# ---- design 1 ----
Figure 1. Routed metal per tile (design 1).
The die is cut into 11 by 11 equal tiles; white is low, dark blue is high, scaled to the fullest tile. Values are wire area over tile area, all layers added.
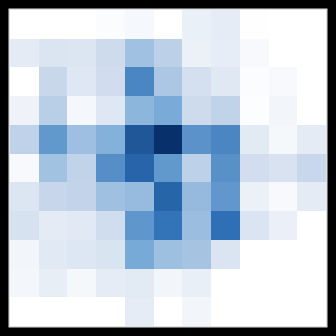

$ cat src/rtl/sar_control_4b.sv
// Successive-approximation controller: binary-searches the comparator's A operand one bit per
// clock, MSB first, with a start/done handshake and early exit on an exact match.
module sar_control_4b #(
  parameter int unsigned N = 4
) (
  input  logic         clk,
  input  logic         rst,
  input  logic         start,
  input  logic         cmp_eq,
  input  logic         cmp_gt,
  output logic [N-1:0] trial,
  output logic [N-1:0] result,
  output logic         busy,
  output logic         done
);

  localparam int unsigned IdxW = (N > 1) ? $clog2(N) : 1;
  localparam logic [IdxW-1:0] IdxTop = IdxW'(N - 1);

  typedef enum logic [1:0] {
    StIdle,
    StConv,
    StDone
  } state_e;

  state_e          state;
  logic [IdxW-1:0] idx;

  logic            ge;
  logic [N-1:0]    msb_code;
  logic [N-1:0]    bit_idx;
  logic [N-1:0]    bit_below;
  logic [N-1:0]    kept;

  always_comb begin
    ge        = cmp_gt | cmp_eq;
    msb_code  = '0;
    msb_code[N-1] = 1'b1;
    bit_idx   = '0;
    bit_idx[idx] = 1'b1;
    bit_below = '0;
    if (idx != '0) begin
      bit_below[idx - 1'b1] = 1'b1;
    end
    // Keep the bit under test when A >= trial, otherwise drop it.
    kept = ge ? trial : (trial & ~bit_idx);
  end

  always_ff @(posedge clk) begin
    if (rst) begin
      state  <= StIdle;
      trial  <= '0;
      result <= '0;
      idx    <= IdxTop;
      busy   <= 1'b0;
      done   <= 1'b0;
    end else begin
      unique case (state)
        StIdle: begin
          if (start) begin
            trial <= msb_code;
            idx   <= IdxTop;
            busy  <= 1'b1;
            state <= StConv;
          end
        end
        StConv: begin
          if (cmp_eq) begin
            result <= trial;
            busy   <= 1'b0;
            done   <= 1'b1;
            state  <= StDone;
          end else if (idx == '0) begin
            result <= kept;
            busy   <= 1'b0;
            done   <= 1'b1;
            state  <= StDone;
          end else begin
            trial <= kept | bit_below;
            idx   <= idx - 1'b1;
          end
        end
        StDone: begin
          done  <= 1'b0;
          idx   <= IdxTop;
          state <= StIdle;
        end
        default: begin
          busy  <= 1'b0;
          done  <= 1'b0;
          idx   <= IdxTop;
          state <= StIdle;
        end
      endcase
    end
  end

endmodule

$ cat config.mk
export PLATFORM = sky130hd
export DESIGN_NAME = sar_control_4b
export DESIGN_NICKNAME = d
export VERILOG_FILES = /design/src/rtl/sar_control_4b.sv
export SDC_FILE = /design/constraint.sdc
export NUM_CORES = 1
export LEC_CHECK = 0
export CAP_MARGIN = 20
export CORE_MARGIN = 2
export CORE_UTILIZATION = 29
export CTS_BUF_LIST = sky130_fd_sc_hd__clkbuf_8
export CTS_CLUSTER_DIAMETER = 40
export DETAILED_ROUTE_END_ITERATION = 12
export GPL_ROUTABILITY_DRIVEN = 0
export GPL_TIMING_DRIVEN = 0
export PLACE_DENSITY_LB_ADDON = 0.08
export SETUP_SLACK_MARGIN = 0.1
export SYNTH_ARGS = -nofsm -noshare
export SYNTH_HDL_FRONTEND = slang
export SYNTH_SLANG_ARGS = --single-unit
$ cat constraint.sdc
create_clock -name clk -period 2.81 [get_ports clk]
set_input_delay 0.562 -clock clk [delete_from_list [all_inputs] [get_ports clk]]
set_output_delay 0.562 -clock clk [all_outputs]
set_load 0.005 [all_outputs]
# ---- design 2 ----
## src/rtl/apb_event_accumulator.sv

```systemverilog
// ----------------------------------------------------------------------------
// apb_event_accumulator
//
// APB completer that receives event-count write transfers from the upstream
// event-to-APB write generator and adds each one into a saturating 32-bit
// total for the addressed source (A, B or C). Reads return the decoded total.
// Every access is held for WAIT_CYCLES wait states. An address that matches
// none of the three sources completes with an error response.
//
// Ports
//   clk, reset          clock and synchronous active-high reset
//   apb_psel_i          APB select
//   apb_penable_i       APB enable (access phase)
//   apb_paddr_i [31:0]  APB address, exact compare against ADDR_A/B/C
//   apb_pwrite_i        1 = write, 0 = read
//   apb_pwdata_i[31:0]  write data (event count to accumulate)
//   apb_pready_o        completer ready, high only in ACCESS once waits expire
//   apb_pslverr_o       error response for an unmapped address (completion only)
//   apb_prdata_o[31:0]  read data (completion of a read only, else 0)
//   clear_i             synchronous clear of totals, flags and transfer count
//   acc_a_o/b_o/c_o     running totals per source
//   xfer_cnt_o  [15:0]  completed mapped write transfers, wraps
//   thresh_hit_o [2:0]  sticky {C,B,A} flags: total reached THRESH
// ----------------------------------------------------------------------------
module apb_event_accumulator #(
  parameter int unsigned WAIT_CYCLES = 2,
  parameter logic [31:0] ADDR_A      = 32'habba0000,
  parameter logic [31:0] ADDR_B      = 32'hbaff0000,
  parameter logic [31:0] ADDR_C      = 32'hcafe0000,
  parameter logic [31:0] THRESH      = 32'h00000100
) (
  input  logic        clk,
  input  logic        reset,
  input  logic        apb_psel_i,
  input  logic        apb_penable_i,
  input  logic [31:0] apb_paddr_i,
  input  logic        apb_pwrite_i,
  input  logic [31:0] apb_pwdata_i,
  output logic        apb_pready_o,
  output logic        apb_pslverr_o,
  output logic [31:0] apb_prdata_o,
  input  logic        clear_i,
  output logic [31:0] acc_a_o,
  output logic [31:0] acc_b_o,
  output logic [31:0] acc_c_o,
  output logic [15:0] xfer_cnt_o,
  output logic [2:0]  thresh_hit_o
);

  localparam logic [3:0] WAIT_INIT = 4'(WAIT_CYCLES);

  typedef enum logic [1:0] {
    IDLE   = 2'd0,
    ACCESS = 2'd1,
    DONE   = 2'd2
  } state_t;

  state_t     state_reg, state_next;
  logic [3:0] wait_reg, wait_next;

  logic             complete;
  logic             any_hit;
  logic [2:0]       hit;
  logic [2:0][31:0] acc_all;
  logic [2:0]       flag_all;
  logic [31:0]      rd_mux;
  logic [15:0]      xfer_cnt_reg;

  // --------------------------------------------------------------------------
  // Transfer FSM
  // --------------------------------------------------------------------------
  always_ff @(posedge clk) begin
    if (reset) begin
      state_reg <= IDLE;
      wait_reg  <= 4'd0;
    end else begin
      state_reg <= state_next;
      wait_reg  <= wait_next;
    end
  end

  // Ready is a pure function of state and remaining wait count.
  assign apb_pready_o = (state_reg == ACCESS) && (wait_reg == 4'd0);
  assign complete     = apb_pready_o && apb_psel_i && apb_penable_i;

  always_comb begin
    state_next = state_reg;
    wait_next  = wait_reg;
    case (state_reg)
      IDLE: begin
        if (apb_psel_i) begin
          state_next = ACCESS;
          wait_next  = WAIT_INIT;
        end
      end
      ACCESS: begin
        if (!apb_psel_i) begin
          // Requester abandoned the transfer: nothing is updated.
          state_next = IDLE;
        end else if (complete) begin
          state_next = DONE;
        end else if (wait_reg != 4'd0) begin
          wait_next = wait_reg - 4'd1;
        end
      end
      DONE: begin
        // One dead cycle so a held psel can never complete the same transfer twice.
        state_next = IDLE;
      end
      default: begin
        state_next = IDLE;
      end
    endcase
  end

  // --------------------------------------------------------------------------
  // Per-source totals and sticky threshold flags
  // --------------------------------------------------------------------------
  for (genvar gi = 0; gi < 3; gi++) begin : g_src
    localparam logic [31:0] SRC_ADDR = (gi == 0) ? ADDR_A : (gi == 1) ? ADDR_B : ADDR_C;

    logic [31:0] acc_reg;
    logic [31:0] acc_next;
    logic [32:0] sum;
    logic        flag_reg;

    assign hit[gi] = (apb_paddr_i == SRC_ADDR);

    // The carry out of the 33-bit sum means the total would exceed 32 bits.
    assign sum      = {1'b0, acc_reg} + {1'b0, apb_pwdata_i};
    assign acc_next = sum[32] ? 32'hFFFF_FFFF : sum[31:0];

    always_ff @(posedge clk) begin
      if (reset || clear_i) begin
        acc_reg <= 32'd0;
      end else if (complete && apb_pwrite_i && hit[gi]) begin
        acc_reg <= acc_next;
      end
    end

    // Flag follows the registered total, so it rises one cycle after the total.
    always_ff @(posedge clk) begin
      if (reset || clear_i) begin
        flag_reg <= 1'b0;
      end else if (acc_reg >= THRESH) begin
        flag_reg <= 1'b1;
      end
    end

    assign acc_all[gi]  = acc_reg;
    assign flag_all[gi] = flag_reg;
  end

  assign any_hit = |hit;

  // --------------------------------------------------------------------------
  // Completed-write counter
  // --------------------------------------------------------------------------
  always_ff @(posedge clk) begin
    if (reset || clear_i) begin
      xfer_cnt_reg <= 16'd0;
    end else if (complete && apb_pwrite_i && any_hit) begin
      xfer_cnt_reg <= xfer_cnt_reg + 16'd1;
    end
  end

  // --------------------------------------------------------------------------
  // Response
  // --------------------------------------------------------------------------
  always_comb begin
    rd_mux = 32'd0;
    for (int i = 0; i < 3; i++) begin
      if (hit[i]) begin
        rd_mux = rd_mux | acc_all[i];
      end
    end
  end

  assign apb_pslverr_o = complete && !any_hit;
  assign apb_prdata_o  = (complete && !apb_pwrite_i) ? rd_mux : 32'd0;

  assign acc_a_o      = acc_all[0];
  assign acc_b_o      = acc_all[1];
  assign acc_c_o      = acc_all[2];
  assign xfer_cnt_o   = xfer_cnt_reg;
  assign thresh_hit_o = flag_all;

endmodule

```

## config.mk

```make
export PLATFORM = sky130hd
export DESIGN_NAME = apb_event_accumulator
export DESIGN_NICKNAME = d
export VERILOG_FILES = /design/src/rtl/apb_event_accumulator.sv
export SDC_FILE = /design/constraint.sdc
export NUM_CORES = 1
export LEC_CHECK = 0
export CAP_MARGIN = 0
export CELL_PAD_IN_SITES_DETAIL_PLACEMENT = 0
export CELL_PAD_IN_SITES_GLOBAL_PLACEMENT = 1
export CORE_ASPECT_RATIO = 0.8
export CORE_MARGIN = 2
export CORE_UTILIZATION = 34
export CTS_CLUSTER_DIAMETER = 50
export CTS_CLUSTER_SIZE = 20
export DETAILED_ROUTE_END_ITERATION = 8
export PLACE_DENSITY = 0.76
export SLEW_MARGIN = 10
export SYNTH_ARGS = -nofsm -noshare
export SYNTH_HDL_FRONTEND = slang
export SYNTH_SLANG_ARGS = --single-unit
```

## constraint.sdc

```tcl
create_clock -name clk -period 2.8 [get_ports clk]
set_clock_uncertainty 0.1 [all_clocks]
set_input_delay 0.42 -clock clk [delete_from_list [all_inputs] [get_ports clk]]
set_output_delay 0.42 -clock clk [all_outputs]
set_load 0.01 [all_outputs]
```

# ---- design 3 ----
**src/rtl/game_flow_ctrl.sv**
```systemverilog
// ---------------------------------------------------------------------------
// game_flow_ctrl
//
// Game-flow sequencer for the maze game. Walks the player through the title
// screen, play, level/world advance banners, life-loss banner and the
// terminal WIN / LOSE screens. The current world, level and life count feed
// the Obstacles/Scrolls/Screens generators; game_status feeds the screen
// logic.
//
// Optional feature (compile-time macro GAME_BONUS_LIFE_EN):
//   defined   - every entry to WORLD_INC awards one life, saturating at
//               MAX_LIVES.
//   undefined - lives change only on reset, game-start reload or death.
//
// Ports:
//   clk            in   1        system clock
//   rst            in   1        synchronous active-high reset
//   start_btn      in   1        start button (level), edge-detected inside
//   player_status  in   2        0=playing 1=level pass 2=died 3=ignored
//   game_status    out  3        current state code (see table below)
//   world          out  WORLD_W  current world index
//   level          out  LEVEL_W  current level index within the world
//   lives          out  LIVES_W  remaining lives
//   level_start    out  1        one-cycle pulse on every entry to PLAYING
//
// All outputs are registered: a decision taken on inputs sampled at edge N
// is visible right after edge N.
// ---------------------------------------------------------------------------
//
// state       | code | meaning
// ------------+------+----------------------------------------------------
// sStart      |  0   | title screen, waiting for a start press
// sPlaying    |  1   | level in progress, watching player_status
// sLevelInc   |  2   | "next level" banner, held HOLD_CYCLES cycles
// sWorldInc   |  3   | "next world" banner, held HOLD_CYCLES cycles
// sLifeLost   |  4   | "life lost" banner, held HOLD_CYCLES cycles
// sLose       |  5   | out of lives; a press returns to the title
// sWin        |  6   | last level of last world cleared; press to title
// (7)         |  -   | unused; recovers to sStart on the next edge
// ---------------------------------------------------------------------------

module game_flow_ctrl #(
    parameter int NUM_WORLDS       = 4,
    parameter int LEVELS_PER_WORLD = 6,
    parameter int START_LIVES      = 3,
    parameter int MAX_LIVES        = 9,
    parameter int HOLD_CYCLES      = 50000000,
    parameter int WORLD_W          = 3,
    parameter int LEVEL_W          = 3,
    parameter int LIVES_W          = 4
) (
    input  logic               clk,
    input  logic               rst,
    input  logic               start_btn,
    input  logic [1:0]         player_status,
    output logic [2:0]         game_status,
    output logic [WORLD_W-1:0] world,
    output logic [LEVEL_W-1:0] level,
    output logic [LIVES_W-1:0] lives,
    output logic               level_start
);

    // -----------------------------------------------------------------------
    // Parameter sanity checks (elaboration time)
    // -----------------------------------------------------------------------
    if (NUM_WORLDS < 1 || NUM_WORLDS > (2 ** WORLD_W)) begin : gBadWorlds
        $error("game_flow_ctrl: NUM_WORLDS must be 1..2**WORLD_W");
    end
    if (LEVELS_PER_WORLD < 1 || LEVELS_PER_WORLD > (2 ** LEVEL_W)) begin : gBadLevels
        $error("game_flow_ctrl: LEVELS_PER_WORLD must be 1..2**LEVEL_W");
    end
    if (MAX_LIVES >= (2 ** LIVES_W)) begin : gBadMaxLives
        $error("game_flow_ctrl: MAX_LIVES must be < 2**LIVES_W");
    end
    if (START_LIVES < 1 || START_LIVES > MAX_LIVES) begin : gBadStartLives
        $error("game_flow_ctrl: START_LIVES must be 1..MAX_LIVES");
    end
    if (HOLD_CYCLES < 1) begin : gBadHold
        $error("game_flow_ctrl: HOLD_CYCLES must be >= 1");
    end

    // -----------------------------------------------------------------------
    // Constants
    // -----------------------------------------------------------------------
    // The hold counter only ever reaches HOLD_CYCLES-1, so $clog2 of the
    // cycle count is enough bits (with a floor of one bit).
    localparam int HOLD_W = (HOLD_CYCLES > 1) ? $clog2(HOLD_CYCLES) : 1;

    localparam logic [HOLD_W-1:0]  HOLD_LAST   = HOLD_W'(HOLD_CYCLES - 1);
    localparam logic [LEVEL_W-1:0] LEVEL_LAST  = LEVEL_W'(LEVELS_PER_WORLD - 1);
    localparam logic [WORLD_W-1:0] WORLD_LAST  = WORLD_W'(NUM_WORLDS - 1);
    localparam logic [LIVES_W-1:0] LIVES_START = LIVES_W'(START_LIVES);
    localparam logic [LIVES_W-1:0] LIVES_MAX   = LIVES_W'(MAX_LIVES);
    localparam logic [LIVES_W-1:0] LIVES_ONE   = LIVES_W'(1);

    // -----------------------------------------------------------------------
    // State encoding matches the game_status code seen by the screen logic
    // -----------------------------------------------------------------------
    typedef enum logic [2:0] {
        sStart    = 3'd0,
        sPlaying  = 3'd1,
        sLevelInc = 3'd2,
        sWorldInc = 3'd3,
        sLifeLost = 3'd4,
        sLose     = 3'd5,
        sWin      = 3'd6
    } stateT;

    stateT             state;
    logic [HOLD_W-1:0] holdCnt;
    logic              startPrev;
    logic              startPress;
    logic              holdDone;
    logic              lastLevel;
    logic              lastWorld;
    logic              lastLife;
    logic [LIVES_W-1:0] livesOnWorldInc;

    // A press is a rising edge of the button; holding it yields one press.
    assign startPress = start_btn & ~startPrev;
    assign holdDone   = (holdCnt == HOLD_LAST);
    assign lastLevel  = (level >= LEVEL_LAST);
    assign lastWorld  = (world >= WORLD_LAST);
    // Treat 0 as "last" as well so a death can never underflow the count.
    assign lastLife   = (lives <= LIVES_ONE);

`ifdef GAME_BONUS_LIFE_EN
    assign livesOnWorldInc = (lives < LIVES_MAX) ? lives + LIVES_ONE : LIVES_MAX;
`else
    assign livesOnWorldInc = lives;
`endif

    // -----------------------------------------------------------------------
    // Flow FSM with registered outputs
    // -----------------------------------------------------------------------
    always_ff @(posedge clk) begin
        if (rst) begin
            state       <= sStart;
            world       <= '0;
            level       <= '0;
            lives       <= LIVES_START;
            level_start <= 1'b0;
            holdCnt     <= '0;
            startPrev   <= 1'b0;
        end else begin
            startPrev   <= start_btn;
            level_start <= 1'b0;

            case (state)
                sStart: begin
                    if (startPress) begin
                        state       <= sPlaying;
                        world       <= '0;
                        level       <= '0;
                        lives       <= LIVES_START;
                        level_start <= 1'b1;
                    end
                end

                sPlaying: begin
                    // Keeping the counter clear here means every banner
                    // entered from PLAYING starts counting from zero.
                    holdCnt <= '0;
                    case (player_status)
                        2'd1: begin
                            if (!lastLevel) begin
                                state <= sLevelInc;
                                level <= level + 1'b1;
                            end else if (!lastWorld) begin
                                state <= sWorldInc;
                                world <= world + 1'b1;
                                level <= '0;
                                lives <= livesOnWorldInc;
                            end else begin
                                state <= sWin;
                            end
                        end
                        2'd2: begin
                            if (!lastLife) begin
                                state <= sLifeLost;
                                lives <= lives - LIVES_ONE;
                            end else begin
                                state <= sLose;
                                lives <= '0;
                            end
                        end
                        default: begin
                            state <= sPlaying;
                        end
                    endcase
                end

                sLevelInc, sWorldInc, sLifeLost: begin
                    // Counter updates were applied on entry; the banner only
                    // has to sit out exactly HOLD_CYCLES cycles.
                    if (holdDone) begin
                        state       <= sPlaying;
                        holdCnt     <= '0;
                        level_start <= 1'b1;
                    end else begin
                        holdCnt <= holdCnt + 1'b1;
                    end
                end

                sWin, sLose: begin
                    // Counters stay on screen until the next game start.
                    if (startPress) begin
                        state <= sStart;
                    end
                end

                default: begin
                    state   <= sStart;
                    holdCnt <= '0;
                end
            endcase
        end
    end

    assign game_status = state;

endmodule

```
**config.mk**
```make
export PLATFORM = sky130hd
export DESIGN_NAME = game_flow_ctrl
export DESIGN_NICKNAME = d
export VERILOG_FILES = /design/src/rtl/game_flow_ctrl.sv
export SDC_FILE = /design/constraint.sdc
export NUM_CORES = 1
export LEC_CHECK = 0
export CAP_MARGIN = 15
export CORE_MARGIN = 2
export CORE_UTILIZATION = 60
export DETAILED_ROUTE_END_ITERATION = 6
export PLACE_DENSITY = 0.82
export SKIP_LAST_GASP = 1
export SLEW_MARGIN = 20
export SYNTH_ARGS = -nofsm -noshare
export SYNTH_HDL_FRONTEND = slang
export SYNTH_SLANG_ARGS = --single-unit
```
**constraint.sdc**
```tcl
create_clock -name clk -period 3.1 [get_ports clk]
set_clock_uncertainty 0.1 [all_clocks]
set_input_delay 0.62 -clock clk [delete_from_list [all_inputs] [get_ports clk]]
set_output_delay 0.62 -clock clk [all_outputs]
set_load 0.1 [all_outputs]
```
Figure 2. Zoomed window (design 1).
Bar = 5 um. Window x 31 to 51, y 31 to 51 um. Cells in gray, sequential cells in the stronger gray; small squares are vias.
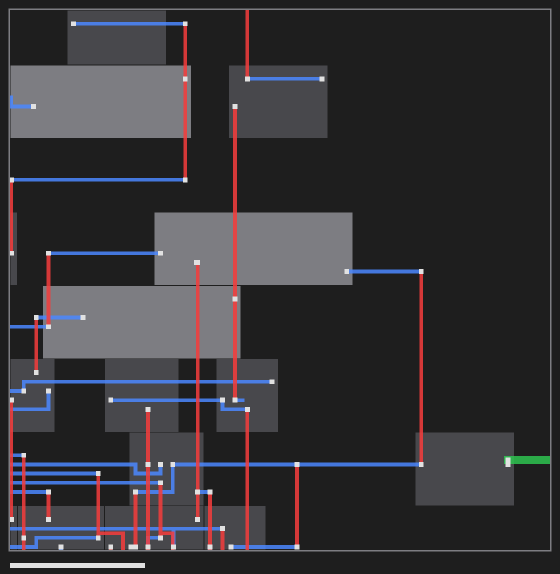
Key: blue = met1; red = met2; green = met3
Sequential cells in the window: 3. Netlist names of flops here include `trial` (2), `busy` (1). Most frequent: dfxtp_1 (3), clkdlybuf4s50_1 (3), nand2b_1 (2). 13 logic cells have their middle in the window.

Notes on Figure 1 above:
The emptiest ninth of the die: north-east. The mean over all tiles is 0.094. The densest ninth of the die: center.

==> CHANGELOG.md, design 1 <==
## Flow update

* Synth Seq Share at 0.375
* Comb pwr share at 0.128
* Final setup vio count at 0
* Fraction of area in registers at 0.286
* ClkCell Share at 0.0561
* Post-CTS Hold Buffers at 0
* RSZ-0062 raised after global routing: no
* Critical-path top delay cell: a2111oi_0
* Worst-path fanout max at 7
* Post-route design area at 981 um2
* DR vias/cell at 5.12
* WL met3 at 80 um
* Top pwr grp: sequential cells
* Post-CTS Setup Inserts at 0
* Worst Hold End: done$_SDFFE_PP0P_
* CP Capture Point: result[0]$_SDFFE_PP0P_
* Worst Hold Path Cells at 2
* Max Fclk at 523 MHz
* Number of enable flip-flop cells at 0
* DR iter-0 viols at 15
* M1 wire length at 888 um
* Core Util, Final at 0.400
* Vias in the first global route at 631
* Starting Density at 0.305
* AO/OA Area Share at 0.244
* WP data arrival at 2.10 ns
* Cells along the critical path: clkdlybuf4s50_1 -> nor2_1 -> a2111oi_0 -> a31o_2
* CTS H-tree depth at 1
* Slew at the pin closest to its max-slew limit at 0.586 ns
* P per Cell Area at 486 nW/um2
* Main area contributors: dfxtp_1 (37%), ha_1 (13%), a31o_2 (4.7%)
* P_leak at 0.402 nW
* Mapped Area at 748 um2
* CTS resizes at 0
* Logic share of the area at 0.449
* Non-clk buf share at 0.156
* Async SR Flop Fraction at 0
* Final hold violations at 0
* Inverter count at 4
* Port bufs at 14
* Routed vias at 645
* N_diodes at 0
* Max rail drop VDD at 0.321 mV
* Post-synthesis area per instance at 9.59 um2
* Initial antenna violation count at 0
* Critical path depth at 4
* CLK BUF at 4
* Status: complete, no violations
* Flops after synth at 14
* Clk sinks at 14
* Final std cells w/o fill at 126
* Sw Ratio at 0.242
* Yosys top cell by instances: dfxtp_1
* Commonest cells post-synth: dfxtp_1 (14), ha_1 (8), a21oi_1 (5), nand2b_1 (5), nor2_1 (5)
* Hold slack at 0.468 ns
* Critical path class: in -> reg
* Flop count at 14
* Logic area at 440 um2
* GRT overflow at 0
* GR Util met2 at 0.214
* Nature of the critical path startpoint: input pin
* Clock skew at 0.00677 ns
* Yosys stat cell total at 78
* Largest cell class: logic gates
* Clock Latency Late Sink at 0.25 ns
* Max Used Layer: met4
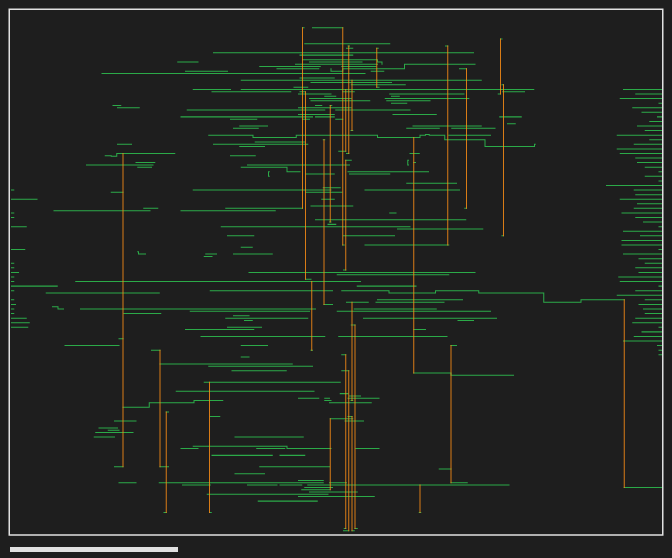
Figure 3: design 2, routed metal, one color a layer.
Bar = 50 um. Only two layers are drawn.
Key: orange = met4 [wire length 1160 um]; green = met3 [wire length 3760 um]

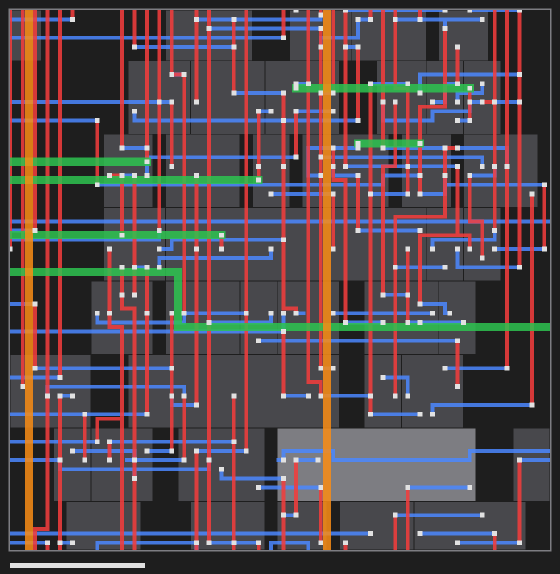
Figure 4: design 2, zoomed window.
Bar = 5 um. Window x 135 to 155, y 107 to 127 um. Cells in gray, sequential cells in the stronger gray; small squares are vias.
Key: orange = met4; green = met3; red = met2; blue = met1
Most frequent: nand2_1 (7), buf_4 (7). Netlist names of flops here include `acc_a_o` (1). 39 logic cells have their middle in the window. Sequential cells in the window: 1.

==> CHANGELOG.md, design 2 <==
## Flow update

* Pin count of the biggest net entering global routing at 33
* P per Cell Area at 287 nW/um2
* Reg-to-reg endpoint: acc_a_o[14]$_SDFFE_PP0P_
* Area share, top type at 0.247
* Core Util, Final at 0.578
* Flops after synth at 121
* Die Height at 156 um
* GRT overflow at 0
* Internal reg-to-reg setup slack at -0.04 ns
* Main area contributors: dfxtp_1 (25%), ha_1 (13%), a21oi_1 (8.2%)
* Clock Path Buffers at 2
* Post-CTS Hold Buffers at 0
* Commonest cells post-synth: a21oi_1 (161), o21ai_0 (139), dfxtp_1 (121)
* Max rail drop VDD at 0.484 mV
* GR Util met2 at 0.438
* XOR Share, Synth at 0.0920
* Area grow syn2layout at 67.1%
* Post-CTS Setup Inserts at 27
* Internal at 3.48 mW
* Clock Power at 2.30 mW
* Status: complete, but fails checks
* Final WS setup at -0.0359 ns
* Area after DPL at 14800 um2
* CP Capture Type: register
* Failing checks: negative setup slack
* ANT nets after route at 0
* Most frequent cells in the layout: buf_4 (339), clkdlybuf4s50_1 (135), o21ai_0 (134)
* Hold_sp: xfer_cnt_o[15]$_SDFFE_PP0P_
* RR Startpoint: acc_a_o[0]$_SDFFE_PP0P_
* DR vias/cell at 5.58
* GR met3 Demand/Resource at 0.0633
* Net Count, Synth at 1408
* Final setup vio count at 18
* Post-DP HPWL at 32300 um
* Comb area leader: AND-OR/OR-AND gates
* WL/cell at 20.1 um
* Largest delay share family, worst path: AND-OR/OR-AND gates
* Critical path depth at 14
* Min Tclk post-route at 2.84 ns
* Core area at 28400 um2
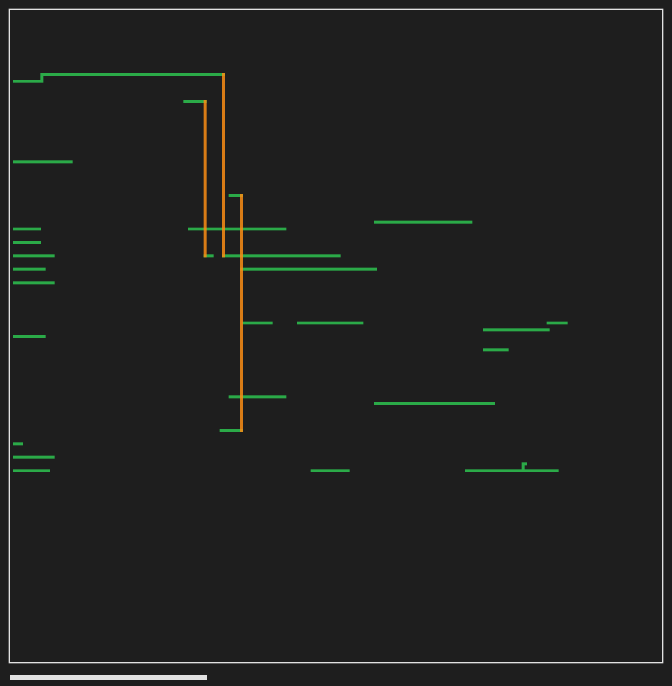
Figure 5: design 3, routed metal, one color a layer.
Bar = 20 um. Only two layers are drawn.
Key: green = met3 [wire length 156 um]; orange = met4 [wire length 57.8 um]

==> CHANGELOG.md, design 3 <==
## Flow update

* Status: complete, no violations
* Yosys stat cell total at 278
* Sequential cell power at 0.588 mW
* Synth area leader: dfxtp_1
* Switching pwr at 0.510 mW
* Max Transition Viols Final at 0
* Number of CTS-inserted buffers at 5
* Fraction of area in registers at 0.319
* Final std cells w/o fill at 345
* Mapped Area at 2310 um2
* Synth mux share at 0.0390
* Synth Seq Share at 0.355
* Net Count, Synth at 292
* DR vias/cell at 5.95
* P per Cell Area at 529 nW/um2
* Clock Path Buffers at 2
* Max rail drop VDD at 0.355 mV
* Port bufs at 18
* ANT nets after route at 0
* Buffers excl. clock at 22
* Worst-path clk slew at 0.07 ns
* Slew at the pin closest to its max-slew limit at 0.514 ns
* Req. time, crit path at 3.23 ns
* Die Height at 66.0 um
* M1 wire length at 2120 um
* Max Fclk at 428 MHz
* CTS tree: done
* Critical path depth at 5
* Inverter count at 10
* Drt pass-1 iters at 4
* GP Congestion at 0.842
* Main area contributors: dfxtp_1 (36%), nor2_1 (5.7%), a21oi_1 (5.0%)
* Max Used Layer: met4
* Area after DPL at 2490 um2
* Setup TNS at 0 ns
* Core area at 3690 um2
* Fillers at 310
* Routed WL at 4560 um
* Logic area at 1400 um2
* Syn Inst Count at 278
* CP Capture Point: holdCnt[22]$_SDFFE_PP0N_
* Flops after synth at 41
* Sw Ratio at 0.374

==> notes/layouts.md <==
Pictures saved along the way, in no particular order.

Routing congestion.
image #1
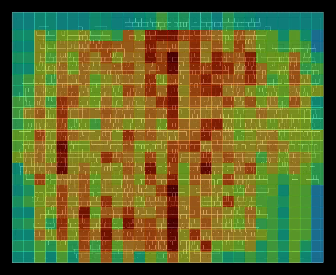
image #2
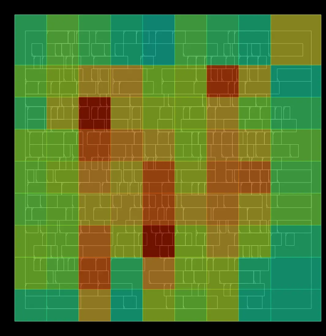
image #3
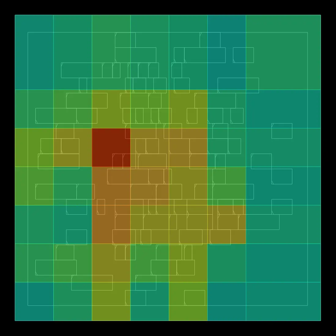
For design 2, see image #1.
For design 1, see image #3.
For design 3, see image #2.


# ---- design 4 ----
==> src/rtl/fib_arb_pkg.sv <==
// rtl/fib_arb_pkg.sv - shared types, widths and index limits for the Fibonacci request arbiter
package fib_arb_pkg;

    localparam int IDX_W   = 5;
    localparam int RES_W   = 20;
    localparam int MAX_IDX = 30;

    typedef enum logic [1:0] {
        ST_IDLE  = 2'd0,
        ST_START = 2'd1,
        ST_WAIT  = 2'd2,
        ST_RESP  = 2'd3
    } state_e;

    // fib(31) no longer fits in RES_W bits, so such indices never reach the engine
    function automatic logic idx_invalid(input logic [IDX_W-1:0] idx);
        return idx > IDX_W'(MAX_IDX);
    endfunction

endpackage

==> src/rtl/fib_arb_if.sv <==
// rtl/fib_arb_if.sv - requester-side request/response bundle between clients and fib_arb
interface fib_arb_if
    import fib_arb_pkg::*;
#(
    parameter int N_REQ = 4
) ();

    logic [N_REQ-1:0]            req_valid;
    logic [N_REQ-1:0][IDX_W-1:0] req_idx;
    logic [N_REQ-1:0]            req_ready;
    logic [N_REQ-1:0]            rsp_valid;
    logic [RES_W-1:0]            rsp_result;
    logic                        rsp_err;

    modport master (
        output req_valid, req_idx,
        input  req_ready, rsp_valid, rsp_result, rsp_err
    );

    modport slave (
        input  req_valid, req_idx,
        output req_ready, rsp_valid, rsp_result, rsp_err
    );

endinterface

==> src/rtl/fib_rr_pick.sv <==
// rtl/fib_rr_pick.sv - combinational round-robin picker: first set request at or above rr_ptr, wrapping
module fib_rr_pick #(
    parameter int N_REQ = 4,
    parameter int PTR_W = (N_REQ > 1) ? $clog2(N_REQ) : 1
) (
    input  logic [N_REQ-1:0] req,
    input  logic [PTR_W-1:0] rr_ptr,
    output logic             any,
    output logic [PTR_W-1:0] owner
);

    localparam int SW = PTR_W + 1;

    logic [PTR_W:0] sum;

    // Scan from the farthest candidate back to rr_ptr so the closest hit is written last
    always_comb begin
        any   = 1'b0;
        owner = '0;
        sum   = '0;
        for (int i = N_REQ - 1; i >= 0; i--) begin
            sum = {1'b0, rr_ptr} + SW'(i);
            if (sum >= SW'(N_REQ)) begin
                sum = sum - SW'(N_REQ);
            end
            if (req[sum[PTR_W-1:0]]) begin
                any   = 1'b1;
                owner = sum[PTR_W-1:0];
            end
        end
    end

endmodule

==> src/rtl/fib_arb.sv <==
// rtl/fib_arb.sv - round-robin arbiter sharing one external Fibonacci engine among N_REQ requesters
// Optional engine watchdog enabled by defining FIB_ARB_TIMEOUT_EN.
module fib_arb
    import fib_arb_pkg::*;
#(
    parameter int N_REQ       = 4,
    parameter int TIMEOUT_CYC = 64
) (
    input  logic             clk,
    input  logic             rst,
    fib_arb_if.slave         bus,
    output logic             eng_start,
    output logic [IDX_W-1:0] eng_i,
    input  logic             eng_done,
    input  logic [RES_W-1:0] eng_result,
    output logic             busy
);

    localparam int PTR_W = (N_REQ > 1) ? $clog2(N_REQ) : 1;
    localparam int SW    = PTR_W + 1;

    state_e           state_q, state_d;
    logic [PTR_W-1:0] owner_q, owner_d;
    logic [PTR_W-1:0] rr_ptr_q, rr_ptr_d;
    logic [IDX_W-1:0] idx_q, idx_d;
    logic [RES_W-1:0] result_q, result_d;
    logic             err_q, err_d;
    logic             pick_any;
    logic [PTR_W-1:0] pick_owner;
    logic [PTR_W:0]   owner_inc;
    logic             wait_first;

`ifdef FIB_ARB_TIMEOUT_EN
    localparam int CNT_W = $clog2(TIMEOUT_CYC + 1);
    logic [CNT_W-1:0] wait_cnt_q, wait_cnt_d;
    assign wait_first = (wait_cnt_q == '0);
`else
    logic first_q, first_d;
    assign wait_first = first_q;
`endif

    fib_rr_pick #(
        .N_REQ (N_REQ),
        .PTR_W (PTR_W)
    ) u_pick (
        .req    (bus.req_valid),
        .rr_ptr (rr_ptr_q),
        .any    (pick_any),
        .owner  (pick_owner)
    );

    assign eng_i          = idx_q;
    assign bus.rsp_result = result_q;

    always_comb begin
        state_d       = state_q;
        owner_d       = owner_q;
        rr_ptr_d      = rr_ptr_q;
        idx_d         = idx_q;
        result_d      = result_q;
        err_d         = err_q;
        eng_start     = 1'b0;
        bus.req_ready = '0;
        bus.rsp_valid = '0;
        bus.rsp_err   = 1'b0;
        busy          = (state_q != ST_IDLE);
        owner_inc     = {1'b0, owner_q} + SW'(1);
        if (owner_inc == SW'(N_REQ)) begin
            owner_inc = '0;
        end
`ifdef FIB_ARB_TIMEOUT_EN
        wait_cnt_d = wait_cnt_q;
`else
        first_d    = first_q;
`endif

        unique case (state_q)
            ST_IDLE: begin
                if (pick_any && !rst) begin
                    bus.req_ready[pick_owner] = 1'b1;
                    owner_d                   = pick_owner;
                    if (idx_invalid(bus.req_idx[pick_owner])) begin
                        result_d = '0;
                        err_d    = 1'b1;
                        state_d  = ST_RESP;
                    end else begin
                        idx_d   = bus.req_idx[pick_owner];
                        err_d   = 1'b0;
                        state_d = ST_START;
                    end
                end
            end
            ST_START: begin
                eng_start = 1'b1;
                state_d   = ST_WAIT;
`ifdef FIB_ARB_TIMEOUT_EN
                wait_cnt_d = '0;
`else
                first_d    = 1'b1;
`endif
            end
            ST_WAIT: begin
                // A done seen in the first WAIT cycle may belong to a previous job
`ifdef FIB_ARB_TIMEOUT_EN
                wait_cnt_d = wait_cnt_q + CNT_W'(1);
`else
                first_d    = 1'b0;
`endif
                if (!wait_first && eng_done) begin
                    result_d = eng_result;
                    err_d    = 1'b0;
                    state_d  = ST_RESP;
                end
`ifdef FIB_ARB_TIMEOUT_EN
                else if (wait_cnt_q == CNT_W'(TIMEOUT_CYC - 1)) begin
                    result_d = '0;
                    err_d    = 1'b1;
                    state_d  = ST_RESP;
                end
`endif
            end
            ST_RESP: begin
                bus.rsp_valid[owner_q] = 1'b1;
                bus.rsp_err            = err_q;
                rr_ptr_d               = owner_inc[PTR_W-1:0];
                state_d                = ST_IDLE;
            end
            default: state_d = ST_IDLE;
        endcase
    end

    always_ff @(posedge clk) begin
        if (rst) begin
            state_q  <= ST_IDLE;
            owner_q  <= '0;
            rr_ptr_q <= '0;
            idx_q    <= '0;
            result_q <= '0;
            err_q    <= 1'b0;
`ifdef FIB_ARB_TIMEOUT_EN
            wait_cnt_q <= '0;
`else
            first_q    <= 1'b0;
`endif
        end else begin
            state_q  <= state_d;
            owner_q  <= owner_d;
            rr_ptr_q <= rr_ptr_d;
            idx_q    <= idx_d;
            result_q <= result_d;
            err_q    <= err_d;
`ifdef FIB_ARB_TIMEOUT_EN
            wait_cnt_q <= wait_cnt_d;
`else
            first_q    <= first_d;
`endif
        end
    end

endmodule

==> src/flat_wrapper.sv <==
// flat-port wrapper written by rule: the top's interface ports become plain ports
module fib_arb_flat import fib_arb_pkg::*;
#(
    parameter int N_REQ       = 4,
    parameter int TIMEOUT_CYC = 64
)
  (clk, rst, eng_start, eng_i, eng_done, eng_result, busy, bus_req_valid, bus_req_idx, bus_req_ready, bus_rsp_valid, bus_rsp_result, bus_rsp_err);
  fib_arb_if #(.N_REQ(N_REQ)) bus_i ();
  input  logic clk;
  input  logic rst;
  output logic eng_start;
  output logic [IDX_W-1:0] eng_i;
  input  logic eng_done;
  input  logic [RES_W-1:0] eng_result;
  output logic busy;
  input wire logic [$bits(bus_i.req_valid)-1:0] bus_req_valid;
  input wire logic [$bits(bus_i.req_idx)-1:0] bus_req_idx;
  output wire logic [$bits(bus_i.req_ready)-1:0] bus_req_ready;
  output wire logic [$bits(bus_i.rsp_valid)-1:0] bus_rsp_valid;
  output wire logic [$bits(bus_i.rsp_result)-1:0] bus_rsp_result;
  output wire logic [$bits(bus_i.rsp_err)-1:0] bus_rsp_err;
  assign bus_i.req_valid = bus_req_valid;
  assign bus_i.req_idx = bus_req_idx;
  assign bus_req_ready = bus_i.req_ready;
  assign bus_rsp_valid = bus_i.rsp_valid;
  assign bus_rsp_result = bus_i.rsp_result;
  assign bus_rsp_err = bus_i.rsp_err;
  fib_arb #(.N_REQ(N_REQ), .TIMEOUT_CYC(TIMEOUT_CYC)) u_core (.clk(clk), .rst(rst), .bus(bus_i), .eng_start(eng_start), .eng_i(eng_i), .eng_done(eng_done), .eng_result(eng_result), .busy(busy));
endmodule
==> config.mk <==
export PLATFORM = sky130hd
export DESIGN_NAME = fib_arb_flat
export DESIGN_NICKNAME = d
export VERILOG_FILES = /design/src/rtl/fib_arb_pkg.sv /design/src/rtl/fib_arb_if.sv /design/src/rtl/fib_rr_pick.sv /design/src/rtl/fib_arb.sv /design/src/flat_wrapper.sv
export SDC_FILE = /design/constraint.sdc
export NUM_CORES = 1
export LEC_CHECK = 0
export CAP_MARGIN = 20
export CELL_PAD_IN_SITES_DETAIL_PLACEMENT = 0
export CELL_PAD_IN_SITES_GLOBAL_PLACEMENT = 1
export CORE_ASPECT_RATIO = 0.75
export CORE_MARGIN = 1
export CORE_UTILIZATION = 30
export CTS_BUF_LIST = sky130_fd_sc_hd__clkbuf_8
export CTS_CLUSTER_SIZE = 14
export DETAILED_ROUTE_END_ITERATION = 10
export GPL_ROUTABILITY_DRIVEN = 1
export PLACE_DENSITY_LB_ADDON = 0.1
export SYNTH_ARGS = -nofsm -noshare
export SYNTH_HDL_FRONTEND = slang
export SYNTH_SLANG_ARGS = --single-unit
==> constraint.sdc <==
create_clock -name clk -period 2.5 [get_ports clk]
set_input_delay 0.375 -clock clk [delete_from_list [all_inputs] [get_ports clk]]
set_output_delay 0.375 -clock clk [all_outputs]
set_load 0.1 [all_outputs]
# ---- design 5 ----
$ cat config.mk
export PLATFORM = sky130hd
export DESIGN_NAME = sync_fifo_reader
export DESIGN_NICKNAME = d
export VERILOG_FILES = /design/src/rtl/sync_fifo_reader.sv
export SDC_FILE = /design/constraint.sdc
export NUM_CORES = 1
export LEC_CHECK = 0
export CAP_MARGIN = 30
export CORE_UTILIZATION = 40
export CTS_CLUSTER_DIAMETER = 30
export DETAILED_ROUTE_END_ITERATION = 16
export PLACE_DENSITY = 0.66
export SYNTH_ARGS = -nofsm -noshare
export SYNTH_HDL_FRONTEND = slang
export SYNTH_SLANG_ARGS = --single-unit
export TNS_END_PERCENT = 20
$ cat constraint.sdc
create_clock -name clk -period 3.1 [get_ports clk]
set_input_delay 0.465 -clock clk [delete_from_list [all_inputs] [get_ports clk]]
set_output_delay 0.465 -clock clk [all_outputs]
set_load 0.1 [all_outputs]
$ cat src/rtl/sync_fifo_reader.sv
// Drains a synchronous FIFO (one-cycle read latency) into a valid/ready stream
// through a 2-entry skid buffer, so the stream can run at one word per cycle.
module sync_fifo_reader #(
    parameter int unsigned WIDTH = 8,
    parameter int unsigned CNT_W = 16
) (
    input  logic             clk,
    input  logic             rst,
    input  logic             en,
    input  logic             empty,
    input  logic [WIDTH-1:0] data_out,
    output logic             r_en,
    output logic             m_valid,
    input  logic             m_ready,
    output logic [WIDTH-1:0] m_data,
    output logic             busy,
    output logic [CNT_W-1:0] rd_count
);

    typedef enum logic [1:0] {
        OCC_EMPTY = 2'd0,
        OCC_ONE   = 2'd1,
        OCC_TWO   = 2'd2
    } occ_e;

    occ_e             occ_q, occ_d;
    logic             inflight_q, inflight_d;
    logic [WIDTH-1:0] head_q, head_d;
    logic [WIDTH-1:0] tail_q, tail_d;
    logic [CNT_W-1:0] rd_count_q, rd_count_d;
    logic             pop;
    logic [2:0]       level;

    always_comb begin
        m_valid  = (occ_q != OCC_EMPTY);
        m_data   = head_q;
        busy     = m_valid || inflight_q;
        rd_count = rd_count_q;
        pop      = m_valid && m_ready;
    end

    always_comb begin
        // Occupancy the buffer will have next cycle; a read is only issued if its
        // word is guaranteed a free slot when it lands.
        level      = {1'b0, occ_q} + {2'b00, inflight_q} - {2'b00, pop};
        r_en       = rst && en && !empty && (level < 3'd2);

        occ_d      = occ_q;
        head_d     = head_q;
        tail_d     = tail_q;
        inflight_d = r_en;
        rd_count_d = rd_count_q;
        if (pop) begin
            rd_count_d = rd_count_q + CNT_W'(1);
        end

        unique case (occ_q)
            OCC_EMPTY: begin
                if (inflight_q) begin
                    head_d = data_out;
                    occ_d  = OCC_ONE;
                end
            end
            OCC_ONE: begin
                unique case ({inflight_q, pop})
                    2'b10: begin
                        tail_d = data_out;
                        occ_d  = OCC_TWO;
                    end
                    2'b01: occ_d = OCC_EMPTY;
                    2'b11: head_d = data_out;
                    default: ;
                endcase
            end
            OCC_TWO: begin
                if (pop) begin
                    head_d = tail_q;
                    if (inflight_q) begin
                        tail_d = data_out;
                    end else begin
                        occ_d = OCC_ONE;
                    end
                end
            end
            default: occ_d = OCC_EMPTY;
        endcase
    end

    always_ff @(posedge clk) begin
        if (!rst) begin
            occ_q      <= OCC_EMPTY;
            inflight_q <= 1'b0;
            head_q     <= '0;
            tail_q     <= '0;
            rd_count_q <= '0;
        end else begin
            occ_q      <= occ_d;
            inflight_q <= inflight_d;
            head_q     <= head_d;
            tail_q     <= tail_d;
            rd_count_q <= rd_count_d;
        end
    end

    a_no_overflow: assert property (@(posedge clk) disable iff (!rst)
        !(occ_q == OCC_TWO && inflight_q && !pop));

endmodule

# ---- design 6 ----
==> config.mk <==
export PLATFORM = sky130hd
export DESIGN_NAME = apb_rr_master_arbiter
export DESIGN_NICKNAME = d
export VERILOG_FILES = /design/src/rtl/apb_rr_master_arbiter.sv
export SDC_FILE = /design/constraint.sdc
export NUM_CORES = 1
export LEC_CHECK = 0
export CORE_MARGIN = 4
export CORE_UTILIZATION = 38
export CTS_BUF_LIST = sky130_fd_sc_hd__clkbuf_16
export DETAILED_ROUTE_END_ITERATION = 16
export PLACE_DENSITY = 0.94
export SETUP_SLACK_MARGIN = 0.02
export SLEW_MARGIN = 20
export SYNTH_ARGS = -nofsm -noshare
export SYNTH_HDL_FRONTEND = slang
export SYNTH_SLANG_ARGS = --single-unit
export TNS_END_PERCENT = 5
==> constraint.sdc <==
create_clock -name i_clk -period 2.4 [get_ports i_clk]
set_input_delay 0.48 -clock i_clk [delete_from_list [all_inputs] [get_ports i_clk]]
set_output_delay 0.48 -clock i_clk [all_outputs]
set_load 0.02 [all_outputs]
==> src/rtl/apb_rr_master_arbiter.sv <==
// Round-robin arbiter feeding a single APB master sequencer (IDLE/SETUP/ACCESS).
// Optional ACCESS-phase timeout is enabled by defining APB_TIMEOUT_EN.
module apb_rr_master_arbiter #(
    parameter int NUM_REQ        = 2,
    parameter int ADDR_WIDTH     = 32,
    parameter int DATA_WIDTH     = 32,
    parameter int TIMEOUT_CYCLES = 256
) (
    input  logic                            i_clk,
    input  logic                            i_reset,
    input  logic [NUM_REQ-1:0]              i_req_valid,
    output logic [NUM_REQ-1:0]              o_req_ready,
    input  logic [NUM_REQ-1:0]              i_req_write,
    input  logic [NUM_REQ*ADDR_WIDTH-1:0]   i_req_addr,
    input  logic [NUM_REQ*DATA_WIDTH-1:0]   i_req_wdata,
    output logic [NUM_REQ-1:0]              o_rsp_valid,
    output logic [DATA_WIDTH-1:0]           o_rsp_rdata,
    output logic                            o_rsp_err,
    output logic                            o_busy,
    output logic                            o_psel,
    output logic                            o_penable,
    output logic                            o_pwrite,
    output logic [ADDR_WIDTH-1:0]           o_paddr,
    output logic [DATA_WIDTH-1:0]           o_pwdata,
    input  logic                            i_pready,
    input  logic [DATA_WIDTH-1:0]           i_prdata,
    input  logic                            i_pslverr
);

    localparam int PTR_W = (NUM_REQ > 1) ? $clog2(NUM_REQ) : 1;
    localparam logic [PTR_W-1:0] LAST_IDX = PTR_W'(NUM_REQ - 1);

    typedef enum logic [1:0] {
        IDLE,
        SETUP,
        ACCESS
    } state_t;

    state_t                 state;
    logic [PTR_W-1:0]       rr_ptr;
    logic [PTR_W-1:0]       grant;
    logic [PTR_W-1:0]       winner;
    logic [PTR_W-1:0]       offset;
    logic [PTR_W:0]         sum;
    logic [NUM_REQ-1:0]     rotated;
    logic                   any_valid;
    logic                   sel_write;
    logic [ADDR_WIDTH-1:0]  sel_addr;
    logic [DATA_WIDTH-1:0]  sel_wdata;

`ifdef APB_TIMEOUT_EN
    localparam int TO_W = (TIMEOUT_CYCLES > 1) ? $clog2(TIMEOUT_CYCLES) : 1;
    logic [TO_W-1:0]        to_cnt;
`endif

    // Rotate valids so the pointer position is bit 0, take the lowest set bit,
    // then rotate the offset back into an absolute requester index.
    always_comb begin
        rotated   = NUM_REQ'({i_req_valid, i_req_valid} >> rr_ptr);
        any_valid = 1'b0;
        offset    = '0;
        for (int unsigned i = 0; i < NUM_REQ; i++) begin
            if (!any_valid && rotated[i]) begin
                any_valid = 1'b1;
                offset    = PTR_W'(i);
            end
        end
        sum = {1'b0, rr_ptr} + {1'b0, offset};
        if (sum >= (PTR_W+1)'(NUM_REQ)) begin
            sum = sum - (PTR_W+1)'(NUM_REQ);
        end
        winner = sum[PTR_W-1:0];
    end

    always_comb begin
        sel_write = i_req_write[winner];
        sel_addr  = i_req_addr[winner*ADDR_WIDTH +: ADDR_WIDTH];
        sel_wdata = i_req_wdata[winner*DATA_WIDTH +: DATA_WIDTH];
    end

    // Ready is masked during reset so no requester sees an accept that never happens.
    always_comb begin
        o_req_ready = '0;
        if (state == IDLE && any_valid && !i_reset) begin
            o_req_ready = NUM_REQ'(1) << winner;
        end
    end

    always_ff @(posedge i_clk) begin
        if (i_reset) begin
            state       <= IDLE;
            rr_ptr      <= '0;
            grant       <= '0;
            o_psel      <= 1'b0;
            o_penable   <= 1'b0;
            o_pwrite    <= 1'b0;
            o_paddr     <= '0;
            o_pwdata    <= '0;
            o_rsp_valid <= '0;
            o_rsp_rdata <= '0;
            o_rsp_err   <= 1'b0;
            o_busy      <= 1'b0;
`ifdef APB_TIMEOUT_EN
            to_cnt      <= '0;
`endif
        end else begin
            o_rsp_valid <= '0;
            o_rsp_rdata <= '0;
            o_rsp_err   <= 1'b0;
            case (state)
                IDLE: begin
                    if (any_valid) begin
                        state     <= SETUP;
                        grant     <= winner;
                        rr_ptr    <= (winner == LAST_IDX) ? '0 : winner + 1'b1;
                        o_psel    <= 1'b1;
                        o_penable <= 1'b0;
                        o_busy    <= 1'b1;
                        o_pwrite  <= sel_write;
                        o_paddr   <= sel_addr;
                        o_pwdata  <= sel_write ? sel_wdata : '0;
                    end
                end
                SETUP: begin
                    state     <= ACCESS;
                    o_penable <= 1'b1;
`ifdef APB_TIMEOUT_EN
                    to_cnt    <= '0;
`endif
                end
                ACCESS: begin
                    if (i_pready) begin
                        state       <= IDLE;
                        o_psel      <= 1'b0;
                        o_penable   <= 1'b0;
                        o_busy      <= 1'b0;
                        o_rsp_valid <= NUM_REQ'(1) << grant;
                        o_rsp_rdata <= o_pwrite ? '0 : i_prdata;
                        o_rsp_err   <= i_pslverr;
                    end
`ifdef APB_TIMEOUT_EN
                    else if (to_cnt == TO_W'(TIMEOUT_CYCLES - 1)) begin
                        state       <= IDLE;
                        o_psel      <= 1'b0;
                        o_penable   <= 1'b0;
                        o_busy      <= 1'b0;
                        o_rsp_valid <= NUM_REQ'(1) << grant;
                        o_rsp_rdata <= '0;
                        o_rsp_err   <= 1'b1;
                    end else begin
                        to_cnt <= to_cnt + 1'b1;
                    end
`endif
                end
                default: begin
                    state     <= IDLE;
                    o_psel    <= 1'b0;
                    o_penable <= 1'b0;
                    o_busy    <= 1'b0;
                end
            endcase
        end
    end

endmodule

# ---- design 7 ----
**src/rtl/arbitro_somador_pkg.sv**
```systemverilog
// ---------------------------------------------------------------------------
// somador_pkg
// Shared types and defaults for the two-requester shared adder.
//   estado_t  : controller states (IDLE, CALC, HOLD)
//   WIDTH_DEF : default operand/result width
//   req_id_t  : requester identifier (0 or 1)
//   other_req : returns the requester that is not the argument
// ---------------------------------------------------------------------------
package somador_pkg;

    typedef enum logic [1:0] {
        IDLE = 2'd0,
        CALC = 2'd1,
        HOLD = 2'd2
    } estado_t;

    localparam int WIDTH_DEF = 8;

    typedef logic req_id_t;

    function automatic req_id_t other_req(input req_id_t id);
        return ~id;
    endfunction

endpackage

```
**src/rtl/arbitro_somador_if.sv**
```systemverilog
// ---------------------------------------------------------------------------
// arbitro_somador_if
// Bundles the two request channels and the result channel of the shared adder.
//   reqX_valid/a/b : requester X operation (driven by clients)
//   reqX_ready     : requester X accepted this cycle (driven by arbiter)
//   res_valid/res_*: registered result and flags (driven by arbiter)
//   res_ready      : consumer takes the result (driven by consumer)
// Modports: master = client/consumer side, slave = arbiter side.
// ---------------------------------------------------------------------------
interface arbitro_somador_if
    import somador_pkg::*;
#(
    parameter int WIDTH = WIDTH_DEF
);

    logic             req0_valid;
    logic [WIDTH-1:0] req0_a;
    logic [WIDTH-1:0] req0_b;
    logic             req0_ready;

    logic             req1_valid;
    logic [WIDTH-1:0] req1_a;
    logic [WIDTH-1:0] req1_b;
    logic             req1_ready;

    logic             res_valid;
    logic             res_ready;
    logic             res_id;
    logic [WIDTH-1:0] res_s;
    logic             res_z;
    logic             res_n;
    logic             res_p;
    logic             res_v;

    modport master (
        output req0_valid, req0_a, req0_b,
        input  req0_ready,
        output req1_valid, req1_a, req1_b,
        input  req1_ready,
        input  res_valid, res_id, res_s, res_z, res_n, res_p, res_v,
        output res_ready
    );

    modport slave (
        input  req0_valid, req0_a, req0_b,
        output req0_ready,
        input  req1_valid, req1_a, req1_b,
        output req1_ready,
        output res_valid, res_id, res_s, res_z, res_n, res_p, res_v,
        input  res_ready
    );

endinterface

```
**src/rtl/arbitro_somador_flags.sv**
```systemverilog
// ---------------------------------------------------------------------------
// somador_flags
// Purely combinational two's-complement adder with result flags.
//   a, b : signed operands
//   s    : a + b modulo 2^WIDTH (carry-out discarded)
//   z    : s is zero
//   n    : sign bit of s
//   p    : s is even
//   v    : signed overflow (operands agree in sign, sum does not)
// ---------------------------------------------------------------------------
module somador_flags
    import somador_pkg::*;
#(
    parameter int WIDTH = WIDTH_DEF
) (
    input  logic [WIDTH-1:0] a,
    input  logic [WIDTH-1:0] b,
    output logic [WIDTH-1:0] s,
    output logic             z,
    output logic             n,
    output logic             p,
    output logic             v
);

    always_comb begin
        s = a + b;
        z = (s == '0);
        n = s[WIDTH-1];
        p = ~s[0];
        v = (a[WIDTH-1] == b[WIDTH-1]) && (s[WIDTH-1] != a[WIDTH-1]);
    end

endmodule

```
**src/rtl/arbitro_somador.sv**
```systemverilog
// ---------------------------------------------------------------------------
// arbitro_somador
// Round-robin arbiter sharing one signed adder between two requesters.
// Captures the granted operands, computes sum and flags one cycle later and
// holds the registered result until the consumer takes it.
//   clk   : system clock, rising edge
//   reset : asynchronous, active-high
//   bus   : request/result channels (slave side of arbitro_somador_if)
//
// state | meaning
// IDLE  | waiting for a request; grants one and latches its operands
// CALC  | latched operands on the adder; result registered on this edge
// HOLD  | result valid, waiting for res_ready
// ---------------------------------------------------------------------------
module arbitro_somador
    import somador_pkg::*;
#(
    parameter int WIDTH = WIDTH_DEF
) (
    input logic              clk,
    input logic              reset,
    arbitro_somador_if.slave bus
);

    estado_t          state;
    estado_t          state_nxt;

    req_id_t          prio;
    req_id_t          gnt_id;
    logic             gnt_valid;

    req_id_t          op_id;
    logic [WIDTH-1:0] op_a;
    logic [WIDTH-1:0] op_b;

    logic [WIDTH-1:0] sum_s;
    logic             sum_z;
    logic             sum_n;
    logic             sum_p;
    logic             sum_v;

    logic             res_valid_q;
    req_id_t          res_id_q;
    logic [WIDTH-1:0] res_s_q;
    logic             res_z_q;
    logic             res_n_q;
    logic             res_p_q;
    logic             res_v_q;

    somador_flags #(.WIDTH(WIDTH)) u_somador (
        .a (op_a),
        .b (op_b),
        .s (sum_s),
        .z (sum_z),
        .n (sum_n),
        .p (sum_p),
        .v (sum_v)
    );

    always_ff @(posedge clk or posedge reset) begin
        if (reset) begin
            state <= IDLE;
        end else begin
            state <= state_nxt;
        end
    end

    always_comb begin
        state_nxt = state;
        case (state)
            IDLE:    if (gnt_valid) state_nxt = CALC;
            CALC:    state_nxt = HOLD;
            HOLD:    if (bus.res_ready) state_nxt = IDLE;
            default: state_nxt = IDLE;
        endcase
    end

    // Grant only in IDLE; a lone requester wins outright, contention goes to prio.
    // Ready is suppressed while reset is held so no accept is signalled then.
    always_comb begin
        gnt_valid = (state == IDLE) && (bus.req0_valid || bus.req1_valid);
        if (bus.req0_valid && bus.req1_valid) begin
            gnt_id = prio;
        end else begin
            gnt_id = bus.req1_valid;
        end
        bus.req0_ready = gnt_valid && (gnt_id == 1'b0) && !reset;
        bus.req1_ready = gnt_valid && (gnt_id == 1'b1) && !reset;
    end

    always_ff @(posedge clk or posedge reset) begin
        if (reset) begin
            prio        <= 1'b0;
            op_id       <= 1'b0;
            op_a        <= '0;
            op_b        <= '0;
            res_valid_q <= 1'b0;
            res_id_q    <= 1'b0;
            res_s_q     <= '0;
            res_z_q     <= 1'b0;
            res_n_q     <= 1'b0;
            res_p_q     <= 1'b0;
            res_v_q     <= 1'b0;
        end else begin
            case (state)
                IDLE: begin
                    if (gnt_valid) begin
                        op_id <= gnt_id;
                        op_a  <= gnt_id ? bus.req1_a : bus.req0_a;
                        op_b  <= gnt_id ? bus.req1_b : bus.req0_b;
                        prio  <= other_req(gnt_id);
                    end
                end
                CALC: begin
                    res_valid_q <= 1'b1;
                    res_id_q    <= op_id;
                    res_s_q     <= sum_s;
                    res_z_q     <= sum_z;
                    res_n_q     <= sum_n;
                    res_p_q     <= sum_p;
                    res_v_q     <= sum_v;
                end
                HOLD: begin
                    // Only valid drops; the data and flags keep their last value.
                    if (bus.res_ready) res_valid_q <= 1'b0;
                end
                default: ;
            endcase
        end
    end

    assign bus.res_valid = res_valid_q;
    assign bus.res_id    = res_id_q;
    assign bus.res_s     = res_s_q;
    assign bus.res_z     = res_z_q;
    assign bus.res_n     = res_n_q;
    assign bus.res_p     = res_p_q;
    assign bus.res_v     = res_v_q;

endmodule
```
**src/flat_wrapper.sv**
```systemverilog
// flat-port wrapper written by rule: the top's interface ports become plain ports
module arbitro_somador_flat import somador_pkg::*;
#(
    parameter int WIDTH = WIDTH_DEF
)
  (clk, reset, bus_req0_valid, bus_req0_a, bus_req0_b, bus_req0_ready, bus_req1_valid, bus_req1_a, bus_req1_b, bus_req1_ready, bus_res_valid, bus_res_id, bus_res_s, bus_res_z, bus_res_n, bus_res_p, bus_res_v, bus_res_ready);
  arbitro_somador_if #(.WIDTH(WIDTH)) bus_i ();
  input logic clk;
  input logic reset;
  input wire logic [$bits(bus_i.req0_valid)-1:0] bus_req0_valid;
  input wire logic [$bits(bus_i.req0_a)-1:0] bus_req0_a;
  input wire logic [$bits(bus_i.req0_b)-1:0] bus_req0_b;
  output wire logic [$bits(bus_i.req0_ready)-1:0] bus_req0_ready;
  input wire logic [$bits(bus_i.req1_valid)-1:0] bus_req1_valid;
  input wire logic [$bits(bus_i.req1_a)-1:0] bus_req1_a;
  input wire logic [$bits(bus_i.req1_b)-1:0] bus_req1_b;
  output wire logic [$bits(bus_i.req1_ready)-1:0] bus_req1_ready;
  output wire logic [$bits(bus_i.res_valid)-1:0] bus_res_valid;
  output wire logic [$bits(bus_i.res_id)-1:0] bus_res_id;
  output wire logic [$bits(bus_i.res_s)-1:0] bus_res_s;
  output wire logic [$bits(bus_i.res_z)-1:0] bus_res_z;
  output wire logic [$bits(bus_i.res_n)-1:0] bus_res_n;
  output wire logic [$bits(bus_i.res_p)-1:0] bus_res_p;
  output wire logic [$bits(bus_i.res_v)-1:0] bus_res_v;
  input wire logic [$bits(bus_i.res_ready)-1:0] bus_res_ready;
  assign bus_i.req0_valid = bus_req0_valid;
  assign bus_i.req0_a = bus_req0_a;
  assign bus_i.req0_b = bus_req0_b;
  assign bus_req0_ready = bus_i.req0_ready;
  assign bus_i.req1_valid = bus_req1_valid;
  assign bus_i.req1_a = bus_req1_a;
  assign bus_i.req1_b = bus_req1_b;
  assign bus_req1_ready = bus_i.req1_ready;
  assign bus_res_valid = bus_i.res_valid;
  assign bus_res_id = bus_i.res_id;
  assign bus_res_s = bus_i.res_s;
  assign bus_res_z = bus_i.res_z;
  assign bus_res_n = bus_i.res_n;
  assign bus_res_p = bus_i.res_p;
  assign bus_res_v = bus_i.res_v;
  assign bus_i.res_ready = bus_res_ready;
  arbitro_somador #(.WIDTH(WIDTH)) u_core (.clk(clk), .reset(reset), .bus(bus_i));
endmodule
```
**config.mk**
```make
export PLATFORM = sky130hd
export DESIGN_NAME = arbitro_somador_flat
export DESIGN_NICKNAME = d
export VERILOG_FILES = /design/src/rtl/arbitro_somador_pkg.sv /design/src/rtl/arbitro_somador_if.sv /design/src/rtl/arbitro_somador_flags.sv /design/src/rtl/arbitro_somador.sv /design/src/flat_wrapper.sv
export SDC_FILE = /design/constraint.sdc
export NUM_CORES = 1
export LEC_CHECK = 0
export ABC_CLOCK_PERIOD_IN_PS = 2450
export CAP_MARGIN = 20
export CORE_AREA = 2 2 64 66
export DETAILED_ROUTE_END_ITERATION = 10
export DIE_AREA = 0 0 66 68
export PLACE_DENSITY = 0.9
export SETUP_SLACK_MARGIN = 0.05
export SYNTH_ARGS = -nofsm -noshare
export SYNTH_HDL_FRONTEND = slang
export SYNTH_SLANG_ARGS = --single-unit
```
**constraint.sdc**
```tcl
create_clock -name clk -period 2.45 [get_ports clk]
set_input_delay 0.3675 -clock clk [delete_from_list [all_inputs] [get_ports clk]]
set_output_delay 0.3675 -clock clk [all_outputs]
set_load 0.005 [all_outputs]
```

## Gallery

Routed metal, one color a layer.
Bar = 20 um. Only two layers are drawn.
(a)
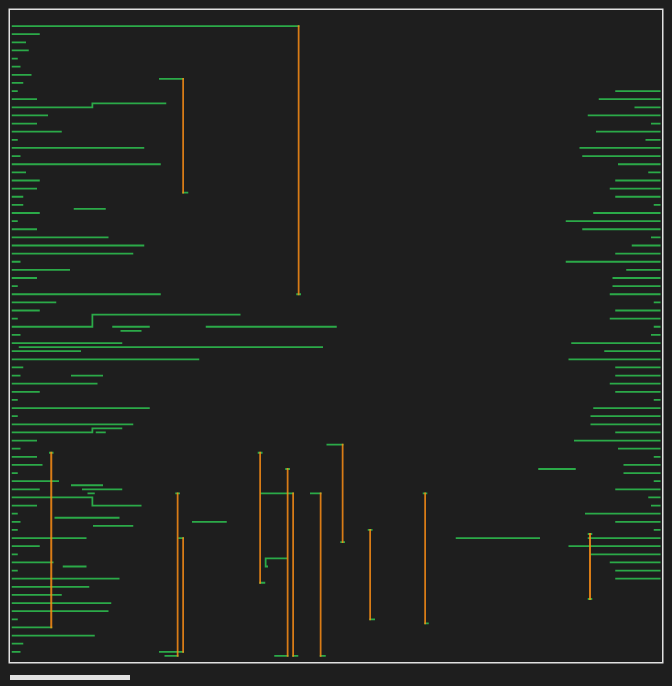
(b)
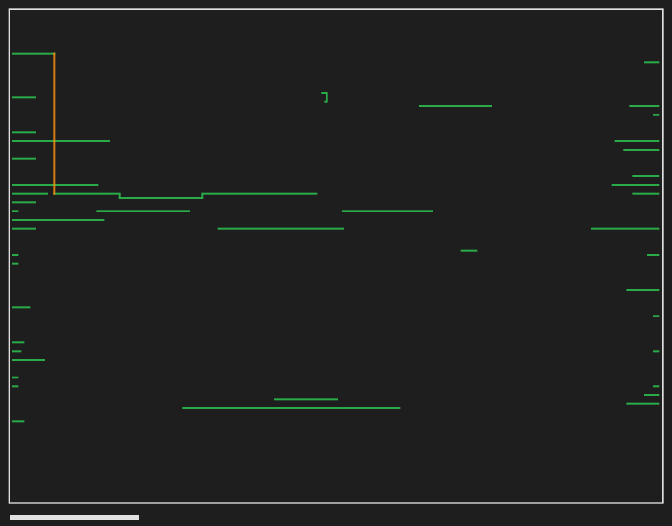
(c)
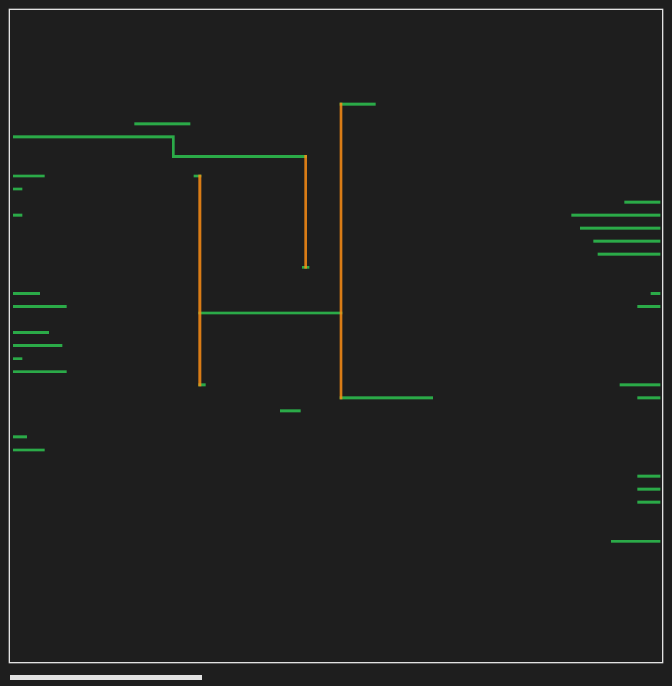
(d)
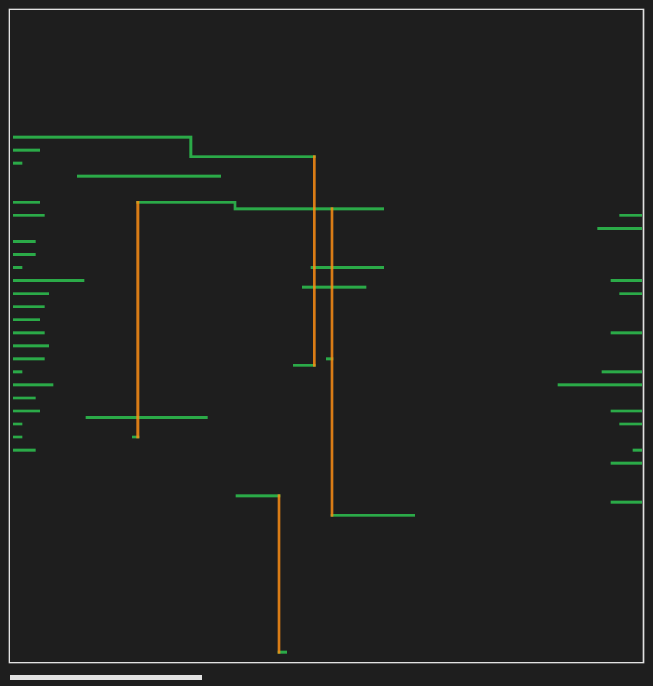
design 7 -> (d)
design 6 -> (a)
design 4 -> (b)
design 5 -> (c)
Of these, largest die: (a)
Of these, most wire: (a)

Key to (b):
Key: orange = met4 [wire length 21.8 um]; green = met3 [wire length 294 um]

Figure 6. Routing congestion (design 7).
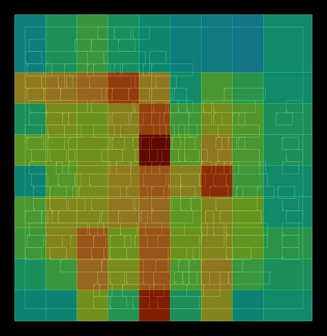
GR Util met2: 0.303
Core Util, Final: 0.609
GRT busiest layer: met2
GR Util met1: 0.222

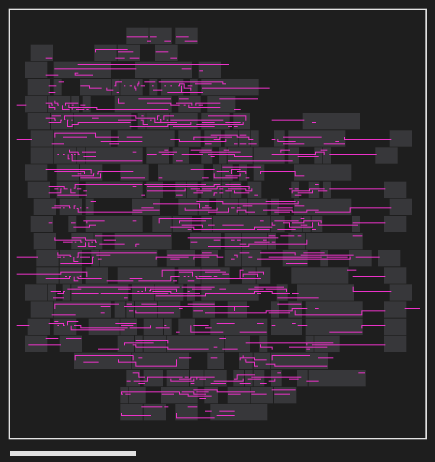
Figure 7: design 7, the metal 1 layer.
Bar = 20 um.
The layer carries 1560 um of wire. The longest straight run is 23.9 um. 220 nets have wire on it. The layer holds 45% of the routed length.

==> CHANGELOG.md, design 7 <==
## Flow update

* Post-CTS Setup Inserts at 0
* YS chip area at 1710 um2
* Hold slack at 0.475 ns
* Post-CTS Hold Buffers at 0
* Fillers at 354
* Final WS setup at 0.215 ns
* Async SR Flop Fraction at 1.00
* Number of CTS-inserted buffers at 5
* Net Count, Synth at 205
* Synth unique cells at 42
* Max incr delay on CP at 0.53 ns
* R2r worst-path depth at 7
* Area share, top type at 0.483
* Commonest cells post-synth: dfrtp_1 (33), inv_1 (22), a222oi_1 (16)
* Req. time, crit path at 2.08 ns
* FF/Latch Area at 826 um2
* Max-cap viol count at 0
* CP Capture Point: bus_req0_ready
* Proportion of layout cells with a drive suffix above 1 at 0.0837
* P_leak at 1.08 nW
* Clock Power at 0.392 mW
* Cell mode on critical path: clkdlybuf4s50_1
* Worst Hold Path Cells at 1
* Logic share of the area at 0.319
* Non-clk buf share at 0.231
* # rows at 23
* DR iter-0 viols at 100
* WP data arrival at 1.87 ns
* Pin count of the biggest net entering global routing at 34
* Nature of the critical path startpoint: input pin
* Vias in the first global route at 1392
* Main area contributors: dfrtp_1 (48%), a222oi_1 (9.4%), ha_1 (5.1%)
* Clk sinks at 33
* WL/cell at 13.2 um
* Comb area leader: AND-OR/OR-AND gates
* XOR Share, Synth at 0.0256
* Worst-path clk slew at 0.06 ns
* Sequential cell power at 1.01 mW
* Status: complete, no violations
* GP Congestion at 0.775
* Final period utilization at 0.912
* CTS tree: done
* ClkCell Share at 0.0351
* Buffers excl. clock at 55
* WL met3 at 206 um
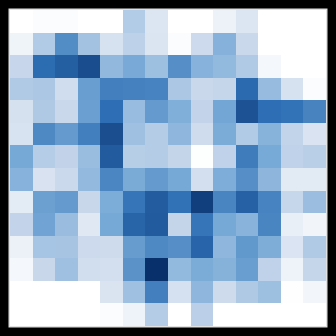
Figure 8: design 5, routed metal per tile.
The die is cut into 14 by 14 equal tiles; white is low, dark blue is high, scaled to the fullest tile. Values are wire area over tile area, all layers added.
The emptiest ninth of the die: south-west. The mean over all tiles is 0.12. 28% of the tiles are over half the peak. 17% of the tiles are nearly empty. The fullest tile reaches 0.34.

==> CHANGELOG.md, design 5 <==
## Flow update

* Status: complete, no violations
* Setup Slack @ Placement at 0.150 ns
* Internal reg-to-reg setup slack at 1.03 ns
* Syn Inst Count at 174
* Clock power frac at 0.326
* Critical path depth at 8
* Comb pwr share at 0.195
* AO/OA Area Share at 0.105
* Final period utilization at 0.955
* Fillers at 368
* GP Congestion at 0.782
* Logic share of the area at 0.447
* P_leak at 1.06 nW
* Synth area leader: dfxtp_1
* XOR Share, Synth at 0.0503
* Final hold violations at 0
* WP data arrival at 2.50 ns
* Final #Nets at 230
* Clock Power at 0.320 mW
* Dominant logic cell type in the layout: dfxtp_1
* Critical path class: in -> out
* CP Capture Point: r_en
* Hold slack at 0.489 ns
* Top pwr grp: sequential cells
* Drt pass-1 iters at 4
* Inverter count at 3
* Critical Path Start: m_ready
* ClkCell Share at 0.0369
* GRT overflow at 0
* Starting Density at 0.426
* Post-route design area at 2200 um2
* Final WS setup at 0.138 ns
* Core area at 4090 um2
* Mapped Area at 1740 um2
* Reg-to-reg endpoint: inflight_q$_SDFF_PN0_
* Switching pwr at 0.305 mW
* Proportion of layout cells with a drive suffix above 1 at 0.223
* Commonest cells post-synth: dfxtp_1 (35), mux2i_1 (23), nand2_1 (19)
* M1 wire length at 1630 um
* Cells along the critical path: clkdlybuf4s50_1 -> nand2_2 -> ha_1 -> nand2b_1 -> fa_1 -> nand4b_1 -> nor2_4 -> buf_12
* P_comb at 0.191 mW
* Largest delay share family, worst path: adder cells
* GR met3 Demand/Resource at 0.0400
* Logic area at 985 um2
* Worst-path fanout max at 4
* Sw Ratio at 0.311
* Met2 WL at 1650 um
* Internal at 0.676 mW
* CTS H-tree depth at 2
* Post-synthesis area per instance at 10.0 um2
* Combinational gates at 127
* Min Tclk post-route at 2.96 ns
* Routed WL at 3490 um
* Tool Warnings at 26
* Max incr delay on CP at 0.50 ns
* Clock Path Buffers at 2
* Max-cap viol count at 0
* Yosys adder share at 0.0259
* Post-CTS Hold Buffers at 0
* Port bufs at 39
* DIE AREA at 4620 um2
* Total power at 0.981 mW
* Number of enable flip-flop cells at 0
* Clock Latency Late Sink at 0.28 ns
* Buffers excl. clock at 42
* Worst-path clk slew at 0.07 ns
* Synth unique cells at 41
* Max Used Layer: met4
* Routed vias at 1355
* Non-clk buf share at 0.163
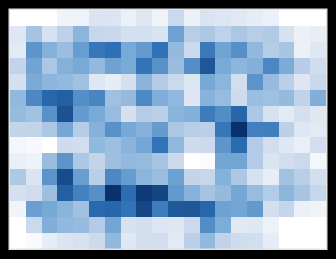
Figure 9: design 4, routed metal per tile.
The die is cut into 20 by 15 equal tiles; white is low, dark blue is high, scaled to the fullest tile. Values are wire area over tile area, all layers added.
26% of the tiles are over half the peak. 5.3% of the tiles are nearly empty. The densest ninth of the die: south.

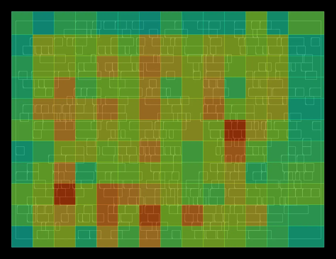
Figure 10: design 4, routing congestion.
WL/cell: 14.2 um
GRT busiest layer: met1
Core Util, Final: 0.514
gr usage total: 0.184

==> CHANGELOG.md, design 4 <==
## Flow update

* Status: complete, no violations
* Logic share of the area at 0.424
* CP Capture Point: bus_req_ready[3]
* CTS tree: done
* Async SR Flop Fraction at 0
* Worst Hold End: u_core.err_q$_SDFFE_PP0P_
* Yosys top cell by instances: nand2_1
* Commonest cells post-synth: nand2_1 (37), nand3_1 (34), dfxtp_1 (33)
* Synth Seq Share at 0.298
* Buffers excl. clock at 127
* Inverter count at 8
* Number of enable flip-flop cells at 0
* Area grow syn2layout at 62.0%
* Max incr delay on CP at 0.52 ns
* Vias in the first global route at 2304
* Final period utilization at 0.969
* Boundary Pins at 83
* Worst Hold Path Cells at 2
* Proportion of layout cells with a drive suffix above 1 at 0.362
* Final #Nets at 432
* Comb pwr share at 0.602
* Inst Count DP at 464
* Critical path depth at 9
* Sequential cell power at 0.649 mW
* Simple Share, Synth at 0.324
* Commonest flop: dfxtp_1
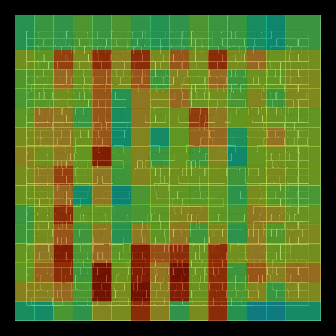
Figure 11: design 6, routing congestion.
GR met3 Demand/Resource: 0.0705
Core Util, Final: 0.712

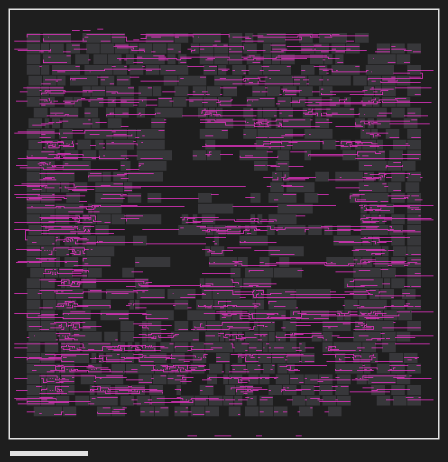
Figure 12: design 6, the metal 1 layer.
Bar = 20 um.
The longest straight run is 43.2 um. The layer holds 35% of the routed length. 714 nets have wire on it.

==> CHANGELOG.md, design 6 <==
## Flow update

* Status: complete, no violations
* Yosys stat cell total at 370
* Post-CTS Setup Inserts at 0
* Max Fclk at 432 MHz
* Final WS setup at 0.0829 ns
* Routed vias at 3956
* Most frequent cells in the layout: clkdlybuf4s50_1 (269), dfxtp_1 (105), and2_1 (35), nor2_1 (35), mux2i_1 (33)
* Port bufs at 272
* Dominant logic cell type in the layout: clkdlybuf4s50_1
* Net Count, Synth at 538
* Slew margin rel. at 0.685
* GRT overflow at 0
* Tool Warnings at 26
* Clock Power at 1.36 mW
* P per Cell Area at 621 nW/um2
* Top pwr grp: sequential cells
* Buf+Inv Stages, Crit Path at 2
* WL met3 at 1300 um
* M1 wire length at 4910 um
* Final std cells w/o fill at 771
* Clock Latency Late Sink at 0.33 ns
* Final setup vio count at 0
* Clock skew at 0.00956 ns
* Largest delay share family, worst path: buffers and inverters
* Inst Count DP at 755
* Final #Nets at 801
* Hold_sp: grant$_SDFFE_PP0P_
* RSZ-0062 raised after global routing: no
* Hold Path Class: reg -> reg
* Worst-path clk slew at 0.07 ns
* Internal at 3.15 mW
* Flops after synth at 105
* Boundary Pins at 273
* Max Transition Viols Final at 0
* Switching pwr at 1.21 mW
* Buffers excl. clock at 288
* GR Util met1 at 0.219
* Fillers at 692
* Area share, top type at 0.541
* Comb pwr share at 0.250
* Yosys adder share at 0.00290

# ---- design 8 ----
Figure 13. Routed metal per tile (design 8).
The die is cut into 23 by 23 equal tiles; white is low, dark blue is high, scaled to the fullest tile. Values are wire area over tile area, all layers added.
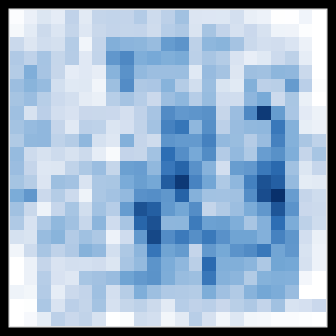

### src/rtl/vend_txn_ctrl.sv
// -----------------------------------------------------------------------------
// vend_txn_ctrl
//
// Transaction sequencer for the vending item_memory. It is the only block that
// drives item_memory. It handles two activities: operator configuration writes,
// and customer purchases (select, coin collection, dispense, change).
//
// Ports
//   clk, rst              system clock, asynchronous active-high reset
//   cfg_valid/addr/       configuration write request: slot, stock count and
//   count/price           price to load
//   sel_valid/addr        customer item select
//   coin_valid/value      coin inserted and its value
//   cancel                customer cancel
//   mem_*                 item_memory write/dispense controls (registered)
//   mem_rdata             item_memory read data
//                         {dispensed[31:24], count[23:16], price[15:0]},
//                         valid one cycle after mem_waddr is driven
//   busy                  high whenever the sequencer is not idle
//   balance               credit currently held
//   dispense_pulse        one-cycle pulse when an item is vended
//   change_valid/amount   one-cycle change or refund (amount is 0 otherwise)
//   coin_reject           one-cycle pulse: the coin is returned
//   err_sold_out          one-cycle pulse: selected item has count 0
//   err_invalid           one-cycle pulse: selected item has price 0
//
// Every output is a register loaded from the next-state logic, so an output
// described as "high in state X" is high during the cycle the FSM sits in X.
// -----------------------------------------------------------------------------
module vend_txn_ctrl #(
  parameter int MAX_ITEMS      = 1024,
  parameter int TIMEOUT_CYCLES = 1000,
  localparam int ADDR_W        = $clog2(MAX_ITEMS)
) (
  input  logic              clk,
  input  logic              rst,
  input  logic              cfg_valid,
  input  logic [ADDR_W-1:0] cfg_addr,
  input  logic [7:0]        cfg_count,
  input  logic [15:0]       cfg_price,
  input  logic              sel_valid,
  input  logic [ADDR_W-1:0] sel_addr,
  input  logic              coin_valid,
  input  logic [15:0]       coin_value,
  input  logic              cancel,
  output logic              mem_we,
  output logic              mem_dispense_valid,
  output logic [ADDR_W-1:0] mem_waddr,
  output logic [7:0]        mem_dispensed_item,
  output logic [7:0]        mem_count,
  output logic [15:0]       mem_price,
  input  logic [31:0]       mem_rdata,
  output logic              busy,
  output logic [15:0]       balance,
  output logic              dispense_pulse,
  output logic              change_valid,
  output logic [15:0]       change_amount,
  output logic              coin_reject,
  output logic              err_sold_out,
  output logic              err_invalid
);

  localparam int TW = $clog2(TIMEOUT_CYCLES + 1);
  // The timer counts down from TIMEOUT_CYCLES-1 to 0, so the refund fires on
  // the TIMEOUT_CYCLES-th coinless cycle spent in COLLECT.
  localparam logic [TW-1:0] TIMER_RELOAD = TW'(TIMEOUT_CYCLES - 1);

  typedef enum logic [2:0] {
    S_IDLE,
    S_CFG,
    S_READ,
    S_CHECK,
    S_COLLECT,
    S_DISPENSE,
    S_CHANGE
  } state_t;

  state_t            state_q, state_d;
  logic [ADDR_W-1:0] item_q, item_d;
  logic [15:0]       price_q, price_d;
  logic [TW-1:0]     timer_q, timer_d;
  logic [15:0]       balance_d;

  logic              mem_we_d, mem_dv_d;
  logic [ADDR_W-1:0] mem_waddr_d;
  logic [7:0]        mem_ditem_d, mem_count_d;
  logic [15:0]       mem_price_d;
  logic              dispense_d, change_valid_d, coin_reject_d;
  logic [15:0]       change_amount_d;
  logic              err_sold_out_d, err_invalid_d;

  logic [16:0]       coin_sum;
  logic [15:0]       credit;
  logic              coin_ok, timed_out;
  logic [15:0]       rd_price;
  logic [7:0]        rd_count;
  logic              unused_rdata;

  assign rd_price     = mem_rdata[15:0];
  assign rd_count     = mem_rdata[23:16];
  assign unused_rdata = ^mem_rdata[31:24];
  // One extra bit exposes a balance overflow as the carry.
  assign coin_sum     = {1'b0, balance} + {1'b0, coin_value};

  always_comb begin
    // NOTE: every signal gets a default before the case so no path leaves one
    // unassigned, which would infer a latch.
    state_d         = state_q;
    item_d          = item_q;
    price_d         = price_q;
    timer_d         = timer_q;
    balance_d       = balance;
    mem_we_d        = 1'b0;
    mem_dv_d        = 1'b0;
    mem_waddr_d     = mem_waddr;
    mem_ditem_d     = 8'd0;
    mem_count_d     = 8'd0;
    mem_price_d     = 16'd0;
    dispense_d      = 1'b0;
    change_valid_d  = 1'b0;
    change_amount_d = 16'd0;
    coin_reject_d   = coin_valid && (state_q != S_COLLECT);
    err_sold_out_d  = 1'b0;
    err_invalid_d   = 1'b0;
    coin_ok         = 1'b0;
    timed_out       = 1'b0;
    credit          = balance;

    case (state_q)
      S_IDLE: begin
        if (cfg_valid) begin
          state_d     = S_CFG;
          mem_we_d    = 1'b1;
          mem_waddr_d = cfg_addr;
          mem_count_d = cfg_count;
          mem_price_d = cfg_price;
        end else if (sel_valid) begin
          state_d     = S_READ;
          item_d      = sel_addr;
          mem_waddr_d = sel_addr;
        end
      end

      S_CFG:  state_d = S_IDLE;

      // The registered read of item_memory lands during CHECK.
      S_READ: state_d = S_CHECK;

      S_CHECK: begin
        if (rd_price == 16'd0) begin
          err_invalid_d = 1'b1;
          state_d       = S_IDLE;
        end else if (rd_count == 8'd0) begin
          err_sold_out_d = 1'b1;
          state_d        = S_IDLE;
        end else begin
          price_d   = rd_price;
          timer_d   = TIMER_RELOAD;
          balance_d = 16'd0;
          state_d   = S_COLLECT;
        end
      end

      S_COLLECT: begin
        coin_ok       = coin_valid && !coin_sum[16];
        coin_reject_d = coin_valid && coin_sum[16];
        if (coin_ok) begin
          credit = coin_sum[15:0];
        end
        timed_out = !coin_ok && (timer_q == '0);
        timer_d   = coin_ok ? TIMER_RELOAD : timer_q - TW'(1);
        // A coin arriving with cancel is credited first and then refunded,
        // so cancel beats completion.
        if (cancel || timed_out) begin
          balance_d = 16'd0;
          if (credit != 16'd0) begin
            state_d         = S_CHANGE;
            change_valid_d  = 1'b1;
            change_amount_d = credit;
          end else begin
            state_d = S_IDLE;
          end
        end else begin
          balance_d = credit;
          if (credit >= price_q) begin
            state_d     = S_DISPENSE;
            mem_dv_d    = 1'b1;
            mem_waddr_d = item_q;
            dispense_d  = 1'b1;
          end
        end
      end

      S_DISPENSE: begin
        balance_d = 16'd0;
        if (balance != price_q) begin
          state_d         = S_CHANGE;
          change_valid_d  = 1'b1;
          change_amount_d = balance - price_q;
        end else begin
          state_d = S_IDLE;
        end
      end

      S_CHANGE: state_d = S_IDLE;

      default:  state_d = S_IDLE;
    endcase
  end

  always_ff @(posedge clk or posedge rst) begin
    if (rst) begin
      state_q            <= S_IDLE;
      item_q             <= '0;
      price_q            <= 16'd0;
      timer_q            <= '0;
      balance            <= 16'd0;
      mem_we             <= 1'b0;
      mem_dispense_valid <= 1'b0;
      mem_waddr          <= '0;
      mem_dispensed_item <= 8'd0;
      mem_count          <= 8'd0;
      mem_price          <= 16'd0;
      busy               <= 1'b0;
      dispense_pulse     <= 1'b0;
      change_valid       <= 1'b0;
      change_amount      <= 16'd0;
      coin_reject        <= 1'b0;
      err_sold_out       <= 1'b0;
      err_invalid        <= 1'b0;
    end else begin
      // NOTE: non-blocking assignments so every register samples the values
      // from before this edge, independent of statement order.
      state_q            <= state_d;
      item_q             <= item_d;
      price_q            <= price_d;
      timer_q            <= timer_d;
      balance            <= balance_d;
      mem_we             <= mem_we_d;
      mem_dispense_valid <= mem_dv_d;
      mem_waddr          <= mem_waddr_d;
      mem_dispensed_item <= mem_ditem_d;
      mem_count          <= mem_count_d;
      mem_price          <= mem_price_d;
      busy               <= (state_d != S_IDLE);
      dispense_pulse     <= dispense_d;
      change_valid       <= change_valid_d;
      change_amount      <= change_amount_d;
      coin_reject        <= coin_reject_d;
      err_sold_out       <= err_sold_out_d;
      err_invalid        <= err_invalid_d;
    end
  end

endmodule

### config.mk
export PLATFORM = sky130hd
export DESIGN_NAME = vend_txn_ctrl
export DESIGN_NICKNAME = d
export VERILOG_FILES = /design/src/rtl/vend_txn_ctrl.sv
export SDC_FILE = /design/constraint.sdc
export NUM_CORES = 1
export LEC_CHECK = 0
export CAP_MARGIN = 20
export CORE_MARGIN = 2
export CORE_UTILIZATION = 54
export DETAILED_ROUTE_END_ITERATION = 16
export GPL_TIMING_DRIVEN = 0
export PLACE_DENSITY = 0.84
export SYNTH_ARGS = -nofsm -noshare
export SYNTH_HDL_FRONTEND = slang
export SYNTH_SLANG_ARGS = --single-unit
### constraint.sdc
create_clock -name clk -period 6.69 [get_ports clk]
set_input_delay 2.007 -clock clk [delete_from_list [all_inputs] [get_ports clk]]
set_output_delay 2.007 -clock clk [all_outputs]
set_load 0.01 [all_outputs]
# ---- design 9 ----
--- src/rtl/branch_target_unit.sv ---
// rtl/branch_target_unit.sv - registered branch/jump target unit with handshake, flush and saturating stats
module branch_target_unit #(
  parameter int DATA_W = 32,
  parameter int IMM_W  = 16,
  parameter int JIDX_W = 26,
  parameter int SHIFT  = 2,
  parameter int CNT_W  = 16
) (
  input  logic              clk,
  input  logic              reset,
  input  logic              flush,
  input  logic              in_valid,
  output logic              in_ready,
  input  logic [2:0]        in_mode,
  input  logic [DATA_W-1:0] pc_plus_4,
  input  logic [IMM_W-1:0]  imm,
  input  logic [JIDX_W-1:0] jidx,
  input  logic [DATA_W-1:0] rs_val,
  input  logic [DATA_W-1:0] rt_val,
  output logic              out_valid,
  input  logic              out_ready,
  output logic [DATA_W-1:0] target,
  output logic              taken,
  output logic              link_we,
  output logic [DATA_W-1:0] link_addr,
  output logic              misalign,
  output logic [CNT_W-1:0]  branch_cnt,
  output logic [CNT_W-1:0]  taken_cnt
);

  localparam logic [2:0] MODE_BEQ = 3'b001;
  localparam logic [2:0] MODE_BNE = 3'b010;
  localparam logic [2:0] MODE_J   = 3'b011;
  localparam logic [2:0] MODE_JAL = 3'b100;
  localparam logic [2:0] MODE_JR  = 3'b101;

  localparam logic [CNT_W-1:0] CNT_MAX = {CNT_W{1'b1}};
  localparam logic [CNT_W-1:0] CNT_ONE = {{(CNT_W-1){1'b0}}, 1'b1};

  logic              accept;
  logic [DATA_W-1:0] imm_sext;
  logic [DATA_W-1:0] br_target;
  logic [DATA_W-1:0] j_target;
  logic [DATA_W-1:0] nxt_target;
  logic              nxt_taken;
  logic              nxt_link_we;
  logic [DATA_W-1:0] nxt_link_addr;
  logic              nxt_misalign;
  logic              is_branch;

  // A new request may enter only when the result slot is free or being drained;
  // flush blocks entry so a squashed instruction never lands in the register.
  assign in_ready = !flush && (!out_valid || out_ready);
  assign accept   = in_valid && in_ready;

  assign imm_sext  = {{(DATA_W-IMM_W){imm[IMM_W-1]}}, imm};
  assign br_target = pc_plus_4 + (imm_sext << SHIFT);
  assign j_target  = {pc_plus_4[DATA_W-1:JIDX_W+SHIFT], jidx, {SHIFT{1'b0}}};

  // Decode the mode into the next result; not-taken always falls through to pc_plus_4.
  always_comb begin
    nxt_taken     = 1'b0;
    nxt_target    = pc_plus_4;
    nxt_link_we   = 1'b0;
    nxt_link_addr = '0;
    is_branch     = 1'b0;
    case (in_mode)
      MODE_BEQ: begin
        is_branch = 1'b1;
        nxt_taken = (rs_val == rt_val);
        if (nxt_taken) nxt_target = br_target;
      end
      MODE_BNE: begin
        is_branch = 1'b1;
        nxt_taken = (rs_val != rt_val);
        if (nxt_taken) nxt_target = br_target;
      end
      MODE_J: begin
        nxt_taken  = 1'b1;
        nxt_target = j_target;
      end
      MODE_JAL: begin
        nxt_taken     = 1'b1;
        nxt_target    = j_target;
        nxt_link_we   = 1'b1;
        nxt_link_addr = pc_plus_4;
      end
      MODE_JR: begin
        nxt_taken  = 1'b1;
        nxt_target = rs_val;
      end
      default: begin
        nxt_taken = 1'b0;
      end
    endcase
    // Only a register-sourced target can be misaligned; the target itself is passed through.
    nxt_misalign = nxt_taken && (|nxt_target[SHIFT-1:0]);
  end

  // Result register: flush drops, accept loads (also covers drain+accept), drain clears valid only.
  always_ff @(posedge clk) begin
    if (reset) begin
      out_valid <= 1'b0;
      target    <= '0;
      taken     <= 1'b0;
      link_we   <= 1'b0;
      link_addr <= '0;
      misalign  <= 1'b0;
    end else if (flush) begin
      out_valid <= 1'b0;
    end else if (accept) begin
      out_valid <= 1'b1;
      target    <= nxt_target;
      taken     <= nxt_taken;
      link_we   <= nxt_link_we;
      link_addr <= nxt_link_addr;
      misalign  <= nxt_misalign;
    end else if (out_ready) begin
      out_valid <= 1'b0;
    end
  end

  // Branch statistics: count accepted conditional branches, saturating independently.
  always_ff @(posedge clk) begin
    if (reset) begin
      branch_cnt <= '0;
      taken_cnt  <= '0;
    end else if (accept && is_branch) begin
      if (branch_cnt != CNT_MAX) branch_cnt <= branch_cnt + CNT_ONE;
      if (nxt_taken && (taken_cnt != CNT_MAX)) taken_cnt <= taken_cnt + CNT_ONE;
    end
  end

endmodule

--- config.mk ---
export PLATFORM = sky130hd
export DESIGN_NAME = branch_target_unit
export DESIGN_NICKNAME = d
export VERILOG_FILES = /design/src/rtl/branch_target_unit.sv
export SDC_FILE = /design/constraint.sdc
export NUM_CORES = 1
export LEC_CHECK = 0
export CORE_MARGIN = 2
export CORE_UTILIZATION = 45
export DETAILED_ROUTE_END_ITERATION = 12
export PLACE_DENSITY = 0.81
export REMOVE_ABC_BUFFERS = 1
export SYNTH_ARGS = -nofsm -noshare
export SYNTH_HDL_FRONTEND = slang
export SYNTH_SLANG_ARGS = --single-unit
--- constraint.sdc ---
create_clock -name clk -period 4.64 [get_ports clk]
set_input_delay 0.464 -clock clk [delete_from_list [all_inputs] [get_ports clk]]
set_output_delay 0.464 -clock clk [all_outputs]
set_load 0.005 [all_outputs]
# ---- design 10 ----
[config.mk]
export PLATFORM = sky130hd
export DESIGN_NAME = decode_group_stage
export DESIGN_NICKNAME = d
export VERILOG_FILES = /design/src/rtl/decode_group_stage.sv
export SDC_FILE = /design/constraint.sdc
export NUM_CORES = 1
export LEC_CHECK = 0
export CAP_MARGIN = 5
export CORE_ASPECT_RATIO = 0.7
export CORE_MARGIN = 2
export CORE_UTILIZATION = 36
export CTS_CLUSTER_SIZE = 14
export DETAILED_ROUTE_END_ITERATION = 12
export PLACE_DENSITY = 0.72
export SETUP_SLACK_MARGIN = 0.02
export SYNTH_ARGS = -nofsm -noshare
export SYNTH_HDL_FRONTEND = slang
export SYNTH_SLANG_ARGS = --single-unit
[constraint.sdc]
create_clock -name clk -period 25 [get_ports clk]
set_input_delay 5 -clock clk [delete_from_list [all_inputs] [get_ports clk]]
set_output_delay 5 -clock clk [all_outputs]
set_load 0.03 [all_outputs]
[src/rtl/decode_group_stage.sv]
// decode_group_stage: WIDTH-lane RV32IM decoder feeding a registered output
// stage with a one-entry skid buffer. Groups carry a wrapping sequence tag.
package decode_group_stage_pkg;
   typedef struct packed {
      logic [6:0]  opcode;
      logic [2:0]  funct3;
      logic [6:0]  funct7;
      logic [4:0]  rs1_s;
      logic [4:0]  rs2_s;
      logic [4:0]  rd_s;
      logic [31:0] immediate;
      logic [31:0] inst;
      logic [31:0] pc_curr;
      logic [31:0] pc_next;
      logic        rs1_needed;
      logic        rs2_needed;
      logic        op1_is_pc;
      logic        op2_is_imm;
      logic        rd_write;
      logic        alu_en;
      logic        cmp_en;
      logic        mul_en;
      logic        div_en;
      logic [3:0]  alu_operation;   // {sub/sra select, funct3}
      logic [2:0]  cmp_operation;   // branch funct3 encoding (slt -> blt, sltu -> bltu)
      logic [1:0]  mul_type;
      logic [1:0]  div_type;
      logic        is_branch;
      logic        is_jump;
      logic        is_load;
      logic        is_store;
      logic        illegal;
   } decode_info_t;
endpackage

module decode_group_stage
   import decode_group_stage_pkg::*;
#(
   parameter int WIDTH = 2,
   parameter int SEQ_W = 6
) (
   input  logic                    clk,
   input  logic                    rst,
   input  logic                    flush,
   input  logic                    in_valid,
   output logic                    in_ready,
   input  logic [WIDTH-1:0]        in_lane_valid,
   input  logic [WIDTH-1:0][31:0]  in_inst,
   input  logic [WIDTH-1:0][31:0]  in_pc_curr,
   input  logic [WIDTH-1:0][31:0]  in_pc_next,
   output logic                    out_valid,
   input  logic                    out_ready,
   output logic [WIDTH-1:0]        out_lane_valid,
   output logic [SEQ_W-1:0]        out_seq,
   output decode_info_t [WIDTH-1:0] out_info
);

   localparam logic [6:0] OPC_LUI    = 7'b0110111;
   localparam logic [6:0] OPC_AUIPC  = 7'b0010111;
   localparam logic [6:0] OPC_JAL    = 7'b1101111;
   localparam logic [6:0] OPC_JALR   = 7'b1100111;
   localparam logic [6:0] OPC_BRANCH = 7'b1100011;
   localparam logic [6:0] OPC_LOAD   = 7'b0000011;
   localparam logic [6:0] OPC_STORE  = 7'b0100011;
   localparam logic [6:0] OPC_OP_IMM = 7'b0010011;
   localparam logic [6:0] OPC_OP     = 7'b0110011;

   typedef enum logic [1:0] {ST_EMPTY, ST_FULL, ST_SKID} state_t;

   state_t                    state, state_next;
   logic                      load_m_in, load_m_skid, load_s;
   logic [SEQ_W-1:0]          seq_cnt;
   decode_info_t [WIDTH-1:0]  dec_info_p0;
   logic [WIDTH-1:0]          m_lane_valid, s_lane_valid;
   logic [SEQ_W-1:0]          m_seq, s_seq;
   decode_info_t [WIDTH-1:0]  m_info, s_info;

   function automatic logic [31:0] imm_i(input logic [31:0] w);
      return {{20{w[31]}}, w[31:20]};
   endfunction

   function automatic logic [31:0] imm_s(input logic [31:0] w);
      return {{20{w[31]}}, w[31:25], w[11:7]};
   endfunction

   function automatic logic [31:0] imm_b(input logic [31:0] w);
      return {{19{w[31]}}, w[31], w[7], w[30:25], w[11:8], 1'b0};
   endfunction

   function automatic logic [31:0] imm_u(input logic [31:0] w);
      return {w[31:12], 12'b0};
   endfunction

   function automatic logic [31:0] imm_j(input logic [31:0] w);
      return {{11{w[31]}}, w[31], w[19:12], w[20], w[30:21], 1'b0};
   endfunction

   function automatic decode_info_t decode_lane(input logic [31:0] w,
                                                input logic [31:0] pc_curr,
                                                input logic [31:0] pc_next);
      decode_info_t d;
      decode_info_t base;
      logic [2:0]   f3;
      logic [6:0]   f7;
      f3 = w[14:12];
      f7 = w[31:25];
      base           = '0;
      base.opcode    = w[6:0];
      base.funct3    = f3;
      base.funct7    = f7;
      base.rs1_s     = w[19:15];
      base.rs2_s     = w[24:20];
      base.rd_s      = w[11:7];
      base.inst      = w;
      base.pc_curr   = pc_curr;
      base.pc_next   = pc_next;
      d = base;
      case (w[6:0])
         OPC_LUI: begin
            d.immediate = imm_u(w); d.alu_en = 1'b1; d.op2_is_imm = 1'b1; d.rd_write = 1'b1;
         end
         OPC_AUIPC: begin
            d.immediate = imm_u(w); d.alu_en = 1'b1; d.op1_is_pc = 1'b1;
            d.op2_is_imm = 1'b1; d.rd_write = 1'b1;
         end
         OPC_JAL: begin
            d.immediate = imm_j(w); d.alu_en = 1'b1; d.op1_is_pc = 1'b1;
            d.op2_is_imm = 1'b1; d.is_jump = 1'b1; d.rd_write = 1'b1;
         end
         OPC_JALR: begin
            d.immediate = imm_i(w); d.alu_en = 1'b1; d.rs1_needed = 1'b1;
            d.op2_is_imm = 1'b1; d.is_jump = 1'b1; d.rd_write = 1'b1;
         end
         OPC_BRANCH: begin
            d.immediate = imm_b(w); d.cmp_en = 1'b1; d.cmp_operation = f3;
            d.rs1_needed = 1'b1; d.rs2_needed = 1'b1; d.is_branch = 1'b1;
            d.illegal = (f3[2:1] == 2'b01);
         end
         OPC_LOAD: begin
            d.immediate = imm_i(w); d.alu_en = 1'b1; d.rs1_needed = 1'b1;
            d.op2_is_imm = 1'b1; d.is_load = 1'b1; d.rd_write = 1'b1;
            d.illegal = (f3 == 3'b011) || (f3[2:1] == 2'b11);
         end
         OPC_STORE: begin
            d.immediate = imm_s(w); d.alu_en = 1'b1; d.rs1_needed = 1'b1;
            d.rs2_needed = 1'b1; d.op2_is_imm = 1'b1; d.is_store = 1'b1;
            d.illegal = (f3 > 3'b010);
         end
         OPC_OP_IMM: begin
            d.immediate = imm_i(w); d.rs1_needed = 1'b1; d.op2_is_imm = 1'b1; d.rd_write = 1'b1;
            if (f3 == 3'b010 || f3 == 3'b011) begin
               d.cmp_en = 1'b1;
               d.cmp_operation = (f3 == 3'b010) ? 3'b100 : 3'b110;
            end else begin
               d.alu_en = 1'b1;
               // Only the right-shift form uses funct7[5] as the arithmetic select.
               d.alu_operation = {(f3 == 3'b101) && f7[5], f3};
               if (f3 == 3'b001) d.illegal = (f7 != 7'b0000000);
               if (f3 == 3'b101) d.illegal = (f7 != 7'b0000000) && (f7 != 7'b0100000);
            end
         end
         OPC_OP: begin
            d.rs1_needed = 1'b1; d.rs2_needed = 1'b1; d.rd_write = 1'b1;
            if (f7 == 7'b0000001) begin
               if (f3[2]) begin
                  d.div_en = 1'b1; d.div_type = f3[1:0];
               end else begin
                  d.mul_en = 1'b1; d.mul_type = f3[1:0];
               end
            end else if (f7 == 7'b0000000) begin
               if (f3 == 3'b010 || f3 == 3'b011) begin
                  d.cmp_en = 1'b1;
                  d.cmp_operation = (f3 == 3'b010) ? 3'b100 : 3'b110;
               end else begin
                  d.alu_en = 1'b1; d.alu_operation = {1'b0, f3};
               end
            end else if (f7 == 7'b0100000 && (f3 == 3'b000 || f3 == 3'b101)) begin
               d.alu_en = 1'b1; d.alu_operation = {1'b1, f3};
            end else begin
               d.illegal = 1'b1;
            end
         end
         default: d.illegal = 1'b1;
      endcase
      // Illegal lanes keep only the raw instruction fields.
      if (d.illegal) begin
         d = base;
         d.illegal = 1'b1;
      end
      if (d.rd_s == 5'd0) d.rd_write = 1'b0;
      return d;
   endfunction

   // Decode every lane of the incoming group.
   always_comb begin
      for (int i = 0; i < WIDTH; i++) begin
         dec_info_p0[i] = decode_lane(in_inst[i], in_pc_curr[i], in_pc_next[i]);
      end
   end

   // Buffer control: next state, handshake outputs and register load strobes.
   always_comb begin
      state_next  = state;
      load_m_in   = 1'b0;
      load_m_skid = 1'b0;
      load_s      = 1'b0;
      in_ready    = (state != ST_SKID);
      out_valid   = (state != ST_EMPTY);
      if (flush) begin
         state_next = ST_EMPTY;
      end else begin
         case (state)
            ST_EMPTY: begin
               if (in_valid) begin
                  load_m_in  = 1'b1;
                  state_next = ST_FULL;
               end
            end
            ST_FULL: begin
               if (in_valid && out_ready) begin
                  load_m_in = 1'b1;
               end else if (in_valid) begin
                  load_s     = 1'b1;
                  state_next = ST_SKID;
               end else if (out_ready) begin
                  state_next = ST_EMPTY;
               end
            end
            ST_SKID: begin
               if (out_ready) begin
                  load_m_skid = 1'b1;
                  state_next  = ST_FULL;
               end
            end
            default: state_next = ST_EMPTY;
         endcase
      end
   end

   // State register and sequence counter; the counter only moves on kept accepts.
   always_ff @(posedge clk or posedge rst) begin
      if (rst) begin
         state   <= ST_EMPTY;
         seq_cnt <= '0;
      end else begin
         state <= state_next;
         if (load_m_in || load_s) seq_cnt <= seq_cnt + 1'b1;
      end
   end

   // ---- stage 1: main output register ----
   // Main register drives the outputs directly, so it clears on reset.
   always_ff @(posedge clk or posedge rst) begin
      if (rst) begin
         m_lane_valid <= '0;
         m_seq        <= '0;
         m_info       <= '0;
      end else if (load_m_in) begin
         m_lane_valid <= in_lane_valid;
         m_seq        <= seq_cnt;
         m_info       <= dec_info_p0;
      end else if (load_m_skid) begin
         m_lane_valid <= s_lane_valid;
         m_seq        <= s_seq;
         m_info       <= s_info;
      end
   end

   // Skid register catches the group accepted while the consumer stalls.
   always_ff @(posedge clk) begin
      if (load_s) begin
         s_lane_valid <= in_lane_valid;
         s_seq        <= seq_cnt;
         s_info       <= dec_info_p0;
      end
   end

   assign out_lane_valid = m_lane_valid;
   assign out_seq        = m_seq;
   assign out_info       = m_info;

endmodule

# ---- design 11 ----
==> src/rtl/double_port_mem_fifo.sv <==
// FIFO storing words in a synchronous-read dual-port RAM, with a registered
// output stage refilled by an EMPTY/FETCH/VALID fetch state machine.

module double_port_mem_wrapper #(
    parameter int SIZE    = 16,
    parameter int DATAW   = 32,
    parameter bit OUT_REG = 1'b0,
    parameter int AW      = (SIZE > 1) ? $clog2(SIZE) : 1
) (
    input  logic             clk_i,
    input  logic             wren_i,
    input  logic [AW-1:0]    waddr_i,
    input  logic [DATAW-1:0] wdata_i,
    input  logic             rden_i,
    input  logic [AW-1:0]    raddr_i,
    output logic [DATAW-1:0] rdata_o
);
    logic [DATAW-1:0] mem_q [SIZE];
    logic [DATAW-1:0] rdata_q;

    always_ff @(posedge clk_i) begin
        if (wren_i) begin
            mem_q[waddr_i] <= wdata_i;
        end
    end

    // Read data only changes when a read is issued, so it holds between reads.
    always_ff @(posedge clk_i) begin
        if (rden_i) begin
            rdata_q <= mem_q[raddr_i];
        end
    end

    generate
        if (OUT_REG) begin : g_outReg
            logic [DATAW-1:0] rdataOut_q;
            always_ff @(posedge clk_i) begin
                rdataOut_q <= rdata_q;
            end
            assign rdata_o = rdataOut_q;
        end else begin : g_noOutReg
            assign rdata_o = rdata_q;
        end
    endgenerate
endmodule

module double_port_mem_fifo #(
    parameter int DATAW = 32,
    parameter int DEPTH = 16,
    parameter int CNTW  = $clog2(DEPTH + 1)
) (
    input  logic             clk_i,
    input  logic             rst_ni,
    input  logic             flush_i,
    input  logic             push_valid_i,
    input  logic [DATAW-1:0] push_data_i,
    output logic             push_ready_o,
    output logic             pop_valid_o,
    output logic [DATAW-1:0] pop_data_o,
    input  logic             pop_ready_i,
    output logic [CNTW-1:0]  count_o
);
    localparam int AW = $clog2(DEPTH);

    typedef enum logic [1:0] {
        EMPTY,
        FETCH,
        VALID
    } state_e;

    state_e           state_q;
    logic [AW-1:0]    wrPtr_q, wrPtr_d;
    logic [AW-1:0]    rdPtr_q, rdPtr_d;
    logic [CNTW-1:0]  count_q, count_d;
    logic [DATAW-1:0] popData_q;
    logic             popValid_q;
    logic [DATAW-1:0] memRdata;
    logic [CNTW-1:0]  memCount;
    logic             pushFire, popFire, hasUnread, rdIssue;

    assign push_ready_o = (count_q < CNTW'(DEPTH)) & ~flush_i;
    assign pushFire     = push_valid_i & push_ready_o;
    assign popFire      = popValid_q & pop_ready_i & ~flush_i;

    // Words still sitting unread in the RAM: everything counted except the
    // one occupying the output stage or travelling through the read port.
    assign memCount  = count_q - {{(CNTW-1){1'b0}}, (state_q != EMPTY)};
    assign hasUnread = (memCount != '0);
    assign rdIssue   = ~flush_i & hasUnread &
                       ((state_q == EMPTY) | ((state_q == VALID) & popFire));

    double_port_mem_wrapper #(
        .SIZE    (DEPTH),
        .DATAW   (DATAW),
        .OUT_REG (1'b0)
    ) u_mem (
        .clk_i   (clk_i),
        .wren_i  (pushFire),
        .waddr_i (wrPtr_q),
        .wdata_i (push_data_i),
        .rden_i  (rdIssue),
        .raddr_i (rdPtr_q),
        .rdata_o (memRdata)
    );

    always_comb begin
        wrPtr_d = wrPtr_q + AW'(pushFire);
        rdPtr_d = rdPtr_q + AW'(rdIssue);
        count_d = count_q;
        if (pushFire && !popFire) begin
            count_d = count_q + 1'b1;
        end else if (popFire && !pushFire) begin
            count_d = count_q - 1'b1;
        end
        if (flush_i) begin
            wrPtr_d = '0;
            rdPtr_d = '0;
            count_d = '0;
        end
    end

    always_ff @(posedge clk_i or negedge rst_ni) begin
        if (!rst_ni) begin
            wrPtr_q <= '0;
            rdPtr_q <= '0;
            count_q <= '0;
        end else begin
            wrPtr_q <= wrPtr_d;
            rdPtr_q <= rdPtr_d;
            count_q <= count_d;
        end
    end

    // A flush abandons any read in flight by returning straight to EMPTY.
    always_ff @(posedge clk_i or negedge rst_ni) begin
        if (!rst_ni) begin
            state_q    <= EMPTY;
            popValid_q <= 1'b0;
            popData_q  <= '0;
        end else if (flush_i) begin
            state_q    <= EMPTY;
            popValid_q <= 1'b0;
        end else begin
            case (state_q)
                EMPTY: begin
                    if (hasUnread) begin
                        state_q <= FETCH;
                    end
                end
                FETCH: begin
                    state_q    <= VALID;
                    popValid_q <= 1'b1;
                    popData_q  <= memRdata;
                end
                VALID: begin
                    if (popFire) begin
                        popValid_q <= 1'b0;
                        state_q    <= hasUnread ? FETCH : EMPTY;
                    end
                end
                default: begin
                    state_q    <= EMPTY;
                    popValid_q <= 1'b0;
                end
            endcase
        end
    end

    assign pop_valid_o = popValid_q;
    assign pop_data_o  = popData_q;
    assign count_o     = count_q;
endmodule

==> config.mk <==
export PLATFORM = sky130hd
export DESIGN_NAME = double_port_mem_fifo
export DESIGN_NICKNAME = d
export VERILOG_FILES = /design/src/rtl/double_port_mem_fifo.sv
export SDC_FILE = /design/constraint.sdc
export NUM_CORES = 1
export LEC_CHECK = 0
export CAP_MARGIN = 10
export CORE_ASPECT_RATIO = 0.7
export CORE_MARGIN = 3
export CORE_UTILIZATION = 35
export DETAILED_ROUTE_END_ITERATION = 8
export HOLD_SLACK_MARGIN = 0.08
export PLACE_DENSITY_LB_ADDON = 0.25
export SLEW_MARGIN = 25
export SYNTH_ARGS = -nofsm -noshare
export SYNTH_HDL_FRONTEND = slang
export SYNTH_HIERARCHICAL = 1
export SYNTH_SLANG_ARGS = --single-unit
export TNS_END_PERCENT = 30
==> constraint.sdc <==
create_clock -name clk_i -period 22.4 [get_ports clk_i]
set_input_delay 6.72 -clock clk_i [delete_from_list [all_inputs] [get_ports clk_i]]
set_output_delay 6.72 -clock clk_i [all_outputs]
set_load 0.01 [all_outputs]

## Gallery

Zoomed window.
shot_01.png
Bar = 5 um. Window x 221 to 241, y 153 to 173 um. Cells in gray, sequential cells in the stronger gray; small squares are vias.
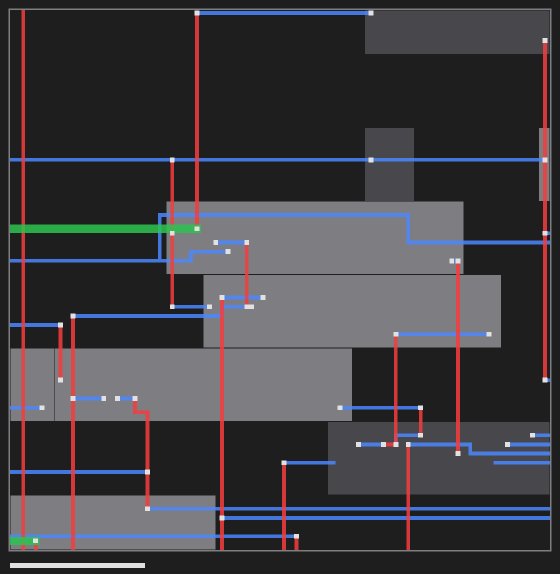
shot_02.png
Bar = 5 um. Window x 84 to 104, y 84 to 104 um. Cells in gray, sequential cells in the stronger gray; small squares are vias.
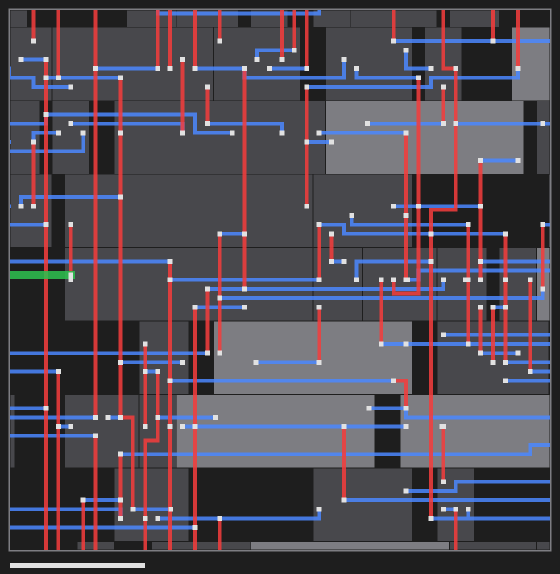
shot_03.png
Bar = 5 um. Window x 78 to 98, y 78 to 98 um. Cells in gray, sequential cells in the stronger gray; small squares are vias.
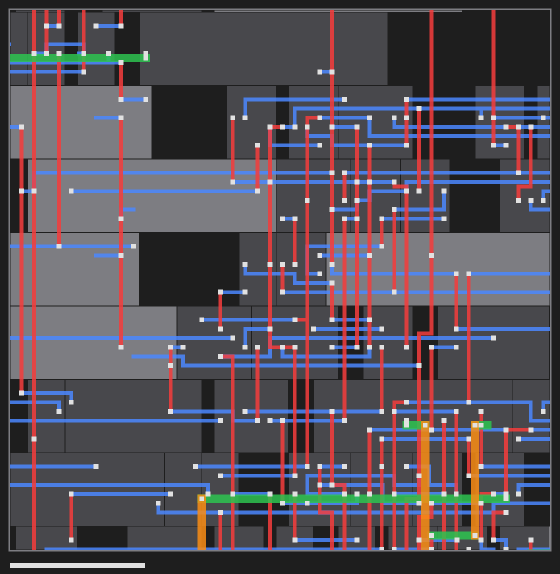
Design 11 is shot_01.png.
Design 9 is shot_02.png.
Design 8 is shot_03.png.
Of these, largest die: shot_01.png

Key to shot_02.png:
Key: blue = met1; green = met3; red = met2
Most frequent: nor2_1 (4), dfxtp_1 (4). Netlist names of flops here include `taken_cnt` (2). Sequential cells in the window: 4. 25 logic cells have their middle in the window.

Figure 14. Routing congestion (design 9).
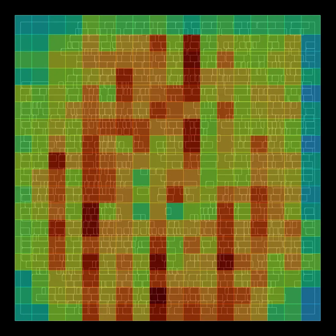
GR met3 Demand/Resource: 0.0556
GR Util met2: 0.492

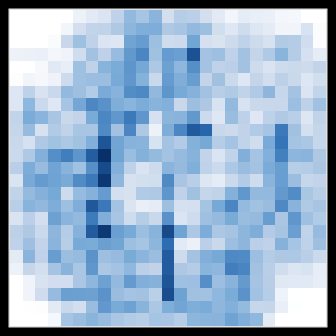
Figure 15: design 9, routed metal per tile.
The die is cut into 25 by 25 equal tiles; white is low, dark blue is high, scaled to the fullest tile. Values are wire area over tile area, all layers added.
5.9% of the tiles are nearly empty. The fullest tile reaches 0.70. The mean over all tiles is 0.24. 17% of the tiles are over half the peak.

==> CHANGELOG.md, design 9 <==
## Flow update

* Final period utilization at 0.733
* CP Capture Type: register
* Combinational gates at 648
* Yosys adder share at 0.0618
* Max incr delay on CP at 0.90 ns
* GR Util met1 at 0.371
* Synth unique cells at 67
* Comb pwr share at 0.282
* Buf+Inv Stages, Crit Path at 2
* Commonest cells post-synth: nor2_1 (115), dfxtp_1 (100), a21oi_1 (59)
* Max rail drop VDD at 0.200 mV
* Internal reg-to-reg setup slack at 1.80 ns
* GP Congestion at 0.911
* Status: complete, no violations
* DRC viols at 0
* Logic share of the area at 0.459
* Max Transition Viols Final at 0
* Proportion of layout cells with a drive suffix above 1 at 0.0529
* Biggest regs: link_addr (32), target (32)
* Critical path class: in -> reg
* N_diodes at 0
* Min Tclk post-route at 3.40 ns
* Core Util, Final at 0.661
* Yosys top cell by instances: nor2_1
* CTS tree: done
* DR vias/cell at 5.93
* Routed vias at 7261
* Mapped Area at 6600 um2
* CLK BUF at 12
* Starting Density at 0.458
* P_leak at 3.54 nW
* RSZ-0062 raised after global routing: no
* Async SR Flop Fraction at 0
* Slew at the pin closest to its max-slew limit at 1.05 ns
* AO/OA Area Share at 0.248
* ClkCell Share at 0.0293
* Post-route design area at 9530 um2
* Initial antenna violation count at 0
* R2r worst-path depth at 8
* Max-cap viol count at 0
* Buffers excl. clock at 261
* Clock Latency Late Sink at 0.35 ns
* Worst-path fanout max at 12
* Setup Slack @ Placement at 0.847 ns
* Cells along the critical path: clkdlybuf4s50_1 -> xor2_1 -> nor4_1 -> nand4_1 -> buf_4 -> nor4_4 -> o21ai_2 -> nor4_2 -> nand3_1 -> mux2_1
* CTS resizes at 0
* P per Cell Area at 239 nW/um2
* Clock skew at 0.00658 ns
* Final setup vio count at 0
* RR Startpoint: taken_cnt[3]$_SDFFE_PP0P_
* Fraction of area in registers at 0.210
* Largest delay share family, worst path: simple AND/OR/NAND/NOR gates
* Worst Hold Path Cells at 2
* Final hold violations at 0
* Switching pwr at 0.687 mW
* P_comb at 0.642 mW
* FF/Latch Area at 2000 um2
* Comb area leader: AND-OR/OR-AND gates
* YS chip area at 6600 um2
* Die width at 125 um
* Final std cells w/o fill at 1224
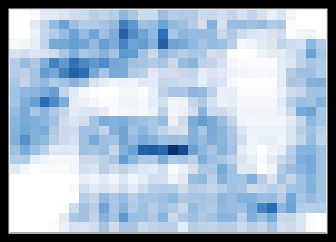
Figure 16: design 10, routed metal per tile.
The die is cut into 32 by 23 equal tiles; white is low, dark blue is high, scaled to the fullest tile. Values are wire area over tile area, all layers added.
The fullest tile reaches 0.64. The emptiest ninth of the die: south-west. The mean over all tiles is 0.18. 8.6% of the tiles are over half the peak. 8.6% of the tiles are nearly empty.

==> CHANGELOG.md, design 10 <==
## Flow update

* Mapped Area at 25800 um2
* Vias in the first global route at 18556
* Cells along the critical path: clkdlybuf4s50_1 -> nand2b_1 -> nor3b_4 -> buf_4 -> buf_4 -> buf_4
* Yosys adder share at 0.000486
* Post-synthesis area per instance at 11.8 um2
* Hold Path Class: reg -> reg
* WL/cell at 21.5 um
* Hold slack at 0.458 ns
* Core area at 71200 um2
* Fraction of area in registers at 0.514
* Total power at 2.73 mW
* Largest cell class: sequential cells
* Port bufs at 578
* Synth warn at 0
* Non-clk buf share at 0.176
* Final std cells w/o fill at 3655
* Drt pass-1 iters at 5
* GR Util met1 at 0.289
* Post-CTS Hold Buffers at 0
* DRC viols at 0
* Yosys stat cell total at 2188
* Max incr delay on CP at 0.92 ns
* Setup Slack @ Placement at 15.91 ns
* Clock Power at 0.961 mW
* GR met3 Demand/Resource at 0.0687
* Max-cap viol count at 0
* Tool Warnings at 34
* Syn Inst Count at 2188
* Req. time, crit path at 25.21 ns
* Flop count at 636
* GRT busiest layer: met2
* Die width at 324 um
* Worst-path fanout max at 72
* Synth unique cells at 72
* Comb pwr share at 0.197
* Status: complete, no violations
* Clock skew at 0.0194 ns
* Logic area at 7180 um2
* Hold_sp: s_info[225]$_DFFE_PP_
* Internal at 1.94 mW
* GR Util met2 at 0.306
* Routed vias at 19101
* CP Capture Type: register
* Commonest flop: dfrtp_1
* Starting Density at 0.362
* Number of CTS-inserted buffers at 66
* Top pwr grp: sequential cells
* Area grow syn2layout at 32.0%
* Initial antenna violation count at 2
* Switching pwr at 0.791 mW
* CP Capture Point: s_info[121]$_DFFE_PP_
* Critical path class: in -> reg
* CLK BUF at 93
* RR Startpoint: state[1]$_DFFE_PP0P_
* Boundary Pins at 579
* Worst-path clk slew at 0.06 ns
* Commonest cells post-synth: nand2_1 (459), dfrtp_1 (322), edfxtp_1 (314)
* Gr usage total at 0.208
* # rows at 82
* M1 wire length at 33400 um
* ClkCell Share at 0.0615
* Max Fclk at 119 MHz
* Clk sinks at 636
* Main area contributors: edfxtp_1 (37%), dfrtp_1 (31%), nand2_1 (6.7%)
* Reg-to-reg endpoint: s_info[121]$_DFFE_PP_
* Min Tclk post-route at 8.40 ns
* Number of enable flip-flop cells at 314
* Synth mux share at 0.00204
* FF/Latch Area at 17500 um2
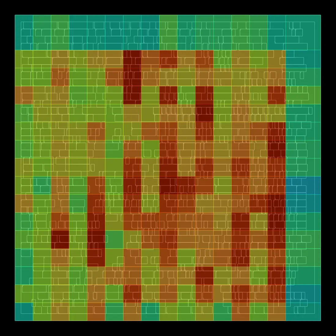
Figure 17: design 8, routing congestion.
GR Util met2: 0.472
GRT busiest layer: met2
WL/cell: 18.3 um

## Picture notes: Figure 13
The densest ninth of the die: center. 4.2% of the tiles are nearly empty. The mean over all tiles is 0.23. 20% of the tiles are over half the peak. The fullest tile reaches 0.68.

==> CHANGELOG.md, design 8 <==
## Flow update

* Starting Density at 0.550
* Gr usage total at 0.289
* Req. time, crit path at 6.93 ns
* Logic area at 3890 um2
* DRC viols at 0
* Simple Share, Synth at 0.144
* M1 wire length at 8320 um
* Die width at 117 um
* R2r worst-path depth at 19
* Sequential cell power at 1.15 mW
* Dominant logic cell type in the layout: clkdlybuf4s50_1
* Post-CTS Setup Inserts at 1
* Main area contributors: dfrtp_1 (41%), ha_1 (8.7%), mux2_2 (4.3%)
* Area grow syn2layout at 34.6%
* Final std cells w/o fill at 1067
* GR Util met1 at 0.390
* Combinational gates at 518
* Core area at 12500 um2
* Sequential share of power at 0.254
* Synth Seq Share at 0.407
* CP Capture Type: register
* N_diodes at 0
* Area share, top type at 0.407
* Critical-path top delay cell: clkdlybuf4s50_1
* Worst-path fanout max at 10
* GRT overflow at 0
* Setup Slack @ Placement at -0.739 ns
* Critical Path Start: coin_value[0]
* AO/OA Area Share at 0.183
* Number of enable flip-flop cells at 0
* Slew at the pin closest to its max-slew limit at 0.699 ns
* Syn Inst Count at 703
* Status: complete, no violations
* Final hold violations at 0
* Clock Power at 0.530 mW
* Routed vias at 6196
* Commonest flop: dfrtp_1
* Post-route design area at 9260 um2
* YS chip area at 6880 um2
* Clock Latency Late Sink at 0.36 ns
* Synth warn at 0
* # rows at 41
* Most frequent cells in the layout: clkdlybuf4s50_1 (163), dfrtp_1 (112), nand2_1 (52)
* Max Fclk at 154 MHz
* Largest cell class: logic gates
* Met2 WL at 9350 um
* Flops after synth at 112
* Total power at 4.51 mW
* P_leak at 4.20 nW
* Drt pass-1 iters at 5
* Max-cap viol count at 0
* Routed WL at 19500 um
* Comb area leader: AND-OR/OR-AND gates
* Slew margin rel. at 0.534
* CTS H-tree depth at 3
* Inverter count at 48
* Buffers excl. clock at 201
* WP data arrival at 6.72 ns
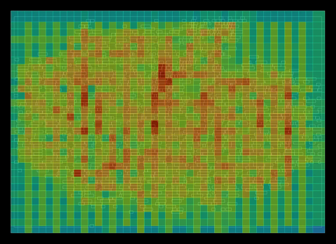
Figure 18: design 11, routing congestion.
GR Util met2: 0.222
GR met3 Demand/Resource: 0.0252

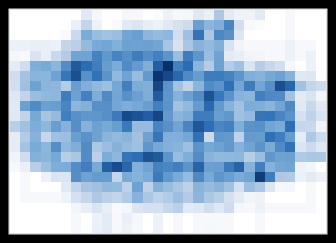
Figure 19: design 11, routed metal per tile.
The die is cut into 31 by 22 equal tiles; white is low, dark blue is high, scaled to the fullest tile. Values are wire area over tile area, all layers added.
The densest ninth of the die: center. The fullest tile reaches 0.34. The mean over all tiles is 0.11.

==> CHANGELOG.md, design 11 <==
## Flow update

* Status: complete, no violations
* # rows at 76
* Worst Hold Path Cells at 1
* Starting Density at 0.359
* Register name with the most flops: u_mem/mem_q
* Yosys stat cell total at 989
* Non-clk buf share at 0.0370
* Final WS setup at 7.13 ns
* Proportion of layout cells with a drive suffix above 1 at 0.257
* Dominant logic cell type in the layout: edfxtp_1
* Critical path class: in -> out
* Logic share of the area at 0.182
* Setup Slack @ Placement at 7.12 ns
* Top pwr grp: sequential cells
* Number of CTS-inserted buffers at 55
* Flop count at 592
* Comb pwr share at 0.189
* Core Util, Final at 0.416
* Sequential cell power at 1.36 mW
* Largest cell class: sequential cells
* Final hold violations at 0
* GRT busiest layer: met1
* Synth area leader: edfxtp_1
* CTS tree: done
* Tap cells at 819
* Simple Share, Synth at 0.0203
* Sw Ratio at 0.247
* P_comb at 0.526 mW
* Vias in the first global route at 10727
* Yosys adder share at 0.00536
* Syn Inst Count at 989
* Req. time, crit path at 15.68 ns
* Switching pwr at 0.686 mW
* Inverter count at 2
* GP Congestion at 0.701
* Hold_sp: u_mem/rdata_o[18]$_DFFE_PP_
* Tool Warnings at 26
* Internal at 2.09 mW
* Logic area at 4730 um2
* Pin count of the biggest net entering global routing at 69
* CP Capture Point: push_ready_o
* Setup TNS at 0 ns
* Die Height at 218 um
* Initial antenna violation count at 0
* Max-cap viol count at 0
* Reg-to-reg endpoint: u_mem/rdata_o[21]$_DFFE_PP_
* Flops after synth at 592
* Comb area leader: multiplexers
* P per Cell Area at 107 nW/um2
* Max rail drop VDD at 0.0622 mV
* Final period utilization at 0.682
* Hold Path Class: reg -> reg
* Sequential share of power at 0.488
* Synth unique cells at 41
* Post-route design area at 26000 um2
* Post-DP HPWL at 25800 um
* DR iter-0 viols at 876
* GRT overflow at 0
* Core area at 62500 um2
* Cell mode on critical path: clkdlybuf4s50_1
* Number of enable flip-flop cells at 544
* DR vias/cell at 5.16
* Largest delay share family, worst path: buffers and inverters
* M1 wire length at 23400 um
* Internal reg-to-reg setup slack at 18.87 ns
* Net Count, Synth at 1035


==> layout pictures side by side <==
The metal 1 layer.
picture 1
Bar = 50 um.
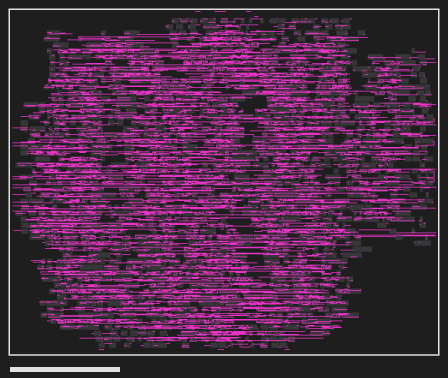
picture 2
Bar = 20 um.
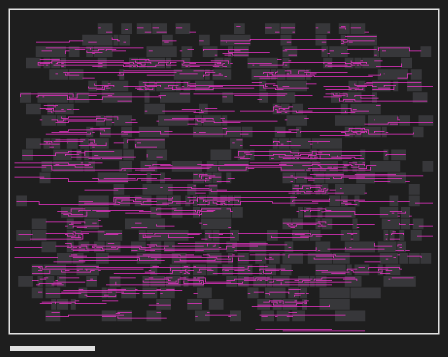
picture 3
Bar = 20 um.
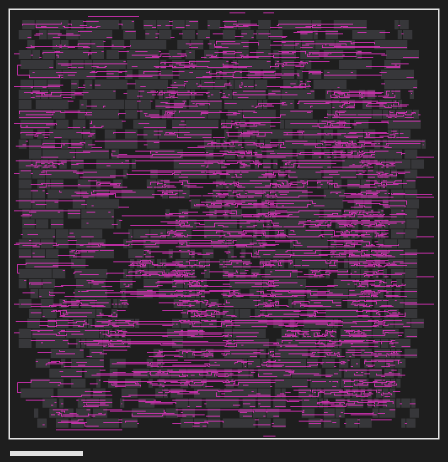
picture 4
Bar = 50 um.
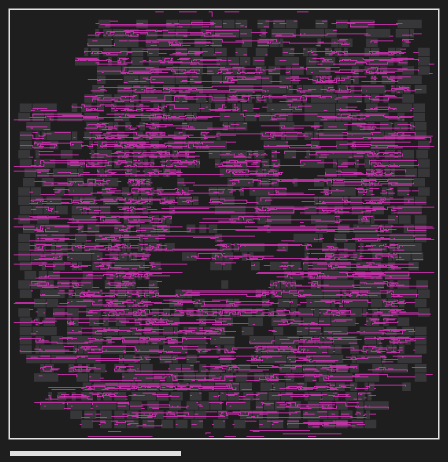
picture 5
Bar = 100 um.
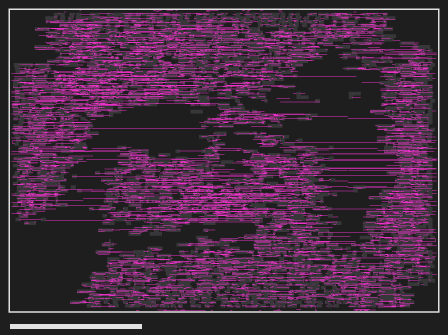
picture 6
Bar = 20 um.
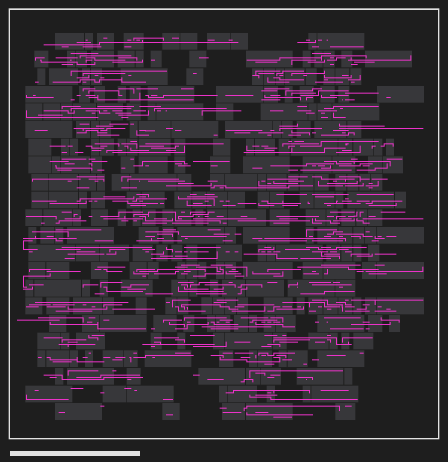
Picture 3 is design 8.
Picture 4 is design 9.
Picture 5 is design 10.
Picture 6 is design 3.
Picture 1 is design 2.
Picture 2 is design 4.
The one with the largest die is picture 5.
The one with the smallest die is picture 6.


## Gallery

The metal 1 layer.
panel A
Bar = 100 um.
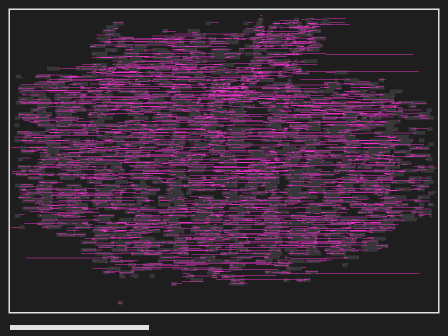
panel B
Bar = 20 um.
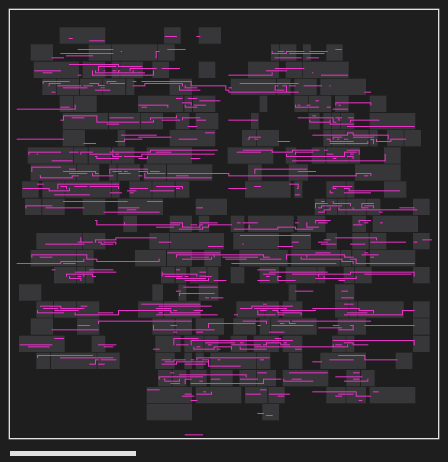
panel C
Bar = 20 um.
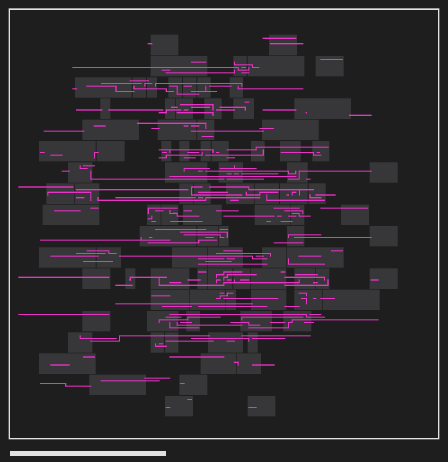
design 11 -> panel A
design 5 -> panel B
design 1 -> panel C

No activity file was given, so power comes from the tool's default toggle rates.
